=== id_ex_stage ===
Figure 1. Signal wires on met1 (id_ex_stage).
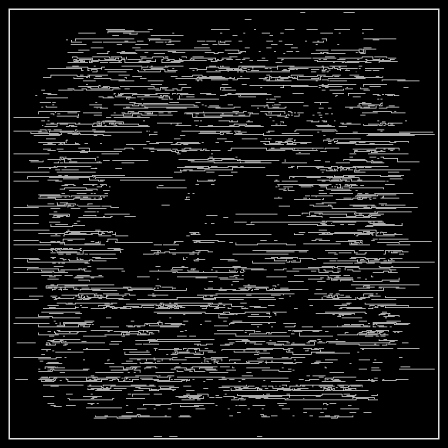

[src/rtl/id_ex_stage.sv]
// ID/EX pipeline register with load-use, mul/div occupancy, hold and flush interlocks.
// Optional performance counters are enabled with `define ID_EX_PERF_CNT_EN.
module id_ex_stage #(
  parameter int unsigned WIDTH      = 32,
  parameter int unsigned MULDIV_LAT = 4
) (
  input  logic             CLK,
  input  logic             nRST,
  input  logic             idValid,
  input  logic [4:0]       idRs,
  input  logic [4:0]       idRt,
  input  logic [4:0]       idRd,
  input  logic             idRegW,
  input  logic             idMemRead,
  input  logic             idMulDiv,
  input  logic [WIDTH-1:0] idRsData,
  input  logic [WIDTH-1:0] idRtData,
  input  logic [WIDTH-1:0] idImm,
  input  logic             exMemHold,
  input  logic             flush,
  output logic             idStall,
  output logic             idExValid,
  output logic [4:0]       idExRs,
  output logic [4:0]       idExRt,
  output logic [4:0]       idExRd,
  output logic             idExRegW,
  output logic             idExMemRead,
  output logic [WIDTH-1:0] idExRsData,
  output logic [WIDTH-1:0] idExRtData,
  output logic [WIDTH-1:0] idExImm,
  output logic             idExBusy
`ifdef ID_EX_PERF_CNT_EN
  ,
  output logic [31:0]      perfLoadUse,
  output logic [31:0]      perfBusy
`endif
);

  localparam int unsigned CntW = (MULDIV_LAT > 2) ? $clog2(MULDIV_LAT) : 1;

  typedef struct packed {
    logic             valid;
    logic [4:0]       rs;
    logic [4:0]       rt;
    logic [4:0]       rd;
    logic             reg_w;
    logic             mem_read;
    logic [WIDTH-1:0] rs_data;
    logic [WIDTH-1:0] rt_data;
    logic [WIDTH-1:0] imm;
  } bundle_t;

  typedef enum logic [2:0] {ActFlush, ActHold, ActBusy, ActBubble, ActCapture} action_e;

  bundle_t         dec_bundle, bundle_d, bundle_q;
  logic [CntW-1:0] cnt_d, cnt_q;
  logic            load_use, busy, stall_raw;
  action_e         action;

  assign dec_bundle = '{valid: idValid, rs: idRs, rt: idRt, rd: idRd, reg_w: idRegW,
                        mem_read: idMemRead, rs_data: idRsData, rt_data: idRtData, imm: idImm};

  assign busy     = (cnt_q != '0);
  assign load_use = idValid & bundle_q.valid & bundle_q.mem_read & (bundle_q.rd != 5'd0) &
                    ((bundle_q.rd == idRs) | (bundle_q.rd == idRt));

  // Priority order: flush beats hold, hold beats mul/div countdown, countdown beats load-use.
  always_comb begin
    if (flush)          action = ActFlush;
    else if (exMemHold) action = ActHold;
    else if (busy)      action = ActBusy;
    else if (load_use)  action = ActBubble;
    else                action = ActCapture;
  end

  always_comb begin
    bundle_d  = bundle_q;
    cnt_d     = cnt_q;
    stall_raw = 1'b0;
    unique case (action)
      ActFlush: begin
        bundle_d = '0;
        cnt_d    = '0;
      end
      ActHold: begin
        stall_raw = 1'b1;
      end
      ActBusy: begin
        cnt_d     = cnt_q - CntW'(1);
        stall_raw = 1'b1;
      end
      ActBubble: begin
        bundle_d  = '0;
        stall_raw = 1'b1;
      end
      ActCapture: begin
        bundle_d = dec_bundle;
        if (idValid && idMulDiv) cnt_d = CntW'(MULDIV_LAT - 1);
      end
      default: ;
    endcase
  end

  always_ff @(posedge CLK or negedge nRST) begin
    if (!nRST) begin
      bundle_q <= '0;
      cnt_q    <= '0;
    end else begin
      bundle_q <= bundle_d;
      cnt_q    <= cnt_d;
    end
  end

  // Reset forces the stall low even though hold/flush inputs may be toggling.
  assign idStall     = nRST & stall_raw;
  assign idExValid   = bundle_q.valid;
  assign idExRs      = bundle_q.rs;
  assign idExRt      = bundle_q.rt;
  assign idExRd      = bundle_q.rd;
  assign idExRegW    = bundle_q.reg_w;
  assign idExMemRead = bundle_q.mem_read;
  assign idExRsData  = bundle_q.rs_data;
  assign idExRtData  = bundle_q.rt_data;
  assign idExImm     = bundle_q.imm;
  assign idExBusy    = busy;

`ifdef ID_EX_PERF_CNT_EN
  logic [31:0] perf_load_use_q, perf_busy_q;

  always_ff @(posedge CLK or negedge nRST) begin
    if (!nRST) begin
      perf_load_use_q <= '0;
      perf_busy_q     <= '0;
    end else begin
      if (action == ActBubble) perf_load_use_q <= perf_load_use_q + 32'd1;
      if (action == ActBusy)   perf_busy_q     <= perf_busy_q + 32'd1;
    end
  end

  assign perfLoadUse = perf_load_use_q;
  assign perfBusy    = perf_busy_q;
`endif

endmodule
[config.mk]
export PLATFORM = sky130hd
export DESIGN_NAME = id_ex_stage
export DESIGN_NICKNAME = d
export VERILOG_FILES = /design/src/rtl/id_ex_stage.sv
export SDC_FILE = /design/constraint.sdc
export NUM_CORES = 1
export LEC_CHECK = 0
export CORE_MARGIN = 5
export CORE_UTILIZATION = 45
export DETAILED_ROUTE_END_ITERATION = 12
export PLACE_DENSITY = 0.78
export SYNTH_ARGS = -nofsm -noshare
export SYNTH_HDL_FRONTEND = slang
export SYNTH_SLANG_ARGS = --single-unit
[constraint.sdc]
create_clock -name CLK -period 2.8 [get_ports CLK]
set_input_delay 0.7 -clock CLK [delete_from_list [all_inputs] [get_ports CLK]]
set_output_delay 0.7 -clock CLK [all_outputs]
set_load 0.03 [all_outputs]
=== cdr_link_supervisor_flat ===
File: config.mk
export PLATFORM = sky130hd
export DESIGN_NAME = cdr_link_supervisor_flat
export DESIGN_NICKNAME = d
export VERILOG_FILES = /design/src/rtl/cdr_link_pkg.sv /design/src/rtl/cdr_link_supervisor_if.sv /design/src/rtl/link_sync_detect.sv /design/src/rtl/cdr_link_supervisor.sv /design/src/flat_wrapper.sv
export SDC_FILE = /design/constraint.sdc
export NUM_CORES = 1
export LEC_CHECK = 0
export ABC_CLOCK_PERIOD_IN_PS = 3700
export CAP_MARGIN = 15
export CORE_MARGIN = 2
export CORE_UTILIZATION = 50
export CTS_CLUSTER_SIZE = 25
export DETAILED_ROUTE_END_ITERATION = 8
export MAX_ROUTING_LAYER = met4
export PLACE_DENSITY = 0.69
export SYNTH_ARGS = -nofsm -noshare
export SYNTH_HDL_FRONTEND = slang
export SYNTH_SLANG_ARGS = --single-unit
File: constraint.sdc
create_clock -name clk_link -period 3.7 [get_ports clk_link]
set_clock_uncertainty 0.1 [all_clocks]
set_input_delay 0.37 -clock clk_link [delete_from_list [all_inputs] [get_ports clk_link]]
set_output_delay 0.37 -clock clk_link [all_outputs]
set_load 0.1 [all_outputs]
File: src/rtl/cdr_link_pkg.sv
// Shared definitions for the CDR link supervisor.
// Holds the supervisor state encoding (also exported on the debug `state` port),
// the default frame sync word, the link-drop counter width and a small helper
// used to size the shared timer.
package cdr_link_pkg;

    typedef enum logic [2:0] {
        StIdle     = 3'd0,
        StCdrReset = 3'd1,
        StWaitLock = 3'd2,
        StHuntSync = 3'd3,
        StLinkUp   = 3'd4,
        StBackoff  = 3'd5,
        StFault    = 3'd6
    } link_state_e;

    localparam logic [15:0] SyncWordDefault = 16'hA5C3;
    localparam int unsigned LinkDropsWidth  = 8;
    localparam int unsigned RetryWidth      = 4;

    function automatic int unsigned max3(input int unsigned a, input int unsigned b,
                                         input int unsigned c);
        int unsigned m;
        m = (a > b) ? a : b;
        return (m > c) ? m : c;
    endfunction

endpackage

File: src/rtl/cdr_link_supervisor_if.sv
// Supervisor <-> CDR connection.
//   cdr_rst_n     : synchronous active-low reset driven to the CDR
//   cdr_locked    : CDR lock status
//   cdr_bit       : recovered bit
//   cdr_bit_valid : recovered-bit strobe
// master = supervisor side, slave = CDR side.
interface cdr_link_supervisor_if;

    logic cdr_rst_n;
    logic cdr_locked;
    logic cdr_bit;
    logic cdr_bit_valid;

    modport master (
        output cdr_rst_n,
        input  cdr_locked,
        input  cdr_bit,
        input  cdr_bit_valid
    );

    modport slave (
        input  cdr_rst_n,
        output cdr_locked,
        output cdr_bit,
        output cdr_bit_valid
    );

endinterface

File: src/rtl/link_sync_detect.sv
// Sync-word hunter: 16-bit shift register, match logic and valid-bit counter.
//   clk_link, rst_n : clock, synchronous active-low reset
//   clear           : holds the shift register and bit counter at zero
//   data_bit, valid : recovered bit and its strobe
//   match           : this valid bit completes SYNC_WORD (post-shift compare)
//   timeout         : this valid bit is number SYNC_TIMEOUT_BITS and did not match
module link_sync_detect
    import cdr_link_pkg::*;
#(
    parameter logic [15:0] SYNC_WORD         = SyncWordDefault,
    parameter int unsigned SYNC_TIMEOUT_BITS = 1024
) (
    input  logic clk_link,
    input  logic rst_n,
    input  logic clear,
    input  logic data_bit,
    input  logic valid,
    output logic match,
    output logic timeout
);

    localparam int unsigned CntWidth = $clog2(SYNC_TIMEOUT_BITS + 1);

    logic [15:0]         sr_q;
    logic [15:0]         sr_next;
    logic [CntWidth-1:0] cnt_q;

    assign sr_next = {sr_q[14:0], data_bit};
    assign match   = valid && (sr_next == SYNC_WORD);
    assign timeout = valid && !match && (cnt_q == CntWidth'(SYNC_TIMEOUT_BITS - 1));

    always_ff @(posedge clk_link) begin
        if (!rst_n || clear) begin
            sr_q  <= '0;
            cnt_q <= '0;
        end else if (valid) begin
            sr_q <= sr_next;
            if (cnt_q != '1) begin
                cnt_q <= cnt_q + CntWidth'(1);
            end
        end
    end

endmodule

File: src/rtl/cdr_link_supervisor.sv
// CDR bring-up / recovery supervisor.
// Resets the CDR, waits for lock, hunts the sync word, then reports link up.
// Failures (lock timeout, sync timeout, lock loss) back off and retry; after
// MAX_RETRIES consecutive failures the supervisor parks in FAULT.
//   clk_link, rst_n : link clock, synchronous active-low reset
//   enable          : level-sensitive link enable
//   clear_fault     : pulse that leaves FAULT
//   cdr             : CDR-side interface (master modport)
//   link_up, fault  : registered status
//   link_drops      : saturating count of lock losses while up
//   state           : current state, for debug
module cdr_link_supervisor
    import cdr_link_pkg::*;
#(
    parameter int unsigned RST_CYCLES        = 16,
    parameter int unsigned LOCK_TIMEOUT      = 4096,
    parameter logic [15:0] SYNC_WORD         = SyncWordDefault,
    parameter int unsigned SYNC_TIMEOUT_BITS = 1024,
    parameter int unsigned BACKOFF_CYCLES    = 256,
    parameter int unsigned MAX_RETRIES       = 4
) (
    input  logic                      clk_link,
    input  logic                      rst_n,
    input  logic                      enable,
    input  logic                      clear_fault,
    cdr_link_supervisor_if.master     cdr,
    output logic                      link_up,
    output logic                      fault,
    output logic [LinkDropsWidth-1:0] link_drops,
    output logic [2:0]                state
);

    localparam int unsigned TimerMax   = max3(RST_CYCLES, LOCK_TIMEOUT, BACKOFF_CYCLES);
    localparam int unsigned TimerWidth = (TimerMax > 1) ? $clog2(TimerMax) : 1;

    link_state_e               state_q, state_d;
    logic [TimerWidth-1:0]     timer_q;
    logic [RetryWidth-1:0]     retry_q, retry_inc;
    logic [LinkDropsWidth-1:0] drops_q;
    logic                      cdr_rst_n_q, link_up_q, fault_q;
    logic                      fail;
    logic                      sync_match, sync_timeout;

    link_sync_detect #(
        .SYNC_WORD         (SYNC_WORD),
        .SYNC_TIMEOUT_BITS (SYNC_TIMEOUT_BITS)
    ) u_sync (
        .clk_link (clk_link),
        .rst_n    (rst_n),
        .clear    (state_q != StHuntSync),
        .data_bit (cdr.cdr_bit),
        .valid    (cdr.cdr_bit_valid),
        .match    (sync_match),
        .timeout  (sync_timeout)
    );

    assign retry_inc = retry_q + RetryWidth'(1);

    always_comb begin
        state_d = state_q;
        fail    = 1'b0;
        case (state_q)
            StIdle:     if (enable) state_d = StCdrReset;
            StCdrReset: if (timer_q == TimerWidth'(RST_CYCLES - 1)) state_d = StWaitLock;
            StWaitLock: begin
                if (cdr.cdr_locked) begin
                    state_d = StHuntSync;
                end else if (timer_q == TimerWidth'(LOCK_TIMEOUT - 1)) begin
                    fail = 1'b1;
                end
            end
            // Lock loss beats a same-cycle sync match.
            StHuntSync: begin
                if (!cdr.cdr_locked || sync_timeout) begin
                    fail = 1'b1;
                end else if (sync_match) begin
                    state_d = StLinkUp;
                end
            end
            StLinkUp:   if (!cdr.cdr_locked) fail = 1'b1;
            StBackoff:  if (timer_q == TimerWidth'(BACKOFF_CYCLES - 1)) state_d = StCdrReset;
            StFault:    if (clear_fault) state_d = StIdle;
            default:    state_d = StIdle;
        endcase
        if (fail) begin
            state_d = (retry_inc == RetryWidth'(MAX_RETRIES)) ? StFault : StBackoff;
        end
        // Disable overrides everything, including a pending failure.
        if (!enable) begin
            state_d = StIdle;
            fail    = 1'b0;
        end
    end

    always_ff @(posedge clk_link) begin
        if (!rst_n) begin
            state_q     <= StIdle;
            timer_q     <= '0;
            retry_q     <= '0;
            drops_q     <= '0;
            cdr_rst_n_q <= 1'b0;
            link_up_q   <= 1'b0;
            fault_q     <= 1'b0;
        end else begin
            state_q <= state_d;
            if (state_d != state_q) begin
                timer_q <= '0;
            end else if (timer_q != '1) begin
                timer_q <= timer_q + TimerWidth'(1);
            end

            if (!enable || (state_q == StFault && state_d == StIdle) ||
                (state_d == StLinkUp && state_q != StLinkUp)) begin
                retry_q <= '0;
            end else if (fail) begin
                retry_q <= retry_inc;
            end

            if (fail && state_q == StLinkUp && drops_q != '1) begin
                drops_q <= drops_q + LinkDropsWidth'(1);
            end

            // Outputs follow the next state so they change with the state register.
            cdr_rst_n_q <= (state_d == StWaitLock) || (state_d == StHuntSync) ||
                           (state_d == StLinkUp);
            link_up_q   <= (state_d == StLinkUp);
            fault_q     <= (state_d == StFault);
        end
    end

    assign cdr.cdr_rst_n = cdr_rst_n_q;
    assign link_up       = link_up_q;
    assign fault         = fault_q;
    assign link_drops    = drops_q;
    assign state         = state_q;

endmodule

File: src/flat_wrapper.sv
// flat-port wrapper written by rule: the top's interface ports become plain ports
module cdr_link_supervisor_flat import cdr_link_pkg::*;
#(
    parameter int unsigned RST_CYCLES        = 16,
    parameter int unsigned LOCK_TIMEOUT      = 4096,
    parameter logic [15:0] SYNC_WORD         = SyncWordDefault,
    parameter int unsigned SYNC_TIMEOUT_BITS = 1024,
    parameter int unsigned BACKOFF_CYCLES    = 256,
    parameter int unsigned MAX_RETRIES       = 4
)
  (clk_link, rst_n, enable, clear_fault, link_up, fault, link_drops, state, cdr_cdr_rst_n, cdr_cdr_locked, cdr_cdr_bit, cdr_cdr_bit_valid);
  cdr_link_supervisor_if cdr_i ();
  input  logic clk_link;
  input  logic rst_n;
  input  logic enable;
  input  logic clear_fault;
  output logic link_up;
  output logic fault;
  output logic [LinkDropsWidth-1:0] link_drops;
  output logic [2:0] state;
  output wire logic [$bits(cdr_i.cdr_rst_n)-1:0] cdr_cdr_rst_n;
  input wire logic [$bits(cdr_i.cdr_locked)-1:0] cdr_cdr_locked;
  input wire logic [$bits(cdr_i.cdr_bit)-1:0] cdr_cdr_bit;
  input wire logic [$bits(cdr_i.cdr_bit_valid)-1:0] cdr_cdr_bit_valid;
  assign cdr_cdr_rst_n = cdr_i.cdr_rst_n;
  assign cdr_i.cdr_locked = cdr_cdr_locked;
  assign cdr_i.cdr_bit = cdr_cdr_bit;
  assign cdr_i.cdr_bit_valid = cdr_cdr_bit_valid;
  cdr_link_supervisor #(.RST_CYCLES(RST_CYCLES), .LOCK_TIMEOUT(LOCK_TIMEOUT), .SYNC_WORD(SYNC_WORD), .SYNC_TIMEOUT_BITS(SYNC_TIMEOUT_BITS), .BACKOFF_CYCLES(BACKOFF_CYCLES), .MAX_RETRIES(MAX_RETRIES)) u_core (.clk_link(clk_link), .rst_n(rst_n), .enable(enable), .clear_fault(clear_fault), .cdr(cdr_i), .link_up(link_up), .fault(fault), .link_drops(link_drops), .state(state));
endmodule
=== alu_seq_ctrl ===
### config.mk
export PLATFORM = sky130hd
export DESIGN_NAME = alu_seq_ctrl
export DESIGN_NICKNAME = d
export VERILOG_FILES = /design/src/rtl/alu_seq_ctrl.sv
export SDC_FILE = /design/constraint.sdc
export NUM_CORES = 1
export LEC_CHECK = 0
export ABC_AREA = 1
export CORE_MARGIN = 5
export CORE_UTILIZATION = 40
export CTS_CLUSTER_DIAMETER = 40
export CTS_CLUSTER_SIZE = 20
export DETAILED_ROUTE_END_ITERATION = 16
export DONT_BUFFER_PORTS = 1
export PLACE_DENSITY = 0.53
export SLEW_MARGIN = 25
export SYNTH_ARGS = -nofsm -noshare
export SYNTH_HDL_FRONTEND = slang
export SYNTH_SLANG_ARGS = --single-unit
export TNS_END_PERCENT = 1
### constraint.sdc
create_clock -name clk -period 6.2 [get_ports clk]
set_input_delay 0.62 -clock clk [delete_from_list [all_inputs] [get_ports clk]]
set_output_delay 0.62 -clock clk [all_outputs]
set_load 0.02 [all_outputs]
### src/rtl/alu_seq_ctrl.sv
// rtl/alu_seq_ctrl.sv - microprogram sequencer driving the 8-bit register/ALU datapath
// Fetches one micro-instruction per two cycles and captures READ data and EXEC flags.
module alu_seq_ctrl #(
  parameter  int WIDTH = 8,
  parameter  int DEPTH = 16,
  localparam int AW    = $clog2(DEPTH),
  localparam int IW    = WIDTH + 8
) (
  input  logic             clk,
  input  logic             rst_n,
  input  logic             prog_we,
  input  logic [AW-1:0]    prog_addr,
  input  logic [IW-1:0]    prog_data,
  input  logic             start,
  output logic             busy,
  output logic             done,
  output logic [WIDTH-1:0] result,
  output logic             zero_q,
  output logic             neg_q,
  output logic             ovf_q,
  output logic             ovf_sticky,
  output logic [WIDTH-1:0] dp_data_in,
  output logic [1:0]       dp_reg_sel,
  output logic [2:0]       dp_alu_op,
  output logic             dp_write_en,
  output logic             dp_alu_en,
  output logic             dp_cin,
  input  logic [WIDTH-1:0] dp_data_out,
  input  logic             dp_zero,
  input  logic             dp_neg,
  input  logic             dp_ovf
);

  localparam logic [1:0] K_LOAD = 2'b00;
  localparam logic [1:0] K_EXEC = 2'b01;
  localparam logic [1:0] K_READ = 2'b10;
  localparam logic [1:0] K_HALT = 2'b11;

  typedef enum logic [1:0] {S_IDLE, S_FETCH, S_ISSUE, S_DONE} state_t;

  state_t        state;
  logic [AW-1:0] pc;
  logic [IW-1:0] ir;
  logic [IW-1:0] mem [DEPTH];
  logic [1:0]    ir_kind;
  logic          issue;

  assign ir_kind = ir[IW-1 -: 2];
  assign issue   = (state == S_ISSUE);

  // Datapath controls decode straight from state and ir, so an async reset
  // (state -> IDLE) removes write_en without waiting for a clock edge.
  assign dp_write_en = issue && (ir_kind == K_LOAD || ir_kind == K_EXEC);
  assign dp_alu_en   = issue && (ir_kind == K_EXEC);
  assign dp_data_in  = dp_write_en ? ir[WIDTH-1:0] : '0;
  assign dp_reg_sel  = (issue && ir_kind != K_HALT) ? ir[IW-3 -: 2] : 2'b00;
  assign dp_alu_op   = dp_alu_en ? ir[IW-5 -: 3] : 3'b000;
  assign dp_cin      = dp_alu_en && ir[WIDTH];

  always_ff @(posedge clk) begin
    if (prog_we && state == S_IDLE) begin
      mem[prog_addr] <= prog_data;
    end
  end

  always_ff @(posedge clk or negedge rst_n) begin
    if (!rst_n) begin
      state      <= S_IDLE;
      pc         <= '0;
      ir         <= '0;
      busy       <= 1'b0;
      done       <= 1'b0;
      result     <= '0;
      zero_q     <= 1'b0;
      neg_q      <= 1'b0;
      ovf_q      <= 1'b0;
      ovf_sticky <= 1'b0;
    end else begin
      done <= 1'b0;
      case (state)
        S_IDLE: begin
          if (start) begin
            pc         <= '0;
            ovf_sticky <= 1'b0;
            busy       <= 1'b1;
            state      <= S_FETCH;
          end
        end
        S_FETCH: begin
          ir    <= mem[pc];
          state <= S_ISSUE;
        end
        S_ISSUE: begin
          if (ir_kind == K_EXEC) begin
            zero_q     <= dp_zero;
            neg_q      <= dp_neg;
            ovf_q      <= dp_ovf;
            ovf_sticky <= ovf_sticky | dp_ovf;
          end
          if (ir_kind == K_READ) begin
            result <= dp_data_out;
          end
          // Last slot acts as an implicit HALT; pc never wraps to 0.
          if (ir_kind == K_HALT || pc == AW'(DEPTH - 1)) begin
            done  <= 1'b1;
            state <= S_DONE;
          end else begin
            pc    <= pc + 1'b1;
            state <= S_FETCH;
          end
        end
        S_DONE: begin
          busy  <= 1'b0;
          state <= S_IDLE;
        end
        default: state <= S_IDLE;
      endcase
    end
  end

endmodule

==> notes/layouts.md <==
Pictures saved along the way, in no particular order.

Congestion heat map.
image #1
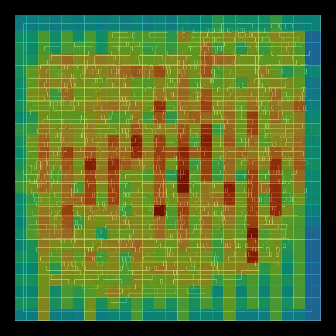
image #2
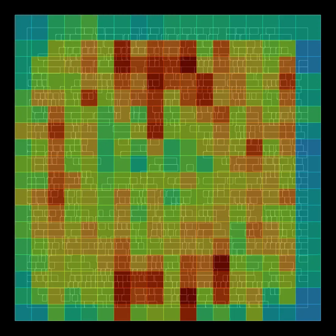
image #3
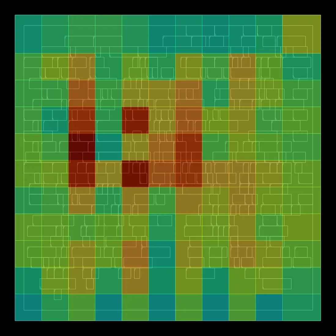
The one with the highest track usage is image #2.
The one with the least wire per cell is image #3.
Image #2 comes from id_ex_stage.
Image #3 comes from cdr_link_supervisor_flat.
Image #1 comes from alu_seq_ctrl.

Figure 2. Met4 routing (id_ex_stage).
Bar = 50 microns.
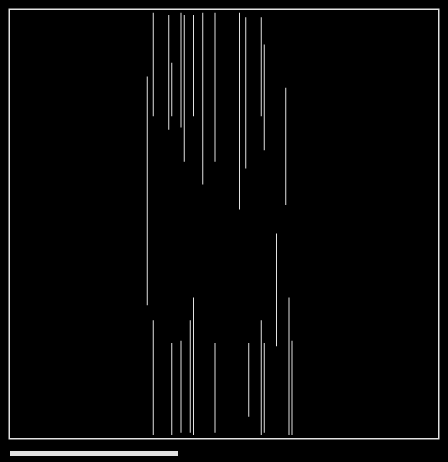
24 nets have wire on it. The wires run mostly vertical. The longest straight run is 68.0 microns.

Notes on Figure 1 above:
The layer holds 40% of the routed length. 847 nets have wire on it.

==> GITHUB_STEP_SUMMARY, id_ex_stage <==
## PnR job results

| Metric | Value |
|---|---|
| TritonCTS Buffers | 17 |
| Worst EP required | 2100 ps |
| Initial antenna violation count | 0 |
| Distinct cells, synth | 27 |
| Max_slew headroom | 0.396 |
| DRT Pass-1 Iters | 5 |
| Outcome | complete, no violations |
| Hold/Removal Path Class | in2async |
| DR vias/cell | 6.04 |
| Gpl congestion | 0.806 |
| First-pass GRT wire length | 31700 microns |
| Yosys Instances | 694 |
| Flop share of the area | 0.315 |
| Flop area | 2910 sq um |
| R2R depth | 5 |
| Cell taking the most area after synthesis | dfrtp_1 |
| DRC viols | 0 |
| Mux share | 0 |
| Most numerous logic cells after layout | clkdlybuf4s50_1, nand3_1, and3_1, a22oi_1, dfrtp_1 |
| Post-route setup TNS | 0 ps |
| Final hold slack | 304 ps |
| Hold-fix buffers at CTS | 0 |
| DP Area | 8640 sq um |
| Worst setup path end | idStall |
| Buffers, non-clock | 251 |
| Sw Pwr | 3.62 mW |
| Final instance area | 9210 sq um |
| Seq group | 2.66 mW |
| Tapcell count | 180 |
| Die H | 128 microns |
| YS chip area | 6240 sq um |
| Sequential share of power | 0.300 |
| CP arrival | 2030 ps |
| Logic area | 2990 sq um |
| Leak | 3.96 nW |
| DP HPWL | 12800 microns |
| Synthesized cell area | 6240 sq um |
| Layer with the highest usage | met2 |
| NonClk Buf Share | 0.277 |
| Synth Register Bits | 116 |
| Total GRT Usage | 0.239 |
| Comb group | 4.26 mW |
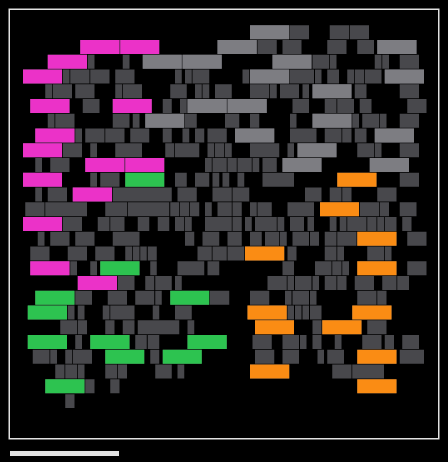
Figure 3: cdr_link_supervisor_flat, sequential cells grouped by signal name.
Bar = 20 microns.
u_core.timer_q: drawn in orange, placed flops 12. u_core.u_sync.sr_q: drawn in magenta, placed flops 15. u_core.u_sync.cnt_q: drawn in green, placed flops 11.
Another 18 sequential cells are not colored.

==> GITHUB_STEP_SUMMARY, cdr_link_supervisor_flat <==
## PnR job results

| Metric | Value |
|---|---|
| Post-Synth AOI/OAI Area | 0.0794 |
| Cells on Worst Hold Path | 2 |
| Clock root buffer | clkbuf_8 |
| Worst setup path end | u_core.timer_q[8] |
| Int Power | 0.826 mW |
| Worst IR drop on VDD | 262 uV |
| Crit share post-route | 0.766 |
| Basic Gates by Area | 0.316 |
| I/O pin count | 21 |
| Fin nets | 333 |
| Worst Hold Endpoint | u_core.retry_q[1] |
| Post-CTS Resized | 0 |
| First-pass GRT wire length | 8850 microns |
| Post-route setup TNS | 0 ps |
| Mux share | 0.0714 |
| # port buffers | 20 |
| Iter 0 DRT Violations | 101 |
| Top Consumer | registers |
| Worst setup SP type | flip-flop |
| Max layer used | met4 |
| Crit path time final | 2840 ps |
| Biggest regs | u_core.u_sync.sr_q (15), u_core.timer_q (12), u_core.u_sync.cnt_q (11) |
| Total length of routed wires | 5030 microns |
| Outcome | complete, no violations |
| Worst reg2reg endpoint | u_core.timer_q[8] |
| Clock Path Buffers | 2 |
| Post-synth EDFFs | 0 |
| Die ar. | 6220 sq um |
| DP HPWL | 3670 microns |
| DR WL/cell | 12.7 microns |
| Max_slew headroom | 0.345 |
| DP Area | 3020 sq um |
Figure 4. Metal 3 (alu_seq_ctrl).
Bar = 50 microns.
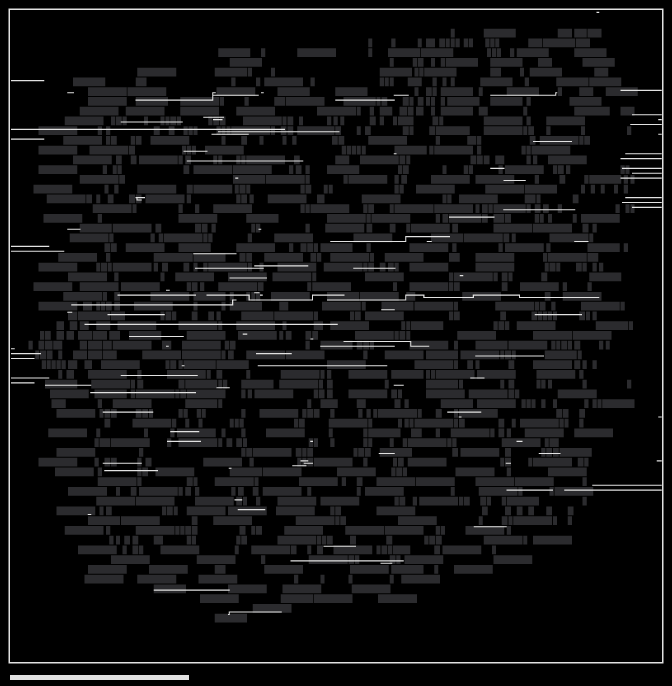
The longest straight run is 76.1 microns. The wires run mostly horizontal. 62 nets have wire on it.
vias: 7553
total length of routed wires: 30800 microns

==> GITHUB_STEP_SUMMARY, alu_seq_ctrl <==
## PnR job results

| Metric | Value |
|---|---|
| Clk slew on worst S/H paths | 60 ps |
| Outcome | complete, no violations |
| Total GRT Usage | 0.188 |
| Mi-comb count | 666 |
| Worst reg2reg endpoint | ir[0] |
| Iter 0 DRT Violations | 632 |
| Logic family by area | simple AND/OR/NAND/NOR gates |
| Hold Crit Start | prog_data[11] |
| Clock Path Buffers | 3 |
| Clock tree buffer count of the final layout | 52 |
| Fillcell total | 2693 |
| Top delay family on crit path | buffers and inverters |
| PD cells | 464 nW/um^2 |
| Cell taking the most area after synthesis | edfxtp_1 |
| Met3 Usage GRT | 0.0310 |
| FFs w/ async S/R, synth | 0.123 |
| Max FFs per register | 256 |
| First-pass GRT wire length | 47800 microns |
| YS chip area | 11800 sq um |
| Seq group | 2.50 mW |
| Clk. pwr | 2.43 mW |
| Setup crit end kind | flip-flop |
| Finish-stage setup viols | 0 |
| Syn_area_per_cell | 11.3 sq um |
| Mux share | 0.00762 |
| DR vias/cell | 5.12 |
| Launch point of the critical path | pc[0] |
| Vias in the first global route | 7783 |
| Sw Pwr | 2.13 mW |
| Adder-cell share of the synthesized area | 0.00106 |
| Num Clock Sinks | 292 |

=== simple_cpu_mc ===
Figure 5. Congestion heat map (simple_cpu_mc).
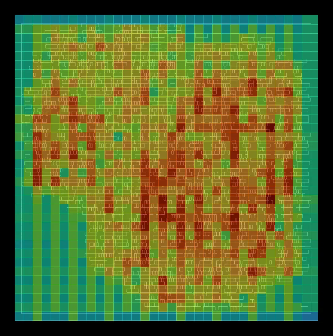

File: src/rtl/simple_cpu_mc.sv
// rtl/simple_cpu_mc.sv - multicycle 4-op CPU with valid/ready instruction intake and debug read ports
// Optional: define CPU_MUL_EN to make ALU funct 5 a truncating multiply.
module simple_cpu_mc #(
  parameter int DATA_WIDTH  = 8,
  parameter int ADDR_BITS   = 5,
  parameter int INSTR_WIDTH = 20,
  parameter int REG_BITS    = 2
) (
  input  logic                   clk,
  input  logic                   rst,
  input  logic [INSTR_WIDTH-1:0] instruction,
  input  logic                   instr_valid,
  output logic                   instr_ready,
  output logic                   done,
  output logic                   illegal,
  input  logic [REG_BITS-1:0]    dbg_reg_sel,
  output logic [DATA_WIDTH-1:0]  dbg_reg_data,
  input  logic [ADDR_BITS-1:0]   dbg_mem_addr,
  output logic [DATA_WIDTH-1:0]  dbg_mem_data
);
  localparam int NUM_REGS  = 2**REG_BITS;
  localparam int MEM_DEPTH = 2**ADDR_BITS;

  localparam logic [1:0] OP_ADDI  = 2'b00;
  localparam logic [1:0] OP_ALU   = 2'b01;
  localparam logic [1:0] OP_STORE = 2'b11;

  typedef enum logic [2:0] {IDLE, DECODE, EXEC, MEM, WB} state_t;

  state_t                  state;
  logic [INSTR_WIDTH-1:0]  ir;
  logic [DATA_WIDTH-1:0]   regs [NUM_REGS];
  logic [DATA_WIDTH-1:0]   mem  [MEM_DEPTH];
  logic [DATA_WIDTH-1:0]   rx1, rx2, rx3, res;
  logic [ADDR_BITS-1:0]    maddr;
  logic                    bad;

  logic [1:0]              op;
  logic [REG_BITS-1:0]     x1, x2, x3;
  logic [7:0]              imm;
  logic [3:0]              funct;

  assign op    = ir[INSTR_WIDTH-1 -: 2];
  assign x1    = ir[INSTR_WIDTH-3 -: REG_BITS];
  assign x2    = ir[INSTR_WIDTH-3-REG_BITS -: REG_BITS];
  assign x3    = ir[INSTR_WIDTH-3-2*REG_BITS -: REG_BITS];
  assign imm   = ir[INSTR_WIDTH-3-3*REG_BITS -: 8];
  assign funct = ir[3:0];

  assign instr_ready  = (state == IDLE);
  assign dbg_reg_data = regs[dbg_reg_sel];
  assign dbg_mem_data = mem[dbg_mem_addr];

  logic [DATA_WIDTH-1:0] alu_res;
  logic                  alu_bad;
  logic [ADDR_BITS-1:0]  addr_calc;

  // Truncating both terms before the add gives the same wrapped address as a full-width sum.
  assign addr_calc = ADDR_BITS'(rx2) + ADDR_BITS'(imm);

  always_comb begin
    alu_res = '0;
    alu_bad = 1'b0;
    if (op == OP_ADDI) begin
      alu_res = rx2 + DATA_WIDTH'(imm);
    end else begin
      case (funct)
        4'd0: alu_res = rx2 + rx3;
        4'd1: alu_res = rx2 - rx3;
        4'd2: alu_res = rx2 & rx3;
        4'd3: alu_res = rx2 | rx3;
        4'd4: alu_res = rx2 ^ rx3;
`ifdef CPU_MUL_EN
        4'd5: alu_res = rx2 * rx3;
`endif
        default: alu_bad = 1'b1;
      endcase
    end
  end

  always_ff @(posedge clk or negedge rst) begin
    if (!rst) begin
      state   <= IDLE;
      ir      <= '0;
      rx1     <= '0;
      rx2     <= '0;
      rx3     <= '0;
      res     <= '0;
      maddr   <= '0;
      bad     <= 1'b0;
      done    <= 1'b0;
      illegal <= 1'b0;
      for (int i = 0; i < NUM_REGS; i++) regs[i] <= DATA_WIDTH'(i);
      for (int j = 0; j < MEM_DEPTH; j++) mem[j] <= '0;
    end else begin
      done    <= 1'b0;
      illegal <= 1'b0;
      case (state)
        IDLE: begin
          if (instr_valid) begin
            ir    <= instruction;
            state <= DECODE;
          end
        end
        DECODE: begin
          rx1   <= regs[x1];
          rx2   <= regs[x2];
          rx3   <= regs[x3];
          state <= EXEC;
        end
        EXEC: begin
          if (op[1]) begin
            maddr <= addr_calc;
            state <= MEM;
          end else begin
            res   <= alu_res;
            bad   <= (op == OP_ALU) && alu_bad;
            state <= WB;
          end
        end
        MEM: begin
          if (op == OP_STORE) begin
            mem[maddr] <= rx1;
            done       <= 1'b1;
            state      <= IDLE;
          end else begin
            res   <= mem[maddr];
            bad   <= 1'b0;
            state <= WB;
          end
        end
        WB: begin
          if (!bad) regs[x1] <= res;
          done    <= 1'b1;
          illegal <= bad;
          state   <= IDLE;
        end
        default: state <= IDLE;
      endcase
    end
  end
endmodule

File: config.mk
export PLATFORM = sky130hd
export DESIGN_NAME = simple_cpu_mc
export DESIGN_NICKNAME = d
export VERILOG_FILES = /design/src/rtl/simple_cpu_mc.sv
export SDC_FILE = /design/constraint.sdc
export NUM_CORES = 1
export LEC_CHECK = 0
export ABC_AREA = 1
export ABC_CLOCK_PERIOD_IN_PS = 4900
export CAP_MARGIN = 10
export CORE_AREA = 5 5 228 230
export CTS_CLUSTER_SIZE = 20
export DETAILED_ROUTE_END_ITERATION = 8
export DIE_AREA = 0 0 233 235
export PLACE_DENSITY = 0.54
export SLEW_MARGIN = 30
export SYNTH_ARGS = -nofsm -noshare
export SYNTH_HDL_FRONTEND = slang
export SYNTH_SLANG_ARGS = --single-unit
File: constraint.sdc
create_clock -name clk -period 4.9 [get_ports clk]
set_input_delay 0.735 -clock clk [delete_from_list [all_inputs] [get_ports clk]]
set_output_delay 0.735 -clock clk [all_outputs]
set_load 0.05 [all_outputs]
=== wb_arbiter ===
## config.mk

```make
export PLATFORM = sky130hd
export DESIGN_NAME = wb_arbiter
export DESIGN_NICKNAME = d
export VERILOG_FILES = /design/src/rtl/wb_arbiter.sv
export SDC_FILE = /design/constraint.sdc
export NUM_CORES = 1
export LEC_CHECK = 0
export CAP_MARGIN = 20
export CORE_AREA = 2 2 112 114
export DETAILED_ROUTE_END_ITERATION = 12
export DIE_AREA = 0 0 114 116
export GPL_TIMING_DRIVEN = 0
export PLACE_DENSITY_LB_ADDON = 0.05
export SKIP_CTS_REPAIR_TIMING = 1
export SYNTH_ARGS = -nofsm -noshare
export SYNTH_HDL_FRONTEND = slang
export SYNTH_SLANG_ARGS = --single-unit
export TNS_END_PERCENT = 20
```

## constraint.sdc

```tcl
create_clock -name clk_i -period 1.9 [get_ports clk_i]
set_clock_uncertainty 0.2 [all_clocks]
set_input_delay 0.19 -clock clk_i [delete_from_list [all_inputs] [get_ports clk_i]]
set_output_delay 0.19 -clock clk_i [all_outputs]
set_load 0.05 [all_outputs]
```

## src/rtl/wb_arbiter.sv

```systemverilog
// Round-robin Wishbone arbiter: shares one slave bus between NUM_MASTERS masters,
// grants whole CYC-framed cycles and aborts stalled transfers with a bus-timeout error.
module wb_arbiter #(
    parameter int unsigned NUM_MASTERS    = 2,
    parameter int unsigned WB_ADDR_WIDTH  = 32,
    parameter int unsigned WB_DATA_WIDTH  = 32,
    parameter int unsigned WB_SEL_WIDTH   = 4,
    parameter int unsigned TIMEOUT_CYCLES = 255
) (
    input  logic                                   clk_i,
    input  logic                                   rst_ni,
    input  logic [NUM_MASTERS-1:0]                 m_cyc_i,
    input  logic [NUM_MASTERS-1:0]                 m_stb_i,
    input  logic [NUM_MASTERS-1:0]                 m_we_i,
    input  logic [NUM_MASTERS*WB_ADDR_WIDTH-1:0]   m_addr_i,
    input  logic [NUM_MASTERS*WB_DATA_WIDTH-1:0]   m_data_i,
    input  logic [NUM_MASTERS*WB_SEL_WIDTH-1:0]    m_sel_i,
    output logic [NUM_MASTERS-1:0]                 m_ack_o,
    output logic [NUM_MASTERS-1:0]                 m_err_o,
    output logic [WB_DATA_WIDTH-1:0]               m_data_o,
    output logic                                   s_cyc_o,
    output logic                                   s_stb_o,
    output logic                                   s_we_o,
    output logic [WB_ADDR_WIDTH-1:0]               s_addr_o,
    output logic [WB_DATA_WIDTH-1:0]               s_data_o,
    output logic [WB_SEL_WIDTH-1:0]                s_sel_o,
    input  logic                                   s_ack_i,
    input  logic [WB_DATA_WIDTH-1:0]               s_data_i,
    output logic [NUM_MASTERS-1:0]                 grant_o,
    output logic                                   timeout_o
);

    localparam int unsigned PTR_W    = (NUM_MASTERS > 1) ? $clog2(NUM_MASTERS) : 1;
    localparam int unsigned WD_W     = (TIMEOUT_CYCLES > 0) ? $clog2(TIMEOUT_CYCLES + 1) : 1;
    localparam int unsigned WD_LIMIT = (TIMEOUT_CYCLES > 0) ? TIMEOUT_CYCLES - 1 : 0;

    typedef enum logic [1:0] {
        ST_IDLE     = 2'd0,
        ST_GRANT    = 2'd1,
        ST_ABORT    = 2'd2,
        ST_WAIT_REL = 2'd3
    } state_t;

    state_t                     state_q, state_d;
    logic [NUM_MASTERS-1:0]     grant_q, grant_d;
    logic [NUM_MASTERS-1:0]     pick_oh;
    logic [NUM_MASTERS-1:0]     err_q;
    logic                       timeout_q;
    logic [PTR_W-1:0]           ptr_q, ptr_d;
    logic [PTR_W-1:0]           owner_idx, next_ptr;
    logic [WD_W-1:0]            wd_q, wd_d;
    logic                       found;
    logic                       in_grant, stall;
    logic                       owner_cyc, owner_stb, owner_we;
    logic [WB_ADDR_WIDTH-1:0]   owner_addr;
    logic [WB_DATA_WIDTH-1:0]   owner_data;
    logic [WB_SEL_WIDTH-1:0]    owner_sel;

    // Owner decode and AND-OR mux of the owner's request onto the slave side
    always_comb begin
        owner_idx  = '0;
        owner_cyc  = 1'b0;
        owner_stb  = 1'b0;
        owner_we   = 1'b0;
        owner_addr = '0;
        owner_data = '0;
        owner_sel  = '0;
        for (int i = 0; i < int'(NUM_MASTERS); i++) begin
            if (grant_q[i]) begin
                owner_idx  = PTR_W'(i);
                owner_cyc  = m_cyc_i[i];
                owner_stb  = m_stb_i[i];
                owner_we   = m_we_i[i];
                owner_addr = m_addr_i[i*WB_ADDR_WIDTH +: WB_ADDR_WIDTH];
                owner_data = m_data_i[i*WB_DATA_WIDTH +: WB_DATA_WIDTH];
                owner_sel  = m_sel_i[i*WB_SEL_WIDTH +: WB_SEL_WIDTH];
            end
        end
        next_ptr = (owner_idx == PTR_W'(NUM_MASTERS - 1)) ? '0 : owner_idx + PTR_W'(1);
    end

    // Round-robin pick: first requester at/after the pointer, else first below it
    always_comb begin
        pick_oh = '0;
        found   = 1'b0;
        for (int i = 0; i < int'(NUM_MASTERS); i++) begin
            if (!found && m_cyc_i[i] && (PTR_W'(i) >= ptr_q)) begin
                pick_oh[i] = 1'b1;
                found      = 1'b1;
            end
        end
        for (int i = 0; i < int'(NUM_MASTERS); i++) begin
            if (!found && m_cyc_i[i]) begin
                pick_oh[i] = 1'b1;
                found      = 1'b1;
            end
        end
    end

    // Slave-side and master-side bus outputs; slave bus only driven while granted
    always_comb begin
        in_grant = (state_q == ST_GRANT);
        s_cyc_o  = in_grant & owner_cyc;
        s_stb_o  = in_grant & owner_cyc & owner_stb;
        s_we_o   = in_grant & owner_cyc & owner_we;
        s_addr_o = in_grant ? owner_addr : '0;
        s_data_o = in_grant ? owner_data : '0;
        s_sel_o  = in_grant ? owner_sel  : '0;
        m_ack_o  = (in_grant && s_ack_i) ? grant_q : '0;
        m_data_o = s_data_i;
        stall    = s_stb_o & ~s_ack_i;
    end

    // Next-state, grant, pointer and watchdog update
    always_comb begin
        state_d = state_q;
        grant_d = grant_q;
        ptr_d   = ptr_q;
        wd_d    = wd_q;
        case (state_q)
            ST_IDLE: begin
                wd_d = '0;
                if (|m_cyc_i) begin
                    grant_d = pick_oh;
                    state_d = ST_GRANT;
                end
            end
            ST_GRANT: begin
                if (!owner_cyc) begin
                    state_d = ST_IDLE;
                    grant_d = '0;
                    ptr_d   = next_ptr;
                    wd_d    = '0;
                end else if (stall) begin
                    if (wd_q == WD_W'(WD_LIMIT)) begin
                        if (TIMEOUT_CYCLES != 0) begin
                            state_d = ST_ABORT;
                            wd_d    = '0;
                        end
                    end else begin
                        wd_d = wd_q + WD_W'(1);
                    end
                end else begin
                    wd_d = '0;
                end
            end
            ST_ABORT: begin
                state_d = ST_WAIT_REL;
            end
            ST_WAIT_REL: begin
                if (!owner_cyc) begin
                    state_d = ST_IDLE;
                    grant_d = '0;
                    ptr_d   = next_ptr;
                end
            end
            default: begin
                state_d = ST_IDLE;
                grant_d = '0;
            end
        endcase
    end

    // State, grant, pointer, watchdog and abort-pulse registers
    always_ff @(posedge clk_i or negedge rst_ni) begin
        if (!rst_ni) begin
            state_q   <= ST_IDLE;
            grant_q   <= '0;
            ptr_q     <= '0;
            wd_q      <= '0;
            err_q     <= '0;
            timeout_q <= 1'b0;
        end else begin
            state_q   <= state_d;
            grant_q   <= grant_d;
            ptr_q     <= ptr_d;
            wd_q      <= wd_d;
            err_q     <= (state_d == ST_ABORT) ? grant_q : '0;
            timeout_q <= (state_d == ST_ABORT);
        end
    end

    assign grant_o   = grant_q;
    assign m_err_o   = err_q;
    assign timeout_o = timeout_q;

endmodule
```

Figure 6. Signal wires on met1 (wb_arbiter).
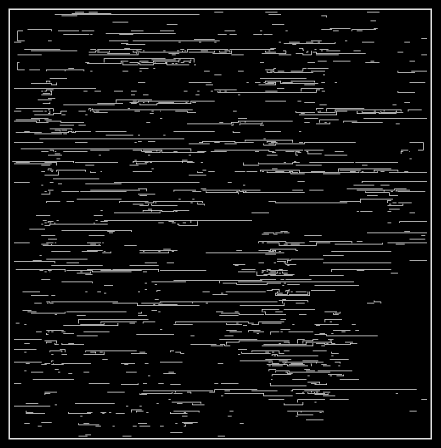
The layer holds 35% of the routed length. The wires run mostly horizontal.
total length of routed wires: 12000 microns
met1 Track Usage GR: 0.180
vias: 3117

Figure 7. M2 wires (wb_arbiter).
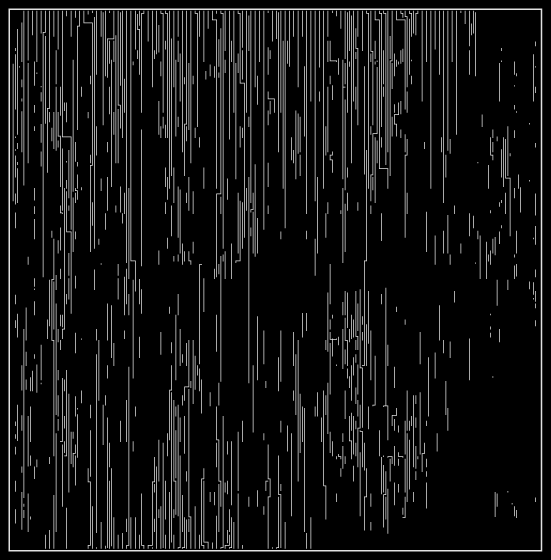
The layer holds 55% of the routed length. The longest straight run is 54.0 microns.
met2 GRT Util: 0.304

==> GITHUB_STEP_SUMMARY, wb_arbiter <==
## PnR job results

| Metric | Value |
|---|---|
| Clock tree buffer count of the final layout | 4 |
| Buffers, non-clock | 318 |
| Post-Synth AOI/OAI Area | 0.324 |
| Met2 WL | 6570 microns |
| Critical Path Fanout Max | 10 |
| Final critical-path setup slack | -89.5 ps |
| Final instance area | 5430 sq um |
| Yosys warns | 0 |
| Outcome | finished, violations left |
| DR vias/cell | 4.49 |
| DR WL/cell | 17.3 microns |
| FFs w/ async S/R, synth | 1.00 |
| Violations in the final reports | negative setup slack |
| Clock latency on the worst-skew pair | 250 ps |
| Cell taking the most area after synthesis | a22oi_1 |
| Leading cell kind | buffers |
| Post-synth EDFFs | 0 |
| Placed cells | 685 |
| Finish-stage setup viols | 63 |
| Logic share of the area | 0.296 |
| R2R depth | 4 |
| Clock root buffer | clkbuf_16 |
| End-of-flow core utilization | 0.456 |
| Post-DRT Antenna Nets | 0 |
Figure 8. Met4 routing (simple_cpu_mc).
Bar = 50 microns.
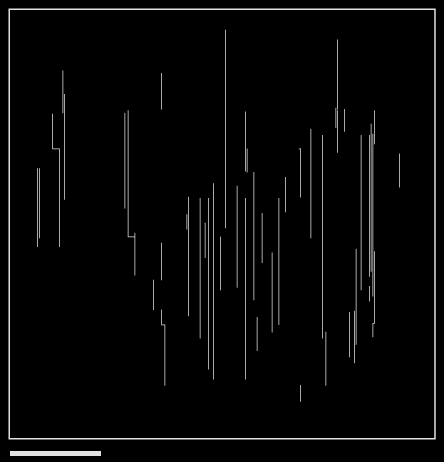
The longest straight run is 112 microns. The wires run mostly vertical. The layer holds 3.4% of the routed length. 38 nets have wire on it. The layer carries 2300 microns of wire.

About Figure 5:
layer with the highest usage: met2
met2 GRT Util: 0.371

==> GITHUB_STEP_SUMMARY, simple_cpu_mc <==
## PnR job results

| Metric | Value |
|---|---|
| NonClk Buf Share | 0.0431 |
| Clock Path Buffers | 3 |
| Vias | 17.7k |
| Worst EP required | 4160 ps |
| Xor/xnor share | 0.00459 |
| Setup Fix Bufs, Post-CTS | 0 |
| Levels on crit path | 6 |
| DRC viols | 0 |
| Clock tree buffer count of the final layout | 63 |
| Largest net degree at the start of global routing | 103 |
| Yosys Instances | 2457 |
| Syn_area_per_cell | 7.76 sq um |
| Fin. max-slew vios | 0 |
| Post-CTS Resized | 0 |
| Adder-cell share of the synthesized area | 0.0224 |
| Sw Ratio | 0.418 |
| Final instance area | 21600 sq um |
| Outcome | complete, no violations |
| Fillcell total | 5107 |
| R2r setup slk | 1960 ps |
| Biggest regs | mem (256), regs (32), ir (20) |
| Flop share of the area | 0.408 |
| Post-synth EDFFs | 0 |
| Int Power | 6.18 mW |
| Total GRT Usage | 0.240 |
| Met2 WL | 30200 microns |
| Clock root buffer | clkbuf_16 |
| Clock-cell share | 0.0664 |
| Launch point of the critical path | dbg_reg_sel[0] |
| Clk. pwr | 3.21 mW |
| Clock latency on the worst-skew pair | 590 ps |
| Synth Register Bits | 351 |
| Post-DRT Antenna Nets | 0 |
| Gate Count Post-Synth | 2457 |
| Final critical-path setup slack | 1110 ps |
| DRT Pass-1 Iters | 6 |
| Worst reg2reg endpoint | res[7] |
| Tool warning count | 37 |

=== fetch_unit ===
Figure 9. Met4 routing (fetch_unit).
Bar = 50 microns.
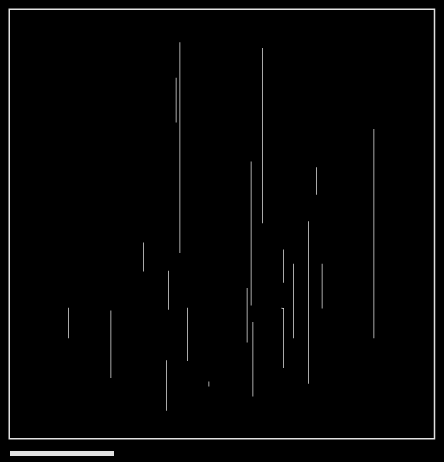

`src/rtl/fetch_unit_pkg.sv`:
```
// Shared definitions for the instruction-fetch front end and its neighbours
// (decoder reuses HALT_OPCODE).
package fetch_unit_pkg;

  localparam int PC_W      = 10;
  localparam int INSTR_W   = 9;
  localparam int LUT_IDX_W = 5;
  localparam int LUT_DEPTH = 1 << LUT_IDX_W;

  localparam logic [PC_W-1:0] START0 = 10'd0;
  localparam logic [PC_W-1:0] START1 = 10'd128;
  localparam logic [PC_W-1:0] START2 = 10'd256;
  localparam logic [PC_W-1:0] START3 = 10'd384;
  localparam logic [PC_W-1:0] PC_MAX = '1;

  localparam logic [INSTR_W-1:0] HALT_OPCODE = 9'h1FF;

  typedef enum logic [1:0] {
    ST_IDLE = 2'd0,
    ST_RUN  = 2'd1,
    ST_DONE = 2'd2
  } state_e;

  function automatic logic [PC_W-1:0] start_addr(input logic [1:0] sel);
    logic [PC_W-1:0] addr;
    case (sel)
      2'd0:    addr = START0;
      2'd1:    addr = START1;
      2'd2:    addr = START2;
      default: addr = START3;
    endcase
    return addr;
  endfunction

endpackage

```
`src/rtl/fetch_unit_branch_lut.sv`:
```
// Branch-target table: one synchronous write port, one combinational read port,
// contents cleared by the asynchronous reset.
module branch_lut
  import fetch_unit_pkg::*;
(
  input  logic                 clk,
  input  logic                 rst_n,
  input  logic                 we,
  input  logic [LUT_IDX_W-1:0] waddr,
  input  logic [PC_W-1:0]      wdata,
  input  logic [LUT_IDX_W-1:0] raddr,
  output logic [PC_W-1:0]      rdata
);

  logic [PC_W-1:0] mem_q [LUT_DEPTH];
  logic [PC_W-1:0] mem_d [LUT_DEPTH];

  always_comb begin
    mem_d = mem_q;
    if (we) mem_d[waddr] = wdata;
  end

  // NOTE: this table is built from flops, so clearing every entry on reset is
  // cheap and intended; a branch after reset must land on address 0, not X.
  always_ff @(posedge clk or negedge rst_n) begin
    if (!rst_n) begin
      for (int i = 0; i < LUT_DEPTH; i++) mem_q[i] <= '0;
    end else begin
      mem_q <= mem_d;
    end
  end

  assign rdata = mem_q[raddr];

endmodule

```
`src/rtl/fetch_unit.sv`:
```
// Instruction-fetch front end: owns the PC and the Start/Ack handshake, and
// resolves branch targets through branch_lut.
module fetch_unit
  import fetch_unit_pkg::*;
(
  input  logic                 Clk,
  input  logic                 Reset,
  input  logic                 Start,
  input  logic [1:0]           ProgSel,
  input  logic                 Halt,
  input  logic                 BranchTaken,
  input  logic [LUT_IDX_W-1:0] BranchIdx,
  input  logic                 LutWe,
  input  logic [LUT_IDX_W-1:0] LutWaddr,
  input  logic [PC_W-1:0]      LutWdata,
  output logic [PC_W-1:0]      RomAddr,
  input  logic [INSTR_W-1:0]   RomData,
  output logic [INSTR_W-1:0]   Instruction,
  output logic                 InstrValid,
  output logic [PC_W-1:0]      PgmCtr,
  output logic                 Ack,
  output logic                 Fault
);

  state_e          state_q, state_d;
  logic [PC_W-1:0] pc_q, pc_d;
  logic            fault_q, fault_d;
  logic            start_q, start_d;
  logic            launch;
  logic            lut_we;
  logic [PC_W-1:0] branch_target;

  assign start_d = Start;
  assign launch  = Start & ~start_q;

  // The table is frozen while a program runs so a branch never races a write.
  assign lut_we = LutWe & (state_q != ST_RUN);

  branch_lut u_branch_lut (
    .clk   (Clk),
    .rst_n (Reset),
    .we    (lut_we),
    .waddr (LutWaddr),
    .wdata (LutWdata),
    .raddr (BranchIdx),
    .rdata (branch_target)
  );

  // NOTE: every variable gets its default first so no path leaves it
  // unassigned and no latch is inferred.
  always_comb begin
    state_d = state_q;
    pc_d    = pc_q;
    fault_d = fault_q;
    case (state_q)
      ST_IDLE: begin
        if (launch) begin
          pc_d    = start_addr(ProgSel);
          state_d = ST_RUN;
        end
      end
      ST_RUN: begin
        if (Halt) begin
          state_d = ST_DONE;
        end else if (BranchTaken) begin
          pc_d = branch_target;
        end else if (pc_q == PC_MAX) begin
          state_d = ST_DONE;
          fault_d = 1'b1;
        end else begin
          pc_d = pc_q + PC_W'(1);
        end
      end
      ST_DONE: begin
        if (launch) begin
          pc_d    = start_addr(ProgSel);
          fault_d = 1'b0;
          state_d = ST_RUN;
        end
      end
      default: begin
        state_d = ST_IDLE;
        pc_d    = '0;
        fault_d = 1'b0;
      end
    endcase
  end

  // NOTE: sequential state uses non-blocking assignments only, so every flop
  // samples its _d value from before the edge.
  always_ff @(posedge Clk or negedge Reset) begin
    if (!Reset) begin
      state_q <= ST_IDLE;
      pc_q    <= '0;
      fault_q <= 1'b0;
      start_q <= 1'b0;
    end else begin
      state_q <= state_d;
      pc_q    <= pc_d;
      fault_q <= fault_d;
      start_q <= start_d;
    end
  end

  assign RomAddr     = pc_q;
  assign PgmCtr      = pc_q;
  assign InstrValid  = (state_q == ST_RUN);
  assign Instruction = InstrValid ? RomData : '0;
  assign Ack         = (state_q == ST_DONE);
  assign Fault       = fault_q;

endmodule

```
`config.mk`:
```
export PLATFORM = sky130hd
export DESIGN_NAME = fetch_unit
export DESIGN_NICKNAME = d
export VERILOG_FILES = /design/src/rtl/fetch_unit_pkg.sv /design/src/rtl/fetch_unit_branch_lut.sv /design/src/rtl/fetch_unit.sv
export SDC_FILE = /design/constraint.sdc
export NUM_CORES = 1
export LEC_CHECK = 0
export ABC_AREA = 0
export ABC_CLOCK_PERIOD_IN_PS = 4000
export CAP_MARGIN = 20
export CORE_AREA = 2 2 201 203
export DETAILED_ROUTE_END_ITERATION = 16
export DIE_AREA = 0 0 203 205
export SETUP_SLACK_MARGIN = 0.1
export SLEW_MARGIN = 20
export SYNTH_ARGS = -nofsm -noshare
export SYNTH_HDL_FRONTEND = slang
export SYNTH_SLANG_ARGS = --single-unit
```
`constraint.sdc`:
```
create_clock -name Clk -period 4 [get_ports Clk]
set_clock_uncertainty 0.15 [all_clocks]
set_input_delay 0.4 -clock Clk [delete_from_list [all_inputs] [get_ports Clk]]
set_output_delay 0.4 -clock Clk [all_outputs]
set_load 0.03 [all_outputs]
```
=== choose_best_fixed_param ===
## src/rtl/choose_best_fixed_param.sv

```systemverilog
// Picks the fixed-predictor order with the smallest saturating sum of absolute residuals
// per block. Lane k skips its first k samples; the result is registered one edge after block end.
module choose_best_fixed_param #(
  parameter int DATA_W     = 16,
  parameter int BLOCK_SIZE = 4096,
  parameter int NUM_ORDERS = 5,
  parameter int ACC_W      = 28
) (
  input  logic                         iClock,
  input  logic                         iReset,
  input  logic                         iEnable,
  input  logic [NUM_ORDERS*DATA_W-1:0] iResidual,
  input  logic [NUM_ORDERS-1:0]        iOrderMask,
  output logic [2:0]                   oBest,
  output logic [ACC_W-1:0]             oBestSum,
  output logic                         oValid
);

  localparam int IDX_W = (BLOCK_SIZE > 1) ? $clog2(BLOCK_SIZE) : 1;
  localparam logic [IDX_W-1:0] LAST_IDX = IDX_W'(BLOCK_SIZE - 1);
  localparam logic [ACC_W-1:0] ACC_MAX  = '1;

  logic [IDX_W-1:0]      idx_q, idx_d;
  logic [ACC_W-1:0]      acc_q [NUM_ORDERS];
  logic [ACC_W-1:0]      acc_d [NUM_ORDERS];
  logic [ACC_W-1:0]      snap_q [NUM_ORDERS];
  logic [ACC_W-1:0]      snap_d [NUM_ORDERS];
  logic [NUM_ORDERS-1:0] mask_q, mask_d;
  logic [NUM_ORDERS-1:0] snap_mask_q, snap_mask_d;
  logic                  pend_q, pend_d;
  logic [2:0]            best_q, best_d;
  logic [ACC_W-1:0]      best_sum_q, best_sum_d;
  logic                  valid_q, valid_d;

  logic [DATA_W-1:0]     mag [NUM_ORDERS];
  logic [ACC_W:0]        wide [NUM_ORDERS];
  logic [ACC_W-1:0]      acc_next [NUM_ORDERS];
  logic [NUM_ORDERS-1:0] blk_mask;
  logic                  last_sample;
  logic [2:0]            cand_idx;
  logic [ACC_W-1:0]      cand_sum;

  // Accumulation, block-end snapshot and mask capture
  always_comb begin
    last_sample = iEnable && (idx_q == LAST_IDX);
    // The mask is taken live on the first sample so a one-sample block still sees it
    blk_mask    = (idx_q == '0) ? (iOrderMask | NUM_ORDERS'(1)) : mask_q;
    idx_d       = idx_q;
    mask_d      = mask_q;
    snap_mask_d = snap_mask_q;
    pend_d      = last_sample;
    for (int unsigned k = 0; k < NUM_ORDERS; k++) begin
      mag[k]      = iResidual[k*DATA_W+DATA_W-1] ? (DATA_W'(0) - iResidual[k*DATA_W +: DATA_W])
                                                 : iResidual[k*DATA_W +: DATA_W];
      wide[k]     = {1'b0, acc_q[k]} + (ACC_W+1)'(mag[k]);
      acc_next[k] = (32'(idx_q) >= k) ? (wide[k][ACC_W] ? ACC_MAX : wide[k][ACC_W-1:0])
                                      : acc_q[k];
      acc_d[k]    = acc_q[k];
      snap_d[k]   = snap_q[k];
    end
    if (iEnable) begin
      idx_d = last_sample ? '0 : idx_q + IDX_W'(1);
      if (idx_q == '0) mask_d = blk_mask;
      if (last_sample) snap_mask_d = blk_mask;
      for (int unsigned k = 0; k < NUM_ORDERS; k++) begin
        acc_d[k] = last_sample ? '0 : acc_next[k];
        if (last_sample) snap_d[k] = acc_next[k];
      end
    end
  end

  // Minimum over the snapshot; strict '<' keeps the lowest index on a tie
  always_comb begin
    cand_idx   = '0;
    cand_sum   = snap_q[0];
    for (int unsigned k = 1; k < NUM_ORDERS; k++) begin
      if (snap_mask_q[k] && (snap_q[k] < cand_sum)) begin
        cand_idx = 3'(k);
        cand_sum = snap_q[k];
      end
    end
    best_d     = pend_q ? cand_idx : best_q;
    best_sum_d = pend_q ? cand_sum : best_sum_q;
    valid_d    = pend_q;
  end

  always_ff @(posedge iClock or posedge iReset) begin
    if (iReset) begin
      idx_q       <= '0;
      mask_q      <= '0;
      snap_mask_q <= '0;
      pend_q      <= 1'b0;
      best_q      <= '0;
      best_sum_q  <= '0;
      valid_q     <= 1'b0;
      for (int unsigned k = 0; k < NUM_ORDERS; k++) begin
        acc_q[k]  <= '0;
        snap_q[k] <= '0;
      end
    end else begin
      idx_q       <= idx_d;
      mask_q      <= mask_d;
      snap_mask_q <= snap_mask_d;
      pend_q      <= pend_d;
      best_q      <= best_d;
      best_sum_q  <= best_sum_d;
      valid_q     <= valid_d;
      for (int unsigned k = 0; k < NUM_ORDERS; k++) begin
        acc_q[k]  <= acc_d[k];
        snap_q[k] <= snap_d[k];
      end
    end
  end

  assign oBest    = best_q;
  assign oBestSum = best_sum_q;
  assign oValid   = valid_q;

endmodule

```

## config.mk

```make
export PLATFORM = sky130hd
export DESIGN_NAME = choose_best_fixed_param
export DESIGN_NICKNAME = d
export VERILOG_FILES = /design/src/rtl/choose_best_fixed_param.sv
export SDC_FILE = /design/constraint.sdc
export NUM_CORES = 1
export LEC_CHECK = 0
export CAP_MARGIN = 20
export CORE_MARGIN = 2
export CORE_UTILIZATION = 51
export CTS_CLUSTER_DIAMETER = 60
export DETAILED_ROUTE_END_ITERATION = 6
export PLACE_DENSITY = 0.76
export SKIP_CTS_REPAIR_TIMING = 1
export SLEW_MARGIN = 0
export SYNTH_ARGS = -nofsm -noshare
export SYNTH_HDL_FRONTEND = slang
export SYNTH_SLANG_ARGS = --single-unit
```

## constraint.sdc

```tcl
create_clock -name iClock -period 22.8 [get_ports iClock]
set_input_delay 4.56 -clock iClock [delete_from_list [all_inputs] [get_ports iClock]]
set_output_delay 4.56 -clock iClock [all_outputs]
set_load 0.02 [all_outputs]
```

=== stack_game_ctrl ===
===== config.mk =====
export PLATFORM = sky130hd
export DESIGN_NAME = stack_game_ctrl
export DESIGN_NICKNAME = d
export VERILOG_FILES = /design/src/rtl/stack_game_ctrl_pkg.sv /design/src/rtl/stack_game_ctrl_row_mem.sv /design/src/rtl/stack_game_ctrl.sv
export SDC_FILE = /design/constraint.sdc
export NUM_CORES = 1
export LEC_CHECK = 0
export ABC_AREA = 0
export CAP_MARGIN = 20
export CORE_UTILIZATION = 40
export DETAILED_ROUTE_END_ITERATION = 12
export SETUP_SLACK_MARGIN = 0.1
export SYNTH_ARGS = -nofsm -noshare
export SYNTH_HDL_FRONTEND = slang
export SYNTH_SLANG_ARGS = --single-unit
export TNS_END_PERCENT = 10

===== constraint.sdc =====
create_clock -name clk -period 3.19 [get_ports clk]
set_clock_uncertainty 0.05 [all_clocks]
set_input_delay 0.319 -clock clk [delete_from_list [all_inputs] [get_ports clk]]
set_output_delay 0.319 -clock clk [all_outputs]
set_load 0.02 [all_outputs]

===== src/rtl/stack_game_ctrl_pkg.sv =====
// Shared constants for the stacker game sequencer: default geometry,
// the level-0 pattern and the FSM state encoding.
package stack_game_ctrl_pkg;

    localparam int DEF_WIDTH     = 8;
    localparam int DEF_ROWS      = 8;
    localparam int DEF_START_LEN = 3;

    localparam logic [DEF_WIDTH-1:0] DEF_START_PATTERN = 8'b1110_0000;

    localparam logic [2:0] ST_IDLE   = 3'd0;
    localparam logic [2:0] ST_LOAD   = 3'd1;
    localparam logic [2:0] ST_RUN    = 3'd2;
    localparam logic [2:0] ST_CHECK  = 3'd3;
    localparam logic [2:0] ST_COMMIT = 3'd4;
    localparam logic [2:0] ST_LOSE   = 3'd5;
    localparam logic [2:0] ST_WIN    = 3'd6;

    // A column is lit in the level-0 pattern when it lies in the top len bits.
    function automatic logic startBit(input int col, input int width, input int len);
        return col >= (width - len);
    endfunction

endpackage


===== src/rtl/stack_game_ctrl_row_mem.sv =====
// Stacked-row storage: one register per row, synchronous write and clear,
// two combinational read ports (display and row-below lookup).
module stack_row_mem #(
    parameter int WIDTH = 8,
    parameter int ROWS  = 8
) (
    input  logic                    clk,
    input  logic                    rst,
    input  logic                    clr,
    input  logic                    wrEn,
    input  logic [$clog2(ROWS)-1:0] wrAddr,
    input  logic [WIDTH-1:0]        wrData,
    input  logic [$clog2(ROWS)-1:0] rdAddrA,
    output logic [WIDTH-1:0]        rdDataA,
    input  logic [$clog2(ROWS)-1:0] rdAddrB,
    output logic [WIDTH-1:0]        rdDataB
);
    localparam int AW = $clog2(ROWS);

    logic [WIDTH-1:0] rowsReg [ROWS];

    generate
        for (genvar gi = 0; gi < ROWS; gi++) begin : gRow
            always_ff @(posedge clk) begin
                if (rst || clr) begin
                    rowsReg[gi] <= '0;
                end else if (wrEn && (wrAddr == AW'(gi))) begin
                    rowsReg[gi] <= wrData;
                end
            end
        end
    endgenerate

    assign rdDataA = rowsReg[rdAddrA];
    assign rdDataB = rowsReg[rdAddrB];

endmodule


===== src/rtl/stack_game_ctrl.sv =====
// Stacker game sequencer: loads row patterns into the shifter, captures the
// stop position, overlaps it with the row below and tracks level, win and loss.
module stack_game_ctrl
    import stack_game_ctrl_pkg::*;
#(
    parameter int WIDTH     = DEF_WIDTH,
    parameter int ROWS      = DEF_ROWS,
    parameter int START_LEN = DEF_START_LEN
) (
    input  logic                       clk,
    input  logic                       rst,
    input  logic                       startBtn,
    input  logic                       stopBtn,
    input  logic [WIDTH-1:0]           curRow,
    output logic                       shiftLoad,
    output logic [WIDTH-1:0]           shiftPattern,
    output logic                       shiftRun,
    input  logic [$clog2(ROWS)-1:0]    rowSel,
    output logic [WIDTH-1:0]           rowData,
    output logic [$clog2(ROWS)-1:0]    level,
    output logic [$clog2(WIDTH+1)-1:0] blocksLeft,
    output logic                       gameOver,
    output logic                       gameWin
);
    localparam int LW = $clog2(ROWS);
    localparam int CW = $clog2(WIDTH+1);

    logic [WIDTH-1:0] startPat;

    generate
        for (genvar gi = 0; gi < WIDTH; gi++) begin : gStartPat
            assign startPat[gi] = startBit(gi, WIDTH, START_LEN);
        end
    endgenerate

    logic [2:0]       stateReg, stateNext;
    logic [LW-1:0]    levelReg, levelNext;
    logic [WIDTH-1:0] patternReg, patternNext;
    logic [WIDTH-1:0] capReg, capNext;
    logic [WIDTH-1:0] ovReg, ovNext;
    logic             startPrevReg, stopPrevReg;
    logic             startEdge, stopEdge;
    logic             memClr, memWe;
    logic [WIDTH-1:0] belowRow;

    assign startEdge = startBtn & ~startPrevReg;
    assign stopEdge  = stopBtn & ~stopPrevReg;

    stack_row_mem #(
        .WIDTH (WIDTH),
        .ROWS  (ROWS)
    ) uRowMem (
        .clk     (clk),
        .rst     (rst),
        .clr     (memClr),
        .wrEn    (memWe),
        .wrAddr  (levelReg),
        .wrData  (ovReg),
        .rdAddrA (rowSel),
        .rdDataA (rowData),
        .rdAddrB (levelReg - LW'(1)),
        .rdDataB (belowRow)
    );

    always_comb begin
        stateNext   = stateReg;
        levelNext   = levelReg;
        patternNext = patternReg;
        capNext     = capReg;
        ovNext      = ovReg;
        memClr      = 1'b0;
        memWe       = 1'b0;
        case (stateReg)
            ST_IDLE, ST_LOSE, ST_WIN: begin
                if (startEdge) begin
                    memClr      = 1'b1;
                    levelNext   = '0;
                    patternNext = startPat;
                    stateNext   = ST_LOAD;
                end
            end
            ST_LOAD: stateNext = ST_RUN;
            ST_RUN: begin
                if (stopEdge) begin
                    capNext   = curRow;
                    stateNext = ST_CHECK;
                end
            end
            ST_CHECK: begin
                // Row 0 sits on the floor, so it keeps the whole capture.
                ovNext    = (levelReg == '0) ? capReg : (capReg & belowRow);
                stateNext = (ovNext == '0) ? ST_LOSE : ST_COMMIT;
            end
            ST_COMMIT: begin
                memWe = 1'b1;
                if (levelReg == LW'(ROWS-1)) begin
                    stateNext = ST_WIN;
                end else begin
                    levelNext   = levelReg + LW'(1);
                    patternNext = ovReg;
                    stateNext   = ST_LOAD;
                end
            end
            default: stateNext = ST_IDLE;
        endcase
    end

    always_ff @(posedge clk) begin
        if (rst) begin
            stateReg     <= ST_IDLE;
            levelReg     <= '0;
            patternReg   <= startPat;
            capReg       <= '0;
            ovReg        <= '0;
            // Held buttons at reset must not register as fresh presses.
            startPrevReg <= 1'b1;
            stopPrevReg  <= 1'b1;
        end else begin
            stateReg     <= stateNext;
            levelReg     <= levelNext;
            patternReg   <= patternNext;
            capReg       <= capNext;
            ovReg        <= ovNext;
            startPrevReg <= startBtn;
            stopPrevReg  <= stopBtn;
        end
    end

    always_comb begin
        blocksLeft = '0;
        for (int i = 0; i < WIDTH; i++) begin
            blocksLeft = blocksLeft + CW'(patternReg[i]);
        end
    end

    assign shiftLoad    = (stateReg == ST_LOAD);
    assign shiftRun     = (stateReg == ST_RUN);
    assign gameOver     = (stateReg == ST_LOSE);
    assign gameWin      = (stateReg == ST_WIN);
    assign shiftPattern = patternReg;
    assign level        = levelReg;

endmodule



==> notes/layouts.md <==
Pictures saved along the way, in no particular order.

Metal 3.
Plate I
Bar = 50 microns.
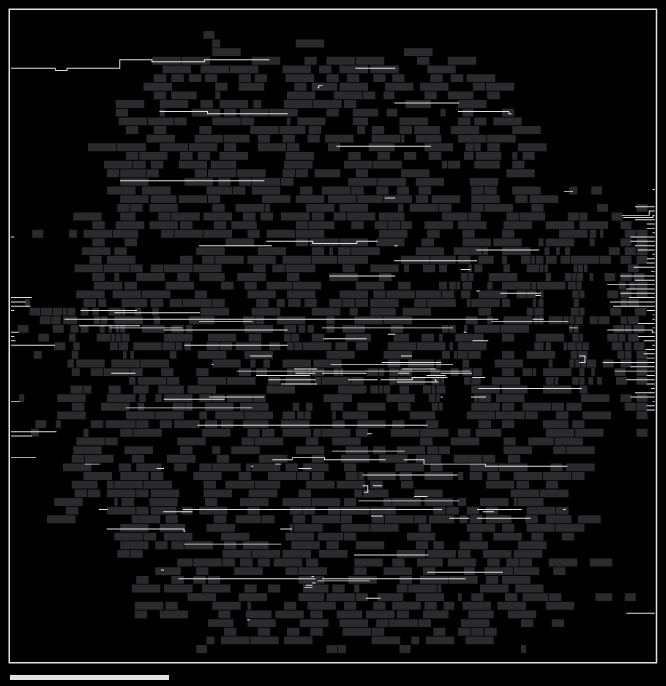
Plate II
Bar = 20 microns.
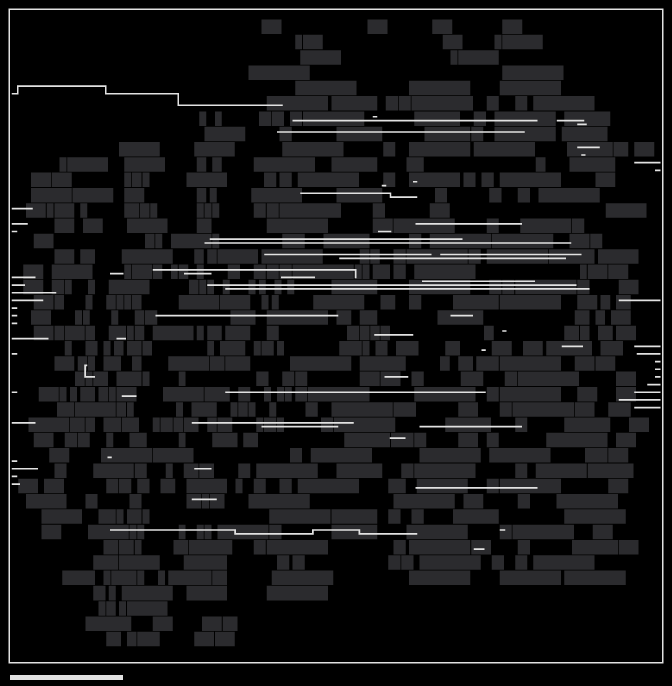
Plate III
Bar = 50 microns.
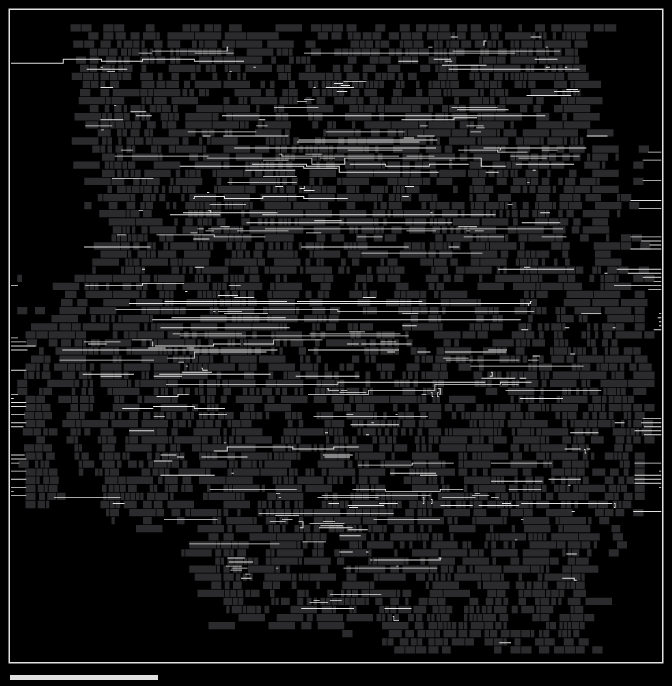
| picture | from |
|---|---|
| Plate I | fetch_unit |
| Plate II | stack_game_ctrl |
| Plate III | choose_best_fixed_param |
- smallest die: Plate II
- largest die: Plate III

Key to Plate III:
The wires run mostly horizontal. 251 nets have wire on it. The layer holds 7.6% of the routed length. The layer carries 4960 microns of wire. The longest straight run is 135 microns.

Figure 10. M2 wires (fetch_unit).
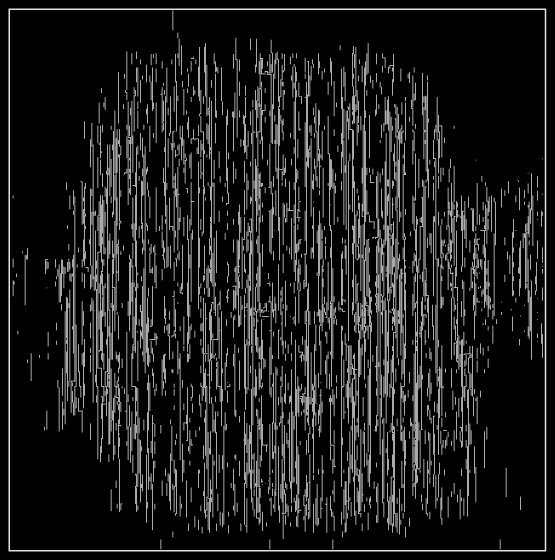
The layer holds 45% of the routed length. 1052 nets have wire on it.

Notes on Figure 9 above:
The layer carries 756 microns of wire. The layer holds 1.9% of the routed length. The longest straight run is 101 microns. The wires run mostly vertical. 14 nets have wire on it.

==> GITHUB_STEP_SUMMARY, fetch_unit <==
## PnR job results

| Metric | Value |
|---|---|
| DRC viols | 0 |
| Worst reg2reg endpoint | u_branch_lut.mem_q[226] |
| Worst IR drop on VDD | 241 uV |
| Met3 wire length | 2180 microns |
| Non-clk invs | 5 |
| Share of cells above drive strength 1 | 0.475 |
| Syn Nets | 1072 |
| NonClk Buf Share | 0.0549 |
| Leading cell kind | sequential cells |
| Critical Path Fanout Max | 13 |
| Finish-stage setup viols | 0 |
| Vias | 9284 |
| Clock root buffer | clkbuf_16 |
| Fillcell total | 3472 |
| Crit path kind | reg2out |
| Num Clock Sinks | 334 |
| Iter 0 DRT Violations | 644 |
| Clk slew on worst S/H paths | 60 ps |
| Max layer used | met4 |
| Sequential share of power | 0.460 |
| Synth Seq Share | 0.534 |
| Fin. max-slew vios | 0 |
| Logic area | 6860 sq um |
| GR Overflow Total | 0 |
| Met2 GRT Util | 0.302 |
| Leak | 7.94 nW |
| Post-route setup TNS | 0 ps |
| Logic family by area | multiplexers |
| Met2 WL | 17900 microns |
| # port buffers | 68 |
| Final instance area | 18000 sq um |
| Outcome | complete, no violations |
| Largest reg by FF count | u_branch_lut.mem_q |
| Clk. pwr | 3.17 mW |
| Met3 Usage GRT | 0.0372 |
| Syn_area_per_cell | 15.1 sq um |
| Slowest stage cell, crit path | clkdlybuf4s50_1 |
| RSZ-0062 raised after global routing | false |
| Basic Gates by Area | 0.0469 |
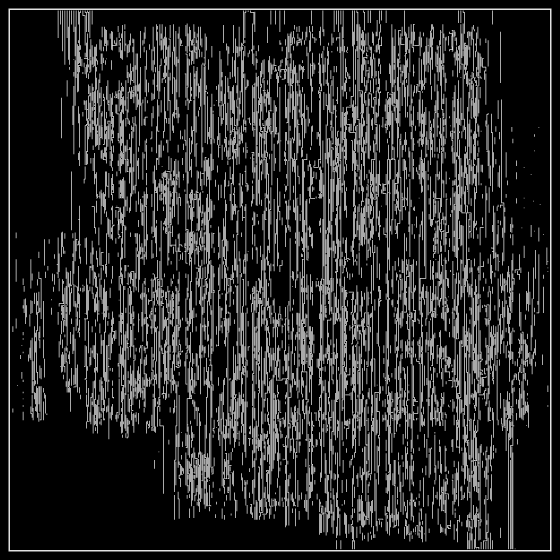
Figure 11: choose_best_fixed_param, M2 wires.
The wires run mostly vertical. 2594 nets have wire on it.

Figure 12. Congestion heat map (choose_best_fixed_param).
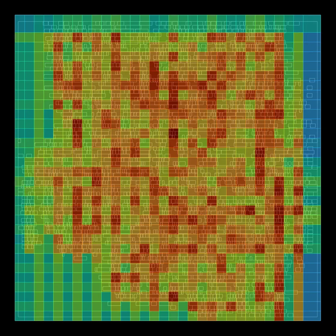
met3 Usage GRT: 0.0558
DR WL/cell: 19.1 microns
layer with the highest usage: met2

==> GITHUB_STEP_SUMMARY, choose_best_fixed_param <==
## PnR job results

| Metric | Value |
|---|---|
| Worst EP required | 23200 ps |
| Crit path time final | 11520 ps |
| Worst reg2reg endpoint | oBestSum[26] |
| Logic share of the area | 0.539 |
| Final hold slack | 485 ps |
| Sw Pwr | 0.951 mW |
| Buf+Inv Stages, Crit Path | 4 |
| Fp_density | 0.520 |
| PD cells | 91.5 nW/um^2 |
| Final hold violations | 0 |
| # port buffers | 118 |
| R2R depth | 44 |
| Area contributors post-synth | dfrtp_1, ha_1, a21oi_1 |
| Worst-margin pin slew | 1000 ps |
| Die ar. | 48200 sq um |
| Synth Register Bits | 333 |
| Met1 Routed Length | 29300 microns |
| Yosys Instances | 2749 |
| Flop share of the area | 0.314 |
| Critical Path Fanout Max | 40 |
| Vias in the first global route | 20.1k |
| Crit share post-route | 0.505 |
| I/O pin count | 120 |
| Largest net degree at the start of global routing | 123 |
| CP arrival | 11930 ps |
| CP most frequent cell | a21oi_1 |
| End-of-flow core utilization | 0.583 |
| Finish-stage setup viols | 0 |
| Max_slew headroom | 0.326 |
| DP Area | 25200 sq um |
| Worst Hold Endpoint | snap_q[120] |
| # rows | 78 |
| Sequential share of power | 0.323 |
| Outcome | complete, no violations |
| Clock latency on the worst-skew pair | 560 ps |
| Clk pwr share | 0.253 |
Figure 13. Met4 routing (stack_game_ctrl).
Bar = 20 microns.
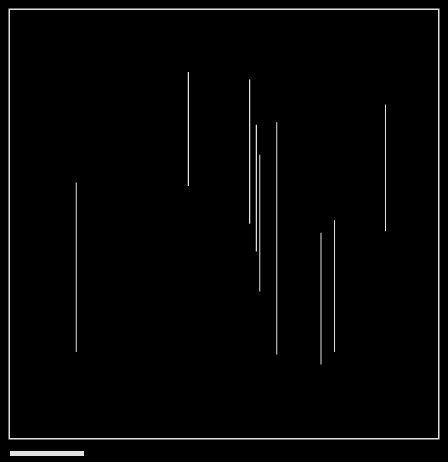
The layer holds 2.7% of the routed length. 8 nets have wire on it.
total length of routed wires: 13300 microns
vias: 3574

==> GITHUB_STEP_SUMMARY, stack_game_ctrl <==
## PnR job results

| Metric | Value |
|---|---|
| Num Clock Sinks | 96 |
| Met1 Track Usage GR | 0.261 |
| Finish-stage setup viols | 3 |
| YS chip area | 5190 sq um |
| Post-route setup TNS | -662 ps |
| DP Area | 5810 sq um |
| Basic Gates by Area | 0.189 |
| Comb group | 0.301 mW |
| Synth Register Bits | 96 |
| CP cell instances | fa_1 > inv_1 > fa_1 > fa_1 > inv_2 > ha_4 > inv_2 > fa_2 > inv_1 > buf_2 |
| Gate Count Post-Synth | 444 |
| Worst IR drop on VDD | 274 uV |
| Met2 WL | 6540 microns |
| FFs w/ async S/R, synth | 0 |
| Post-Synth AOI/OAI Area | 0.0647 |
| Violations in the final reports | negative setup slack |
| Crit path time final | 3490 ps |
| # port buffers | 41 |
| Outcome | finished, violations left |
| Syn Nets | 473 |
| CP most frequent cell | fa_1 |
| CORE AREA | 12600 sq um |
| Cell taking the most area after synthesis | edfxtp_1 |
| Die H | 116 microns |
| Iter 0 DRT Violations | 274 |
| Die width | 116 microns |
| Worst EP required | 2820 ps |
| CTS tree | built |
| DRC viols | 0 |
| Combinational share of power | 0.108 |
| Tapcell count | 172 |
| Launch point of the critical path | shiftPattern[0] |
| Final critical-path setup slack | -300 ps |
| Setup crit end kind | output port |
| Met2 GRT Util | 0.353 |
| Initial antenna violation count | 0 |

=== uart_regfile_fifo_flat ===
Figure 14. M2 wires (uart_regfile_fifo_flat).
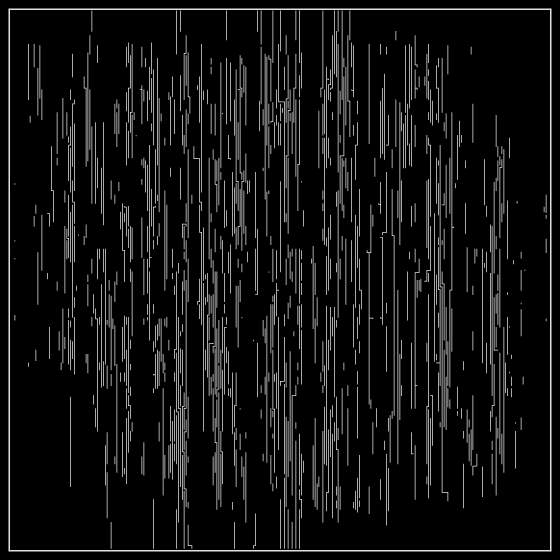

**src/rtl/uart_regfile_fifo_if.sv**
```systemverilog
// Bus bundle between the CPU register port / UART cores and the register file.
// The slave modport is the register file; the master modport is its environment
// (CPU side plus the UART TX/RX cores).
interface uart_regfile_fifo_if #(
   parameter int WIDTH = 8
);
   logic             wr_en;
   logic [2:0]       wr_addr;
   logic [WIDTH-1:0] wr_data;
   logic             rd_en;
   logic [2:0]       rd_addr;
   logic [WIDTH-1:0] rd_data;
   logic [WIDTH-1:0] control;
   logic [WIDTH-1:0] uart_tx_data;
   logic             tx_valid;
   logic             tx_ready;
   logic [WIDTH-1:0] uart_rx_data;
   logic             rx_valid;
   logic             busy;
   logic             done;
   logic             irq;

   modport master (
      output wr_en, wr_addr, wr_data, rd_en, rd_addr,
      output tx_ready, uart_rx_data, rx_valid, busy, done,
      input  rd_data, control, uart_tx_data, tx_valid, irq
   );

   modport slave (
      input  wr_en, wr_addr, wr_data, rd_en, rd_addr,
      input  tx_ready, uart_rx_data, rx_valid, busy, done,
      output rd_data, control, uart_tx_data, tx_valid, irq
   );
endinterface

```
**src/rtl/uart_regfile_fifo.sv**
```systemverilog
// UART CPU register file with TX/RX FIFOs, level registers, sticky W1C event
// flags and a maskable, registered interrupt.
module uart_regfile_fifo #(
   parameter int WIDTH    = 8,
   parameter int TX_DEPTH = 4,
   parameter int RX_DEPTH = 4
) (
   input logic              clk,
   input logic              arst_n,
   uart_regfile_fifo_if.slave bus
);
   localparam int TX_AW = $clog2(TX_DEPTH);
   localparam int RX_AW = $clog2(RX_DEPTH);
   localparam logic [TX_AW:0] TX_FULL_LVL = (TX_AW + 1)'(TX_DEPTH);
   localparam logic [RX_AW:0] RX_FULL_LVL = (RX_AW + 1)'(RX_DEPTH);

   localparam logic [2:0] A_CONTROL = 3'd0;
   localparam logic [2:0] A_TXDATA  = 3'd1;
   localparam logic [2:0] A_STATUS  = 3'd2;
   localparam logic [2:0] A_RXDATA  = 3'd3;
   localparam logic [2:0] A_IRQEN   = 3'd4;
   localparam logic [2:0] A_IRQST   = 3'd5;
   localparam logic [2:0] A_RXLVL   = 3'd6;
   localparam logic [2:0] A_TXLVL   = 3'd7;

   logic [WIDTH-1:0] tx_mem [TX_DEPTH];
   logic [WIDTH-1:0] rx_mem [RX_DEPTH];
   logic [TX_AW-1:0] tx_wptr, tx_rptr;
   logic [RX_AW-1:0] rx_wptr, rx_rptr;
   logic [TX_AW:0]   tx_level;
   logic [RX_AW:0]   rx_level;

   logic [WIDTH-1:0] control_r, rd_r, rd_mux;
   logic [3:0]       irq_en;
   logic [2:0]       irq_stat, irq_set, irq_clr, irq_stat_nxt;
   logic             done_d, irq_r;

   logic tx_empty, tx_full, rx_empty, rx_full;
   logic tx_push_req, tx_push, tx_pop, tx_ovf;
   logic rx_pop, rx_push, rx_ovf;

   assign tx_empty = (tx_level == '0);
   assign tx_full  = (tx_level == TX_FULL_LVL);
   assign rx_empty = (rx_level == '0);
   assign rx_full  = (rx_level == RX_FULL_LVL);

   // A same-cycle pop frees the slot, so a push into a full FIFO survives it.
   assign tx_pop      = !tx_empty && bus.tx_ready;
   assign tx_push_req = bus.wr_en && (bus.wr_addr == A_TXDATA);
   assign tx_push     = tx_push_req && (!tx_full || tx_pop);
   assign tx_ovf      = tx_push_req && tx_full && !tx_pop;

   // Reading RX_DATA while empty is a no-op on the FIFO.
   assign rx_pop  = bus.rd_en && (bus.rd_addr == A_RXDATA) && !rx_empty;
   assign rx_push = bus.rx_valid && (!rx_full || rx_pop);
   assign rx_ovf  = bus.rx_valid && rx_full && !rx_pop;

   // Set beats clear when both hit the same bit in one cycle.
   assign irq_set      = {tx_ovf, rx_ovf, bus.done && !done_d};
   assign irq_clr      = (bus.wr_en && (bus.wr_addr == A_IRQST)) ? bus.wr_data[2:0] : 3'b000;
   assign irq_stat_nxt = (irq_stat & ~irq_clr) | irq_set;

   assign bus.rd_data      = rd_r;
   assign bus.control      = control_r;
   assign bus.irq          = irq_r;
   assign bus.tx_valid     = !tx_empty;
   assign bus.uart_tx_data = tx_empty ? '0 : tx_mem[tx_rptr];

   // Read mux over pre-edge state; unmapped and write-only locations read 0.
   always_comb begin
      rd_mux = '0;
      case (bus.rd_addr)
         A_CONTROL: rd_mux = control_r;
         A_STATUS:  rd_mux[5:0] = {rx_full, rx_empty, tx_full, tx_empty, bus.busy, bus.done};
         A_RXDATA:  if (!rx_empty) rd_mux = rx_mem[rx_rptr];
         A_IRQEN:   rd_mux[3:0] = irq_en;
         A_IRQST:   rd_mux[2:0] = irq_stat;
         A_RXLVL:   rd_mux[RX_AW:0] = rx_level;
         A_TXLVL:   rd_mux[TX_AW:0] = tx_level;
         default:   rd_mux = '0;
      endcase
   end

   // FIFO storage; contents need no reset because the pointers and levels do.
   always_ff @(posedge clk) begin
      if (tx_push) tx_mem[tx_wptr] <= bus.wr_data;
      if (rx_push) rx_mem[rx_wptr] <= bus.uart_rx_data;
   end

   // Registers, FIFO pointers/levels, event flags and the interrupt output.
   always_ff @(posedge clk) begin
      if (!arst_n) begin
         control_r <= '0;
         irq_en    <= '0;
         irq_stat  <= '0;
         done_d    <= 1'b0;
         rd_r      <= '0;
         irq_r     <= 1'b0;
         tx_wptr   <= '0;
         tx_rptr   <= '0;
         tx_level  <= '0;
         rx_wptr   <= '0;
         rx_rptr   <= '0;
         rx_level  <= '0;
      end else begin
         if (bus.wr_en && (bus.wr_addr == A_CONTROL)) control_r <= bus.wr_data;
         if (bus.wr_en && (bus.wr_addr == A_IRQEN))   irq_en    <= bus.wr_data[3:0];
         irq_stat <= irq_stat_nxt;
         done_d   <= bus.done;
         if (bus.rd_en) rd_r <= rd_mux;
         irq_r <= (|(irq_stat & irq_en[2:0])) | (irq_en[3] & !rx_empty);

         if (tx_push) tx_wptr <= tx_wptr + TX_AW'(1);
         if (tx_pop)  tx_rptr <= tx_rptr + TX_AW'(1);
         tx_level <= tx_level + (TX_AW + 1)'(tx_push) - (TX_AW + 1)'(tx_pop);

         if (rx_push) rx_wptr <= rx_wptr + RX_AW'(1);
         if (rx_pop)  rx_rptr <= rx_rptr + RX_AW'(1);
         rx_level <= rx_level + (RX_AW + 1)'(rx_push) - (RX_AW + 1)'(rx_pop);
      end
   end
endmodule

```
**src/flat_wrapper.sv**
```systemverilog
// flat-port wrapper written by rule: the top's interface ports become plain ports
module uart_regfile_fifo_flat 
#(
   parameter int WIDTH    = 8,
   parameter int TX_DEPTH = 4,
   parameter int RX_DEPTH = 4
)
  (clk, arst_n, bus_wr_en, bus_wr_addr, bus_wr_data, bus_rd_en, bus_rd_addr, bus_tx_ready, bus_uart_rx_data, bus_rx_valid, bus_busy, bus_done, bus_rd_data, bus_control, bus_uart_tx_data, bus_tx_valid, bus_irq);
  uart_regfile_fifo_if #(.WIDTH(WIDTH)) bus_i ();
  input logic clk;
  input logic arst_n;
  input wire logic [$bits(bus_i.wr_en)-1:0] bus_wr_en;
  input wire logic [$bits(bus_i.wr_addr)-1:0] bus_wr_addr;
  input wire logic [$bits(bus_i.wr_data)-1:0] bus_wr_data;
  input wire logic [$bits(bus_i.rd_en)-1:0] bus_rd_en;
  input wire logic [$bits(bus_i.rd_addr)-1:0] bus_rd_addr;
  input wire logic [$bits(bus_i.tx_ready)-1:0] bus_tx_ready;
  input wire logic [$bits(bus_i.uart_rx_data)-1:0] bus_uart_rx_data;
  input wire logic [$bits(bus_i.rx_valid)-1:0] bus_rx_valid;
  input wire logic [$bits(bus_i.busy)-1:0] bus_busy;
  input wire logic [$bits(bus_i.done)-1:0] bus_done;
  output wire logic [$bits(bus_i.rd_data)-1:0] bus_rd_data;
  output wire logic [$bits(bus_i.control)-1:0] bus_control;
  output wire logic [$bits(bus_i.uart_tx_data)-1:0] bus_uart_tx_data;
  output wire logic [$bits(bus_i.tx_valid)-1:0] bus_tx_valid;
  output wire logic [$bits(bus_i.irq)-1:0] bus_irq;
  assign bus_i.wr_en = bus_wr_en;
  assign bus_i.wr_addr = bus_wr_addr;
  assign bus_i.wr_data = bus_wr_data;
  assign bus_i.rd_en = bus_rd_en;
  assign bus_i.rd_addr = bus_rd_addr;
  assign bus_i.tx_ready = bus_tx_ready;
  assign bus_i.uart_rx_data = bus_uart_rx_data;
  assign bus_i.rx_valid = bus_rx_valid;
  assign bus_i.busy = bus_busy;
  assign bus_i.done = bus_done;
  assign bus_rd_data = bus_i.rd_data;
  assign bus_control = bus_i.control;
  assign bus_uart_tx_data = bus_i.uart_tx_data;
  assign bus_tx_valid = bus_i.tx_valid;
  assign bus_irq = bus_i.irq;
  uart_regfile_fifo #(.WIDTH(WIDTH), .TX_DEPTH(TX_DEPTH), .RX_DEPTH(RX_DEPTH)) u_core (.clk(clk), .arst_n(arst_n), .bus(bus_i));
endmodule
```
**config.mk**
```make
export PLATFORM = sky130hd
export DESIGN_NAME = uart_regfile_fifo_flat
export DESIGN_NICKNAME = d
export VERILOG_FILES = /design/src/rtl/uart_regfile_fifo_if.sv /design/src/rtl/uart_regfile_fifo.sv /design/src/flat_wrapper.sv
export SDC_FILE = /design/constraint.sdc
export NUM_CORES = 1
export LEC_CHECK = 0
export ABC_AREA = 1
export CAP_MARGIN = 30
export CELL_PAD_IN_SITES_DETAIL_PLACEMENT = 2
export CELL_PAD_IN_SITES_GLOBAL_PLACEMENT = 2
export CORE_MARGIN = 3
export CORE_UTILIZATION = 31
export DETAILED_ROUTE_END_ITERATION = 8
export GPL_TIMING_DRIVEN = 0
export PLACE_DENSITY = 0.72
export SLEW_MARGIN = 20
export SYNTH_ARGS = -nofsm -noshare
export SYNTH_HDL_FRONTEND = slang
export SYNTH_SLANG_ARGS = --single-unit
```
**constraint.sdc**
```tcl
create_clock -name clk -period 2 [get_ports clk]
set_clock_uncertainty 0.05 [all_clocks]
set_input_delay 0.2 -clock clk [delete_from_list [all_inputs] [get_ports clk]]
set_output_delay 0.2 -clock clk [all_outputs]
set_load 0.05 [all_outputs]
```
=== serial_frame_rx ===
## config.mk

```make
export PLATFORM = sky130hd
export DESIGN_NAME = serial_frame_rx
export DESIGN_NICKNAME = d
export VERILOG_FILES = /design/src/rtl/serial_frame_rx.sv
export SDC_FILE = /design/constraint.sdc
export NUM_CORES = 1
export LEC_CHECK = 0
export ABC_AREA = 1
export CORE_AREA = 4 4 55 57
export CTS_BUF_LIST = sky130_fd_sc_hd__clkbuf_8
export DETAILED_ROUTE_END_ITERATION = 7
export DIE_AREA = 0 0 59 61
export PLACE_DENSITY_LB_ADDON = 0.05
export SLEW_MARGIN = 20
export SYNTH_ARGS = -nofsm -noshare
export SYNTH_HDL_FRONTEND = slang
export SYNTH_SLANG_ARGS = --single-unit
```

## constraint.sdc

```tcl
create_clock -name clk -period 4 [get_ports clk]
set_clock_uncertainty 0.15 [all_clocks]
set_input_delay 0.8 -clock clk [delete_from_list [all_inputs] [get_ports clk]]
set_output_delay 0.8 -clock clk [all_outputs]
set_load 0.01 [all_outputs]
```

## src/rtl/serial_frame_rx.sv

```systemverilog
// Serial frame receiver: start bit, LSB-first payload, optional even parity, stop bit.
// Good frames land in a one-entry valid/ready buffer; parity/stop failures pulse frame_err.
//
// state     | meaning
// ----------+-------------------------------------------------------------
// IDLE      | line idle, waiting for a low start bit
// DATA      | shifting in DATA_BITS payload bits, LSB first
// PARITY    | sampling the even-parity bit
// STOP      | sampling the stop bit, frame accepted or rejected here
// WAIT_IDLE | after a missing stop bit, wait for the line to return high
module serial_frame_rx #(
    parameter int DATA_BITS = 8,
    parameter int PARITY_EN = 1
) (
    input  logic                 clk,
    input  logic                 rst,
    input  logic                 din,
    output logic [DATA_BITS-1:0] frame_data,
    output logic                 frame_valid,
    input  logic                 frame_ready,
    output logic                 frame_err,
    output logic                 overrun
);

    localparam int CW = $clog2(DATA_BITS + 1);

    typedef enum logic [2:0] {
        IDLE,
        DATA,
        PARITY,
        STOP,
        WAIT_IDLE
    } state_t;

    state_t               state_q, state_d;
    logic [CW-1:0]        cnt_q, cnt_d;
    logic [DATA_BITS-1:0] shift_q, shift_d;
    logic [DATA_BITS-1:0] data_q, data_d;
    logic                 par_err_q, par_err_d;
    logic                 valid_q, valid_d;
    logic                 err_q, err_d;
    logic                 ovr_q, ovr_d;
    logic                 good;

    always_ff @(posedge clk or posedge rst) begin
        if (rst) begin
            state_q   <= IDLE;
            cnt_q     <= '0;
            shift_q   <= '0;
            data_q    <= '0;
            par_err_q <= 1'b0;
            valid_q   <= 1'b0;
            err_q     <= 1'b0;
            ovr_q     <= 1'b0;
        end else begin
            state_q   <= state_d;
            cnt_q     <= cnt_d;
            shift_q   <= shift_d;
            data_q    <= data_d;
            par_err_q <= par_err_d;
            valid_q   <= valid_d;
            err_q     <= err_d;
            ovr_q     <= ovr_d;
        end
    end

    always_comb begin
        state_d   = state_q;
        cnt_d     = cnt_q;
        shift_d   = shift_q;
        par_err_d = par_err_q;
        good      = 1'b0;
        err_d     = 1'b0;

        case (state_q)
            IDLE: begin
                if (!din) begin
                    state_d   = DATA;
                    cnt_d     = '0;
                    par_err_d = 1'b0;
                end
            end
            DATA: begin
                shift_d = {din, shift_q[DATA_BITS-1:1]};
                cnt_d   = cnt_q + CW'(1);
                if (cnt_q == CW'(DATA_BITS - 1)) begin
                    state_d = (PARITY_EN != 0) ? PARITY : STOP;
                end
            end
            PARITY: begin
                par_err_d = (^shift_q) ^ din;
                state_d   = STOP;
            end
            STOP: begin
                if (din && !par_err_q) begin
                    good    = 1'b1;
                    state_d = IDLE;
                end else if (din) begin
                    err_d   = 1'b1;
                    state_d = IDLE;
                end else begin
                    err_d   = 1'b1;
                    state_d = WAIT_IDLE;
                end
            end
            WAIT_IDLE: begin
                if (din) begin
                    state_d = IDLE;
                end
            end
            default: state_d = IDLE;
        endcase
    end

    // A full buffer keeps its frame; the newcomer is dropped and flagged.
    always_comb begin
        valid_d = valid_q;
        data_d  = data_q;
        ovr_d   = 1'b0;
        if (good) begin
            if (!valid_q || frame_ready) begin
                data_d  = shift_q;
                valid_d = 1'b1;
            end else begin
                ovr_d = 1'b1;
            end
        end else if (valid_q && frame_ready) begin
            valid_d = 1'b0;
        end
    end

    assign frame_data  = data_q;
    assign frame_valid = valid_q;
    assign frame_err   = err_q;
    assign overrun     = ovr_q;

endmodule

```

=== lbm_node_sequencer ===
$ cat config.mk
export PLATFORM = sky130hd
export DESIGN_NAME = lbm_node_sequencer
export DESIGN_NICKNAME = d
export VERILOG_FILES = /design/src/rtl/lbm_pkg.sv /design/src/rtl/lbm_div_watchdog.sv /design/src/rtl/lbm_node_sequencer.sv
export SDC_FILE = /design/constraint.sdc
export NUM_CORES = 1
export LEC_CHECK = 0
export ABC_AREA = 1
export CAP_MARGIN = 20
export CORE_ASPECT_RATIO = 1.2
export CORE_MARGIN = 2
export CORE_UTILIZATION = 49
export CTS_BUF_LIST = sky130_fd_sc_hd__clkbuf_2 sky130_fd_sc_hd__clkbuf_4 sky130_fd_sc_hd__clkbuf_8
export CTS_CLUSTER_SIZE = 40
export DETAILED_ROUTE_END_ITERATION = 7
export GPL_ROUTABILITY_DRIVEN = 0
export GPL_TIMING_DRIVEN = 0
export MAX_ROUTING_LAYER = met4
export PLACE_DENSITY = 0.87
export SLEW_MARGIN = 20
export SYNTH_ARGS = -nofsm -noshare
export SYNTH_HDL_FRONTEND = slang
export SYNTH_SLANG_ARGS = --single-unit
$ cat constraint.sdc
create_clock -name Clk -period 1.45 [get_ports Clk]
set_input_delay 0.29 -clock Clk [delete_from_list [all_inputs] [get_ports Clk]]
set_output_delay 0.29 -clock Clk [all_outputs]
set_load 0.02 [all_outputs]
$ cat src/rtl/lbm_pkg.sv
// lbm_pkg: shared types and constants for the LBM node control path.
// Lattice directions, sequencer states and small helpers live here.
package lbm_pkg;

  localparam int Q          = 9;
  localparam int DIR_W      = 4;
  localparam int DATA_WIDTH = 32;

  typedef enum logic [3:0] {
    IDLE,
    CLR,
    ACCUM,
    DIVX_START,
    DIVX_WAIT,
    DIVY_START,
    DIVY_WAIT,
    WR_MACRO,
    FEQ,
    COLLIDE,
    NEXT
  } seq_state_t;

  function automatic logic [Q-1:0] dir_onehot(
    input logic [DIR_W-1:0] d
  );
    return Q'(1) << d;
  endfunction

endpackage

$ cat src/rtl/lbm_div_watchdog.sv
// lbm_div_watchdog: loadable down-counter guarding divider waits.
// expired is high once the loaded budget has been counted out.
module lbm_div_watchdog #(
  parameter int DIV_TIMEOUT = 64
) (
  input  logic clk,
  input  logic rst_n,
  input  logic load,
  input  logic en,
  output logic expired
);

  localparam int CW = $clog2(DIV_TIMEOUT + 1);

  logic [CW-1:0] cnt;

  // Loaded with TIMEOUT-1 so the last permitted wait cycle sees zero.
  always_ff @(posedge clk or negedge rst_n) begin
    if (!rst_n) begin
      cnt <= '0;
    end else if (load) begin
      cnt <= CW'(DIV_TIMEOUT - 1);
    end else if (en && (cnt != '0)) begin
      cnt <= cnt - CW'(1);
    end
  end

  assign expired = (cnt == '0);

endmodule

$ cat src/rtl/lbm_node_sequencer.sv
// lbm_node_sequencer: steps every lattice node through accumulate,
// divide, macro write, feq load and collide, with a divider watchdog.
module lbm_node_sequencer
  import lbm_pkg::*;
#(
  parameter int GRID_DIM    = 256,
  parameter int DIV_TIMEOUT = 64
) (
  input  logic                        Clk,
  input  logic                        Reset,
  input  logic                        start,
  output logic                        busy,
  output logic                        done,
  output logic                        err,
  output logic [$clog2(GRID_DIM)-1:0] node_addr,
  output logic [DIR_W-1:0]            dir,
  output logic                        fin_rd_en,
  output logic                        acc_clr,
  output logic                        LD_EN_P,
  output logic                        LD_EN_PUX,
  output logic                        LD_EN_PUY,
  output logic                        div_start,
  output logic                        div_sel,
  input  logic                        div_valid,
  output logic                        LD_EN_UX,
  output logic                        LD_EN_UY,
  output logic                        WE_p_mem,
  output logic                        WE_ux_mem,
  output logic                        WE_uy_mem,
  output logic [Q-1:0]                LD_EN_FEQ,
  output logic                        WE_feq_mem,
  output logic                        WE_fout_mem
);

  localparam int AW = $clog2(GRID_DIM);
  localparam logic [AW-1:0] LAST_NODE = AW'(GRID_DIM - 1);
  localparam logic [DIR_W-1:0] ACC_LAST = DIR_W'(Q);
  localparam logic [DIR_W-1:0] DIR_LAST = DIR_W'(Q - 1);
  localparam logic [DIR_W-1:0] ONE = DIR_W'(1);

  seq_state_t       state;
  logic [DIR_W-1:0] step;
  logic             ld_acc;
  logic             we_macro;
  logic             wd_load;
  logic             wd_en;
  logic             wd_expired;

  assign wd_load = (state == DIVX_START) || (state == DIVY_START);
  assign wd_en   = (state == DIVX_WAIT) || (state == DIVY_WAIT);

  lbm_div_watchdog #(
    .DIV_TIMEOUT(DIV_TIMEOUT)
  ) u_wd (
    .clk    (Clk),
    .rst_n  (Reset),
    .load   (wd_load),
    .en     (wd_en),
    .expired(wd_expired)
  );

  assign LD_EN_P   = ld_acc;
  assign LD_EN_PUX = ld_acc;
  assign LD_EN_PUY = ld_acc;
  assign WE_p_mem  = we_macro;
  assign WE_ux_mem = we_macro;
  assign WE_uy_mem = we_macro;

  // Every output is set on the transition into the state that owns it.
  always_ff @(posedge Clk or negedge Reset) begin
    if (!Reset) begin
      state       <= IDLE;
      step        <= '0;
      node_addr   <= '0;
      dir         <= '0;
      busy        <= 1'b0;
      done        <= 1'b0;
      err         <= 1'b0;
      fin_rd_en   <= 1'b0;
      acc_clr     <= 1'b0;
      ld_acc      <= 1'b0;
      div_start   <= 1'b0;
      div_sel     <= 1'b0;
      LD_EN_UX    <= 1'b0;
      LD_EN_UY    <= 1'b0;
      we_macro    <= 1'b0;
      LD_EN_FEQ   <= '0;
      WE_feq_mem  <= 1'b0;
      WE_fout_mem <= 1'b0;
    end else begin
      done        <= 1'b0;
      dir         <= '0;
      fin_rd_en   <= 1'b0;
      acc_clr     <= 1'b0;
      ld_acc      <= 1'b0;
      div_start   <= 1'b0;
      div_sel     <= 1'b0;
      LD_EN_UX    <= 1'b0;
      LD_EN_UY    <= 1'b0;
      we_macro    <= 1'b0;
      LD_EN_FEQ   <= '0;
      WE_feq_mem  <= 1'b0;
      WE_fout_mem <= 1'b0;
      unique case (state)
        IDLE: begin
          if (start) begin
            state   <= CLR;
            err     <= 1'b0;
            busy    <= 1'b1;
            acc_clr <= 1'b1;
          end
        end
        CLR: begin
          state     <= ACCUM;
          step      <= '0;
          fin_rd_en <= 1'b1;
        end
        // Read of direction k lands one cycle later, hence the skew.
        ACCUM: begin
          if (step == ACC_LAST) begin
            state     <= DIVX_START;
            div_start <= 1'b1;
          end else begin
            step   <= step + ONE;
            ld_acc <= 1'b1;
            if (step < DIR_LAST) begin
              fin_rd_en <= 1'b1;
              dir       <= step + ONE;
            end
          end
        end
        DIVX_START: begin
          state <= DIVX_WAIT;
        end
        DIVX_WAIT: begin
          if (div_valid) begin
            state     <= DIVY_START;
            LD_EN_UX  <= 1'b1;
            div_start <= 1'b1;
            div_sel   <= 1'b1;
          end else if (wd_expired) begin
            state     <= IDLE;
            err       <= 1'b1;
            busy      <= 1'b0;
            node_addr <= '0;
          end
        end
        DIVY_START: begin
          state   <= DIVY_WAIT;
          div_sel <= 1'b1;
        end
        DIVY_WAIT: begin
          if (div_valid) begin
            state    <= WR_MACRO;
            LD_EN_UY <= 1'b1;
            we_macro <= 1'b1;
          end else if (wd_expired) begin
            state     <= IDLE;
            err       <= 1'b1;
            busy      <= 1'b0;
            node_addr <= '0;
          end else begin
            div_sel <= 1'b1;
          end
        end
        WR_MACRO: begin
          state      <= FEQ;
          step       <= '0;
          LD_EN_FEQ  <= dir_onehot('0);
          WE_feq_mem <= 1'b1;
        end
        FEQ: begin
          if (step == DIR_LAST) begin
            state       <= COLLIDE;
            step        <= '0;
            WE_fout_mem <= 1'b1;
          end else begin
            step       <= step + ONE;
            dir        <= step + ONE;
            LD_EN_FEQ  <= dir_onehot(step + ONE);
            WE_feq_mem <= 1'b1;
          end
        end
        COLLIDE: begin
          if (step == DIR_LAST) begin
            state <= NEXT;
            step  <= '0;
          end else begin
            step        <= step + ONE;
            dir         <= step + ONE;
            WE_fout_mem <= 1'b1;
          end
        end
        NEXT: begin
          if (node_addr == LAST_NODE) begin
            state     <= IDLE;
            node_addr <= '0;
            done      <= 1'b1;
            busy      <= 1'b0;
          end else begin
            state     <= CLR;
            node_addr <= node_addr + AW'(1);
            acc_clr   <= 1'b1;
          end
        end
        default: begin
          state <= IDLE;
          busy  <= 1'b0;
        end
      endcase
    end
  end

endmodule

=== alu_unit ===
## src/rtl/alu_unit.sv

```systemverilog
// Registered two-operand ALU: ADD/SUB/AND/OR with a one-bit-wider result.
// Optional macro ALU_FLAGS_EN adds registered ZERO_FLAG and CARRY_FLAG outputs.
module alu_unit #(
  parameter int WIDTH = 16
) (
  input  logic             CLK,
  input  logic             RST,
  input  logic [WIDTH-1:0] A,
  input  logic [WIDTH-1:0] B,
  input  logic [1:0]       ALU_FUN,
`ifdef ALU_FLAGS_EN
  output logic             ZERO_FLAG,
  output logic             CARRY_FLAG,
`endif
  output logic [WIDTH:0]   ALU_OUT
);

  logic [WIDTH:0] result_d;
  logic [WIDTH:0] result_q;

  // Operation decode; SUB wraps in WIDTH+1 bits so the MSB becomes the borrow.
  always_comb begin
    result_d = '0;
    if (RST) begin
      result_d = '0;
    end else begin
      case (ALU_FUN)
        2'b00:   result_d = {1'b0, A} + {1'b0, B};
        2'b01:   result_d = {1'b0, A} - {1'b0, B};
        2'b10:   result_d = {1'b0, A & B};
        2'b11:   result_d = {1'b0, A | B};
        default: result_d = '0;
      endcase
    end
  end

  always_ff @(posedge CLK) begin
    if (RST) begin
      result_q <= '0;
    end else begin
      result_q <= result_d;
    end
  end

  assign ALU_OUT = result_q;

`ifdef ALU_FLAGS_EN
  logic zero_d;
  logic zero_q;
  logic carry_d;
  logic carry_q;

  // Flags describe the value about to be registered, so they line up with ALU_OUT.
  always_comb begin
    zero_d  = 1'b0;
    carry_d = 1'b0;
    if (RST) begin
      zero_d  = 1'b0;
      carry_d = 1'b0;
    end else begin
      zero_d  = (result_d == '0);
      carry_d = result_d[WIDTH];
    end
  end

  always_ff @(posedge CLK) begin
    if (RST) begin
      zero_q  <= 1'b0;
      carry_q <= 1'b0;
    end else begin
      zero_q  <= zero_d;
      carry_q <= carry_d;
    end
  end

  assign ZERO_FLAG  = zero_q;
  assign CARRY_FLAG = carry_q;
`endif

endmodule

```

## config.mk

```make
export PLATFORM = sky130hd
export DESIGN_NAME = alu_unit
export DESIGN_NICKNAME = d
export VERILOG_FILES = /design/src/rtl/alu_unit.sv
export SDC_FILE = /design/constraint.sdc
export NUM_CORES = 1
export LEC_CHECK = 0
export CORE_MARGIN = 2
export CORE_UTILIZATION = 25
export CTS_BUF_LIST = sky130_fd_sc_hd__clkbuf_16
export CTS_CLUSTER_DIAMETER = 150
export DETAILED_ROUTE_END_ITERATION = 12
export MAX_ROUTING_LAYER = met4
export PLACE_DENSITY = 0.48
export SYNTH_ARGS = -nofsm -noshare
export SYNTH_HDL_FRONTEND = slang
export SYNTH_SLANG_ARGS = --single-unit
```

## constraint.sdc

```tcl
create_clock -name CLK -period 4.75 [get_ports CLK]
set_clock_uncertainty 0.2 [all_clocks]
set_input_delay 0.7125 -clock CLK [delete_from_list [all_inputs] [get_ports CLK]]
set_output_delay 0.7125 -clock CLK [all_outputs]
set_load 0.02 [all_outputs]
```

Figure 15. Signal wires on met1 (uart_regfile_fifo_flat).
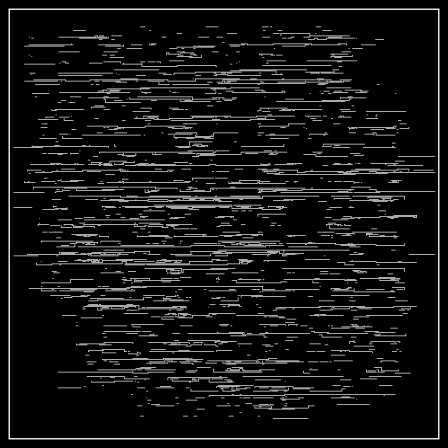
The wires run mostly horizontal. 574 nets have wire on it. The layer carries 6190 microns of wire. The longest straight run is 42.3 microns.
total length of routed wires: 13600 microns
vias: 3709
met1 Track Usage GR: 0.217

Figure 16. Sequential cells grouped by signal name (uart_regfile_fifo_flat).
Bar = 50 microns.
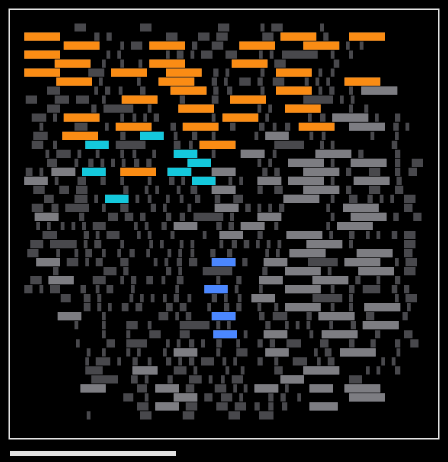
u_core.irq_en: drawn in blue, placed flops 4. u_core.rx_mem: drawn in orange, placed flops 32. u_core.bus.rd_data: drawn in cyan, placed flops 8.

## Picture notes: Figure 14
The longest straight run is 49.1 microns. The wires run mostly vertical. The layer carries 7000 microns of wire. 542 nets have wire on it.
met2 GRT Util: 0.313

==> GITHUB_STEP_SUMMARY, uart_regfile_fifo_flat <==
## PnR job results

| Metric | Value |
|---|---|
| CP arrival | 2190 ps |
| DP HPWL | 10300 microns |
| Worst reg2reg endpoint | u_core.rx_level[1] |
| Power, Total | 6.45 mW |
| Slowest stage cell, crit path | fa_2 |
| Sw Ratio | 0.351 |
| Ys flop type | edfxtp_1 |
| DP Area | 5470 sq um |
| YS chip area | 4690 sq um |
| Fillcell total | 1606 |
| Cell taking the most area after synthesis | edfxtp_1 |
| Die ar. | 16700 sq um |
| Mux share | 0 |
| Fin nets | 622 |
| Iter 0 DRT Violations | 198 |
| Most numerous logic cells after layout | nor2_1, nand2_1, edfxtp_1 |
| Crit path kind | reg2reg |
| Final hold violations | 0 |
| Clk slew on worst S/H paths | 80 ps |
| Outcome | complete, no violations |
| TritonCTS Buffers | 9 |
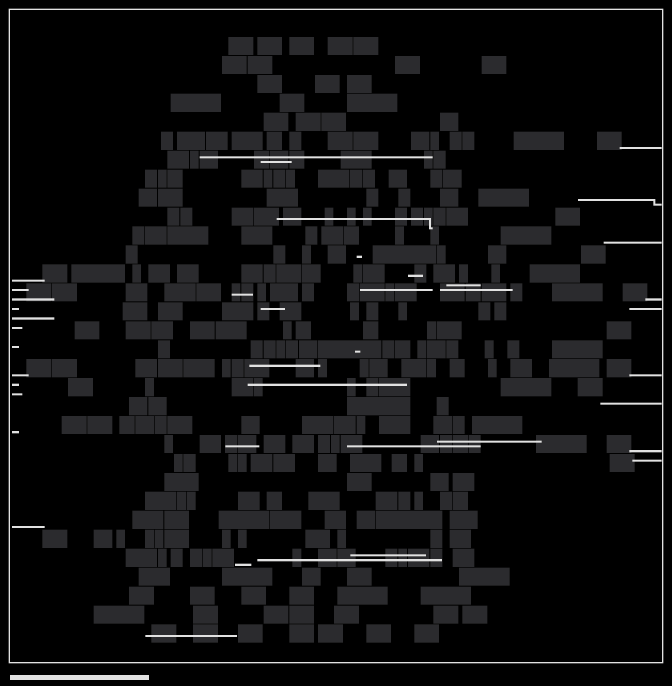
Figure 17: alu_unit, metal 3.
Bar = 20 microns.
The wires run mostly horizontal. The layer holds 4.7% of the routed length.
total length of routed wires: 6320 microns
met3 Usage GRT: 0.0129
vias: 2114

Figure 18. Cell classes on the final placement (alu_unit).
Bar = 20 microns.
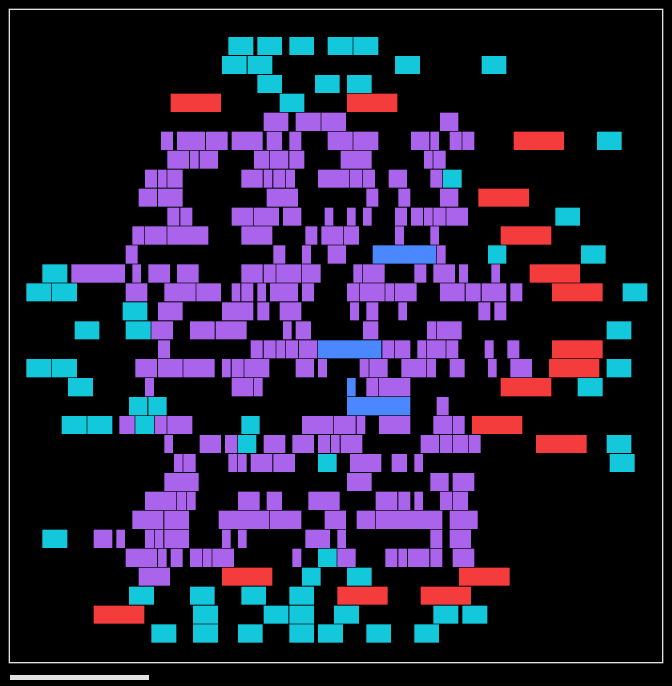
flip-flops: drawn in red, cells 17, share of their area 13%. other buffers and delay cells: drawn in cyan, cells 62, share of their area 23%. all other logic: drawn in purple, cells 229, share of their area 62%. clock drivers and dummy loads: drawn in blue, cells 4, share of their area 3.0%.

==> GITHUB_STEP_SUMMARY, alu_unit <==
## PnR job results

| Metric | Value |
|---|---|
| Distinct cells, synth | 56 |
| Layer with the highest usage | met2 |
| Total GRT Usage | 0.154 |
| Clk slew on worst S/H paths | 50 ps |
| Seq group | 0.166 mW |
| Leading cell kind | combinational gates |
| Met3 wire length | 299 microns |
| Setup WS pre-CTS | 123 ps |
| Outcome | complete, no violations |
| Crit path kind | in2reg |
| Clk. pwr | 0.170 mW |
| Flop share of the area | 0.123 |
| Gpl congestion | 0.868 |
| # diodes | 0 |
| Max layer used | met4 |
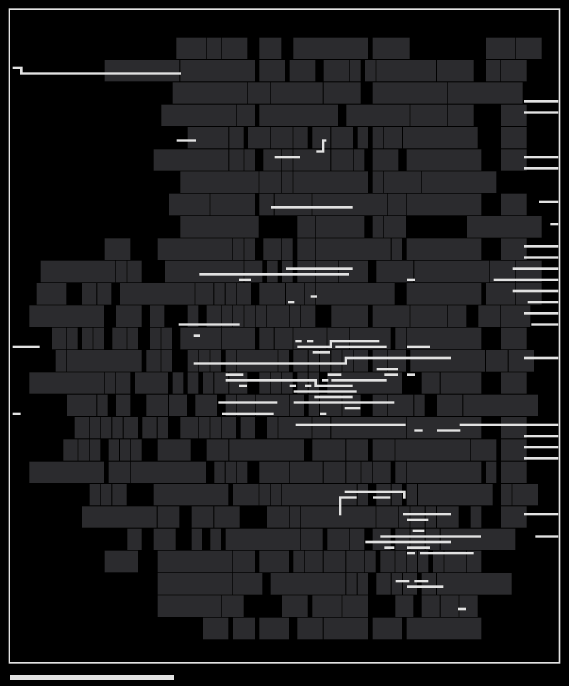
Figure 19: lbm_node_sequencer, metal 3.
Bar = 20 microns.
The layer holds 5.8% of the routed length. The layer carries 367 microns of wire. The wires run mostly horizontal. 62 nets have wire on it.
met3 Usage GRT: 0.0395
total length of routed wires: 6380 microns
vias: 2203

==> GITHUB_STEP_SUMMARY, lbm_node_sequencer <==
## PnR job results

| Metric | Value |
|---|---|
| Mi-comb count | 171 |
| Violations in the final reports | negative setup slack |
| Buffers, non-clock | 73 |
| Sequential share of power | 0.329 |
| Die ar. | 5320 sq um |
| # rows | 27 |
| Adder-cell share of the synthesized area | 0.0592 |
| Clock root buffer | clkbuf_8 |
| Outcome | finished, violations left |
| DRT Pass-1 Iters | 5 |
| # diodes | 0 |
| DP HPWL | 3550 microns |
| Sw Pwr | 2.62 mW |
| Max FFs per register | 9 |
| Fin. max-slew vios | 0 |
| Final critical-path setup slack | -12.7 ps |
| I/O pin count | 42 |
| R2r setup slk | -10 ps |
| Mux share | 0 |
| CP cell instances | inv_4 > nor3_4 > ha_4 > clkinv_4 > nor4_2 |
| Final instance area | 3330 sq um |
| Area contributors post-synth | dfrtp_1, nand2_1, ha_1 |
| Clk pwr share | 0.145 |
| Worst reg2reg endpoint | LD_EN_FEQ[2] |
| Fillcell total | 288 |
| Finish-stage setup viols | 3 |
| Synth Register Bits | 48 |
| Total GRT Usage | 0.209 |
| Max layer used | met4 |
| Largest reg by FF count | LD_EN_FEQ |
| Met1 Track Usage GR | 0.244 |
| Biggest regs | LD_EN_FEQ (9), node_addr (8), u_wd.cnt (7) |
| Worst EP required | 1650 ps |
| Top delay family on crit path | flip-flops |
| Cell taking the most area after synthesis | dfrtp_1 |
| Fp_density | 0.506 |
| Non-clk invs | 42 |
| Clk slew on worst S/H paths | 90 ps |
| Flop share of the area | 0.362 |
| Distinct cells, synth | 29 |
| Xor/xnor share | 0.00753 |
| Clk. pwr | 0.848 mW |
| Post-DRT Antenna Nets | 0 |
| Worst-margin pin slew | 421 ps |
Figure 20. Sequential cells grouped by signal name (serial_frame_rx).
Bar = 20 microns.
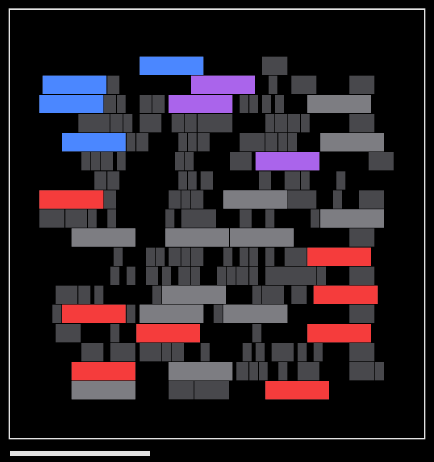
state_q: drawn in purple, placed flops 3. cnt_q: drawn in blue, placed flops 4, where upper left. frame_data: drawn in red, placed flops 8.
flop share of the area: 0.468
Seq group: 0.464 mW
Flop area: 676 sq um
end-of-flow core utilization: 0.583

==> GITHUB_STEP_SUMMARY, serial_frame_rx <==
## PnR job results

| Metric | Value |
|---|---|
| Outcome | complete, no violations |
| YS chip area | 1240 sq um |
| Non-clk invs | 17 |
| Yosys warns | 0 |
| Area contributors post-synth | dfrtp_1, nand2_1, o21ai_2 |
| Xor/xnor share | 0.0141 |
| Share of cells above drive strength 1 | 0.130 |
| H-Tree Depth | 1 |
| Ys flop type | dfrtp_1 |
| Logic family by area | simple AND/OR/NAND/NOR gates |
| Clock Path Buffers | 2 |
| Die ar. | 3600 sq um |
| Worst Hold Endpoint | frame_data[5] |
| Crit path kind | reg2out |
| RSZ-0062 raised after global routing | false |
| Total length of routed wires | 2300 microns |
| Tool warning count | 26 |
| Layer with the highest usage | met2 |
| Maxcap violations | 0 |
| Most numerous logic cells after layout | nand2_1, dfrtp_1, inv_1, clkdlybuf4s50_1, nand3_1 |
| Final Non-Filler Cells | 184 |
| # port buffers | 14 |
| Post-CTS Resized | 0 |
| Top cells by instance count after synthesis | nand2_1, dfrtp_1, inv_1, nand3_1, o21ai_0 |
| Clock tree buffer count of the final layout | 3 |
| Worst setup path end | frame_data[7] |
| Vias in the first global route | 923 |
| Tapcell count | 30 |
| Iter 0 DRT Violations | 12 |
| Met2 GRT Util | 0.254 |
| Final critical-path setup slack | 1860 ps |
| Comb group | 0.473 mW |
| Syn-to-layout area delta | 16.3% |
| Final hold slack | 344 ps |
| Power, Total | 1.09 mW |
| Synthesized cell area | 1240 sq um |
| Combinational share of power | 0.434 |

## Gallery

Congestion heat map.
panel A
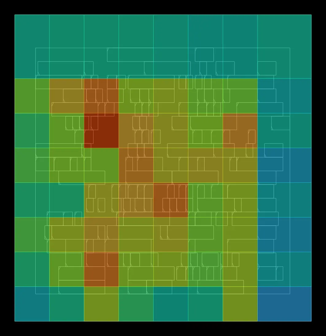
panel B
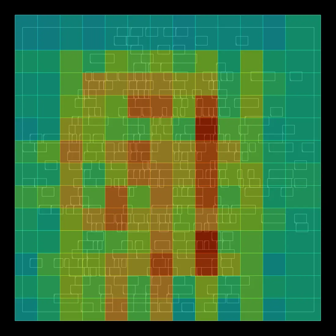
panel C
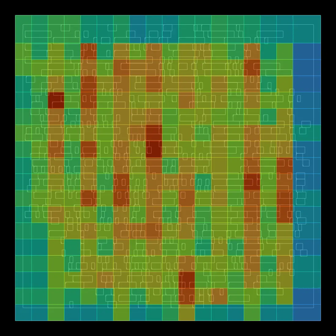
panel D
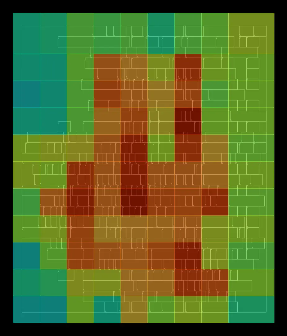
- panel D = lbm_node_sequencer
- panel A = serial_frame_rx
- panel C = uart_regfile_fifo_flat
- panel B = alu_unit



==> gallery <==
Signal wires on met1.
picture 1
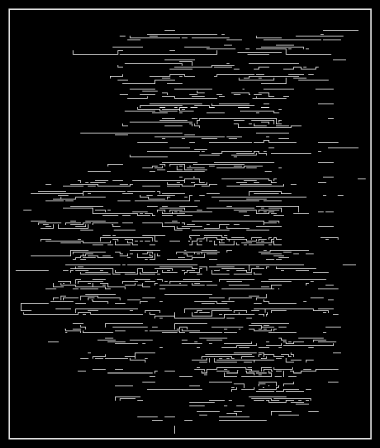
picture 2
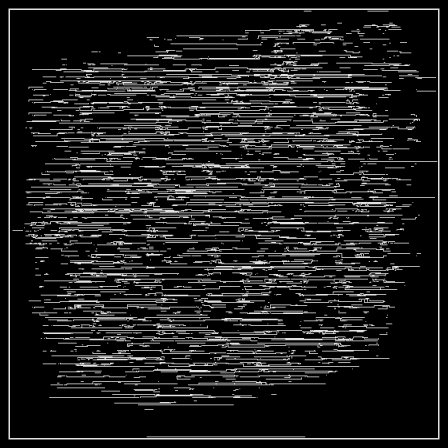
picture 3
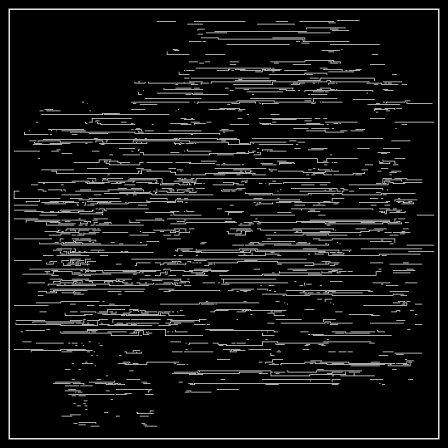
picture 4
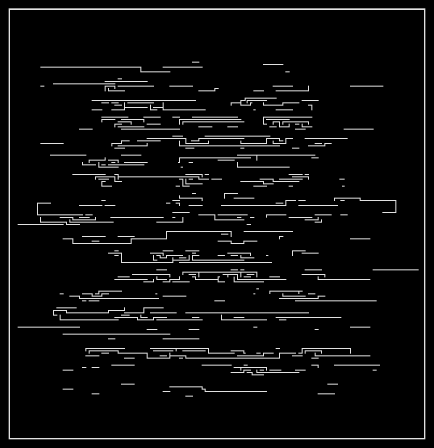
picture 5
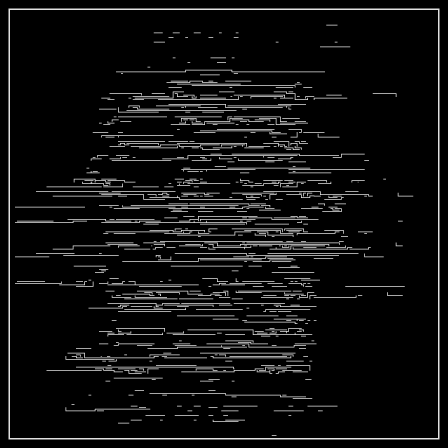
picture 6
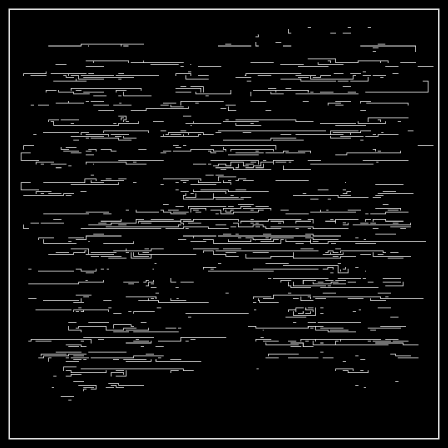
| from | picture |
|---|---|
| alu_seq_ctrl | picture 2 |
| lbm_node_sequencer | picture 1 |
| cdr_link_supervisor_flat | picture 6 |
| stack_game_ctrl | picture 3 |
| serial_frame_rx | picture 4 |
| alu_unit | picture 5 |

Key to picture 1:
The longest straight run is 18.9 microns. The layer holds 38% of the routed length. The wires run mostly horizontal. The layer carries 2400 microns of wire. 314 nets have wire on it.


## Gallery

Met4 routing.
shot_01.png
Bar = 50 microns.
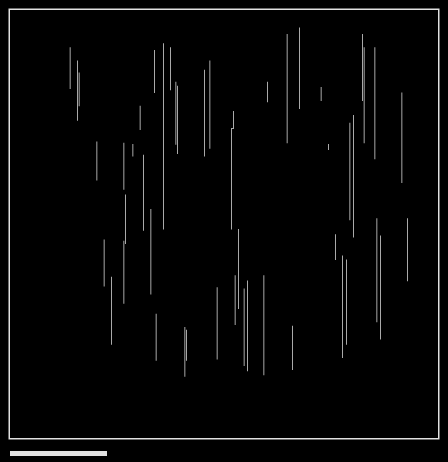
shot_02.png
Bar = 20 microns.
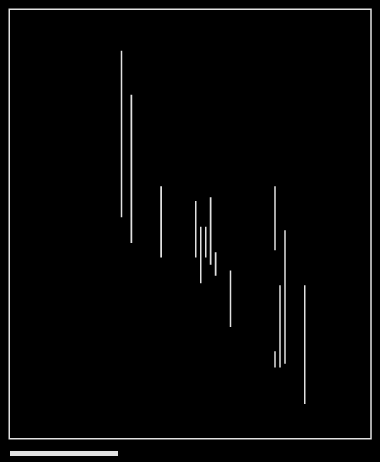
shot_01.png comes from choose_best_fixed_param.
shot_02.png comes from lbm_node_sequencer.
Of these, largest die: shot_01.png

Power and IR drop assume default switching activity.
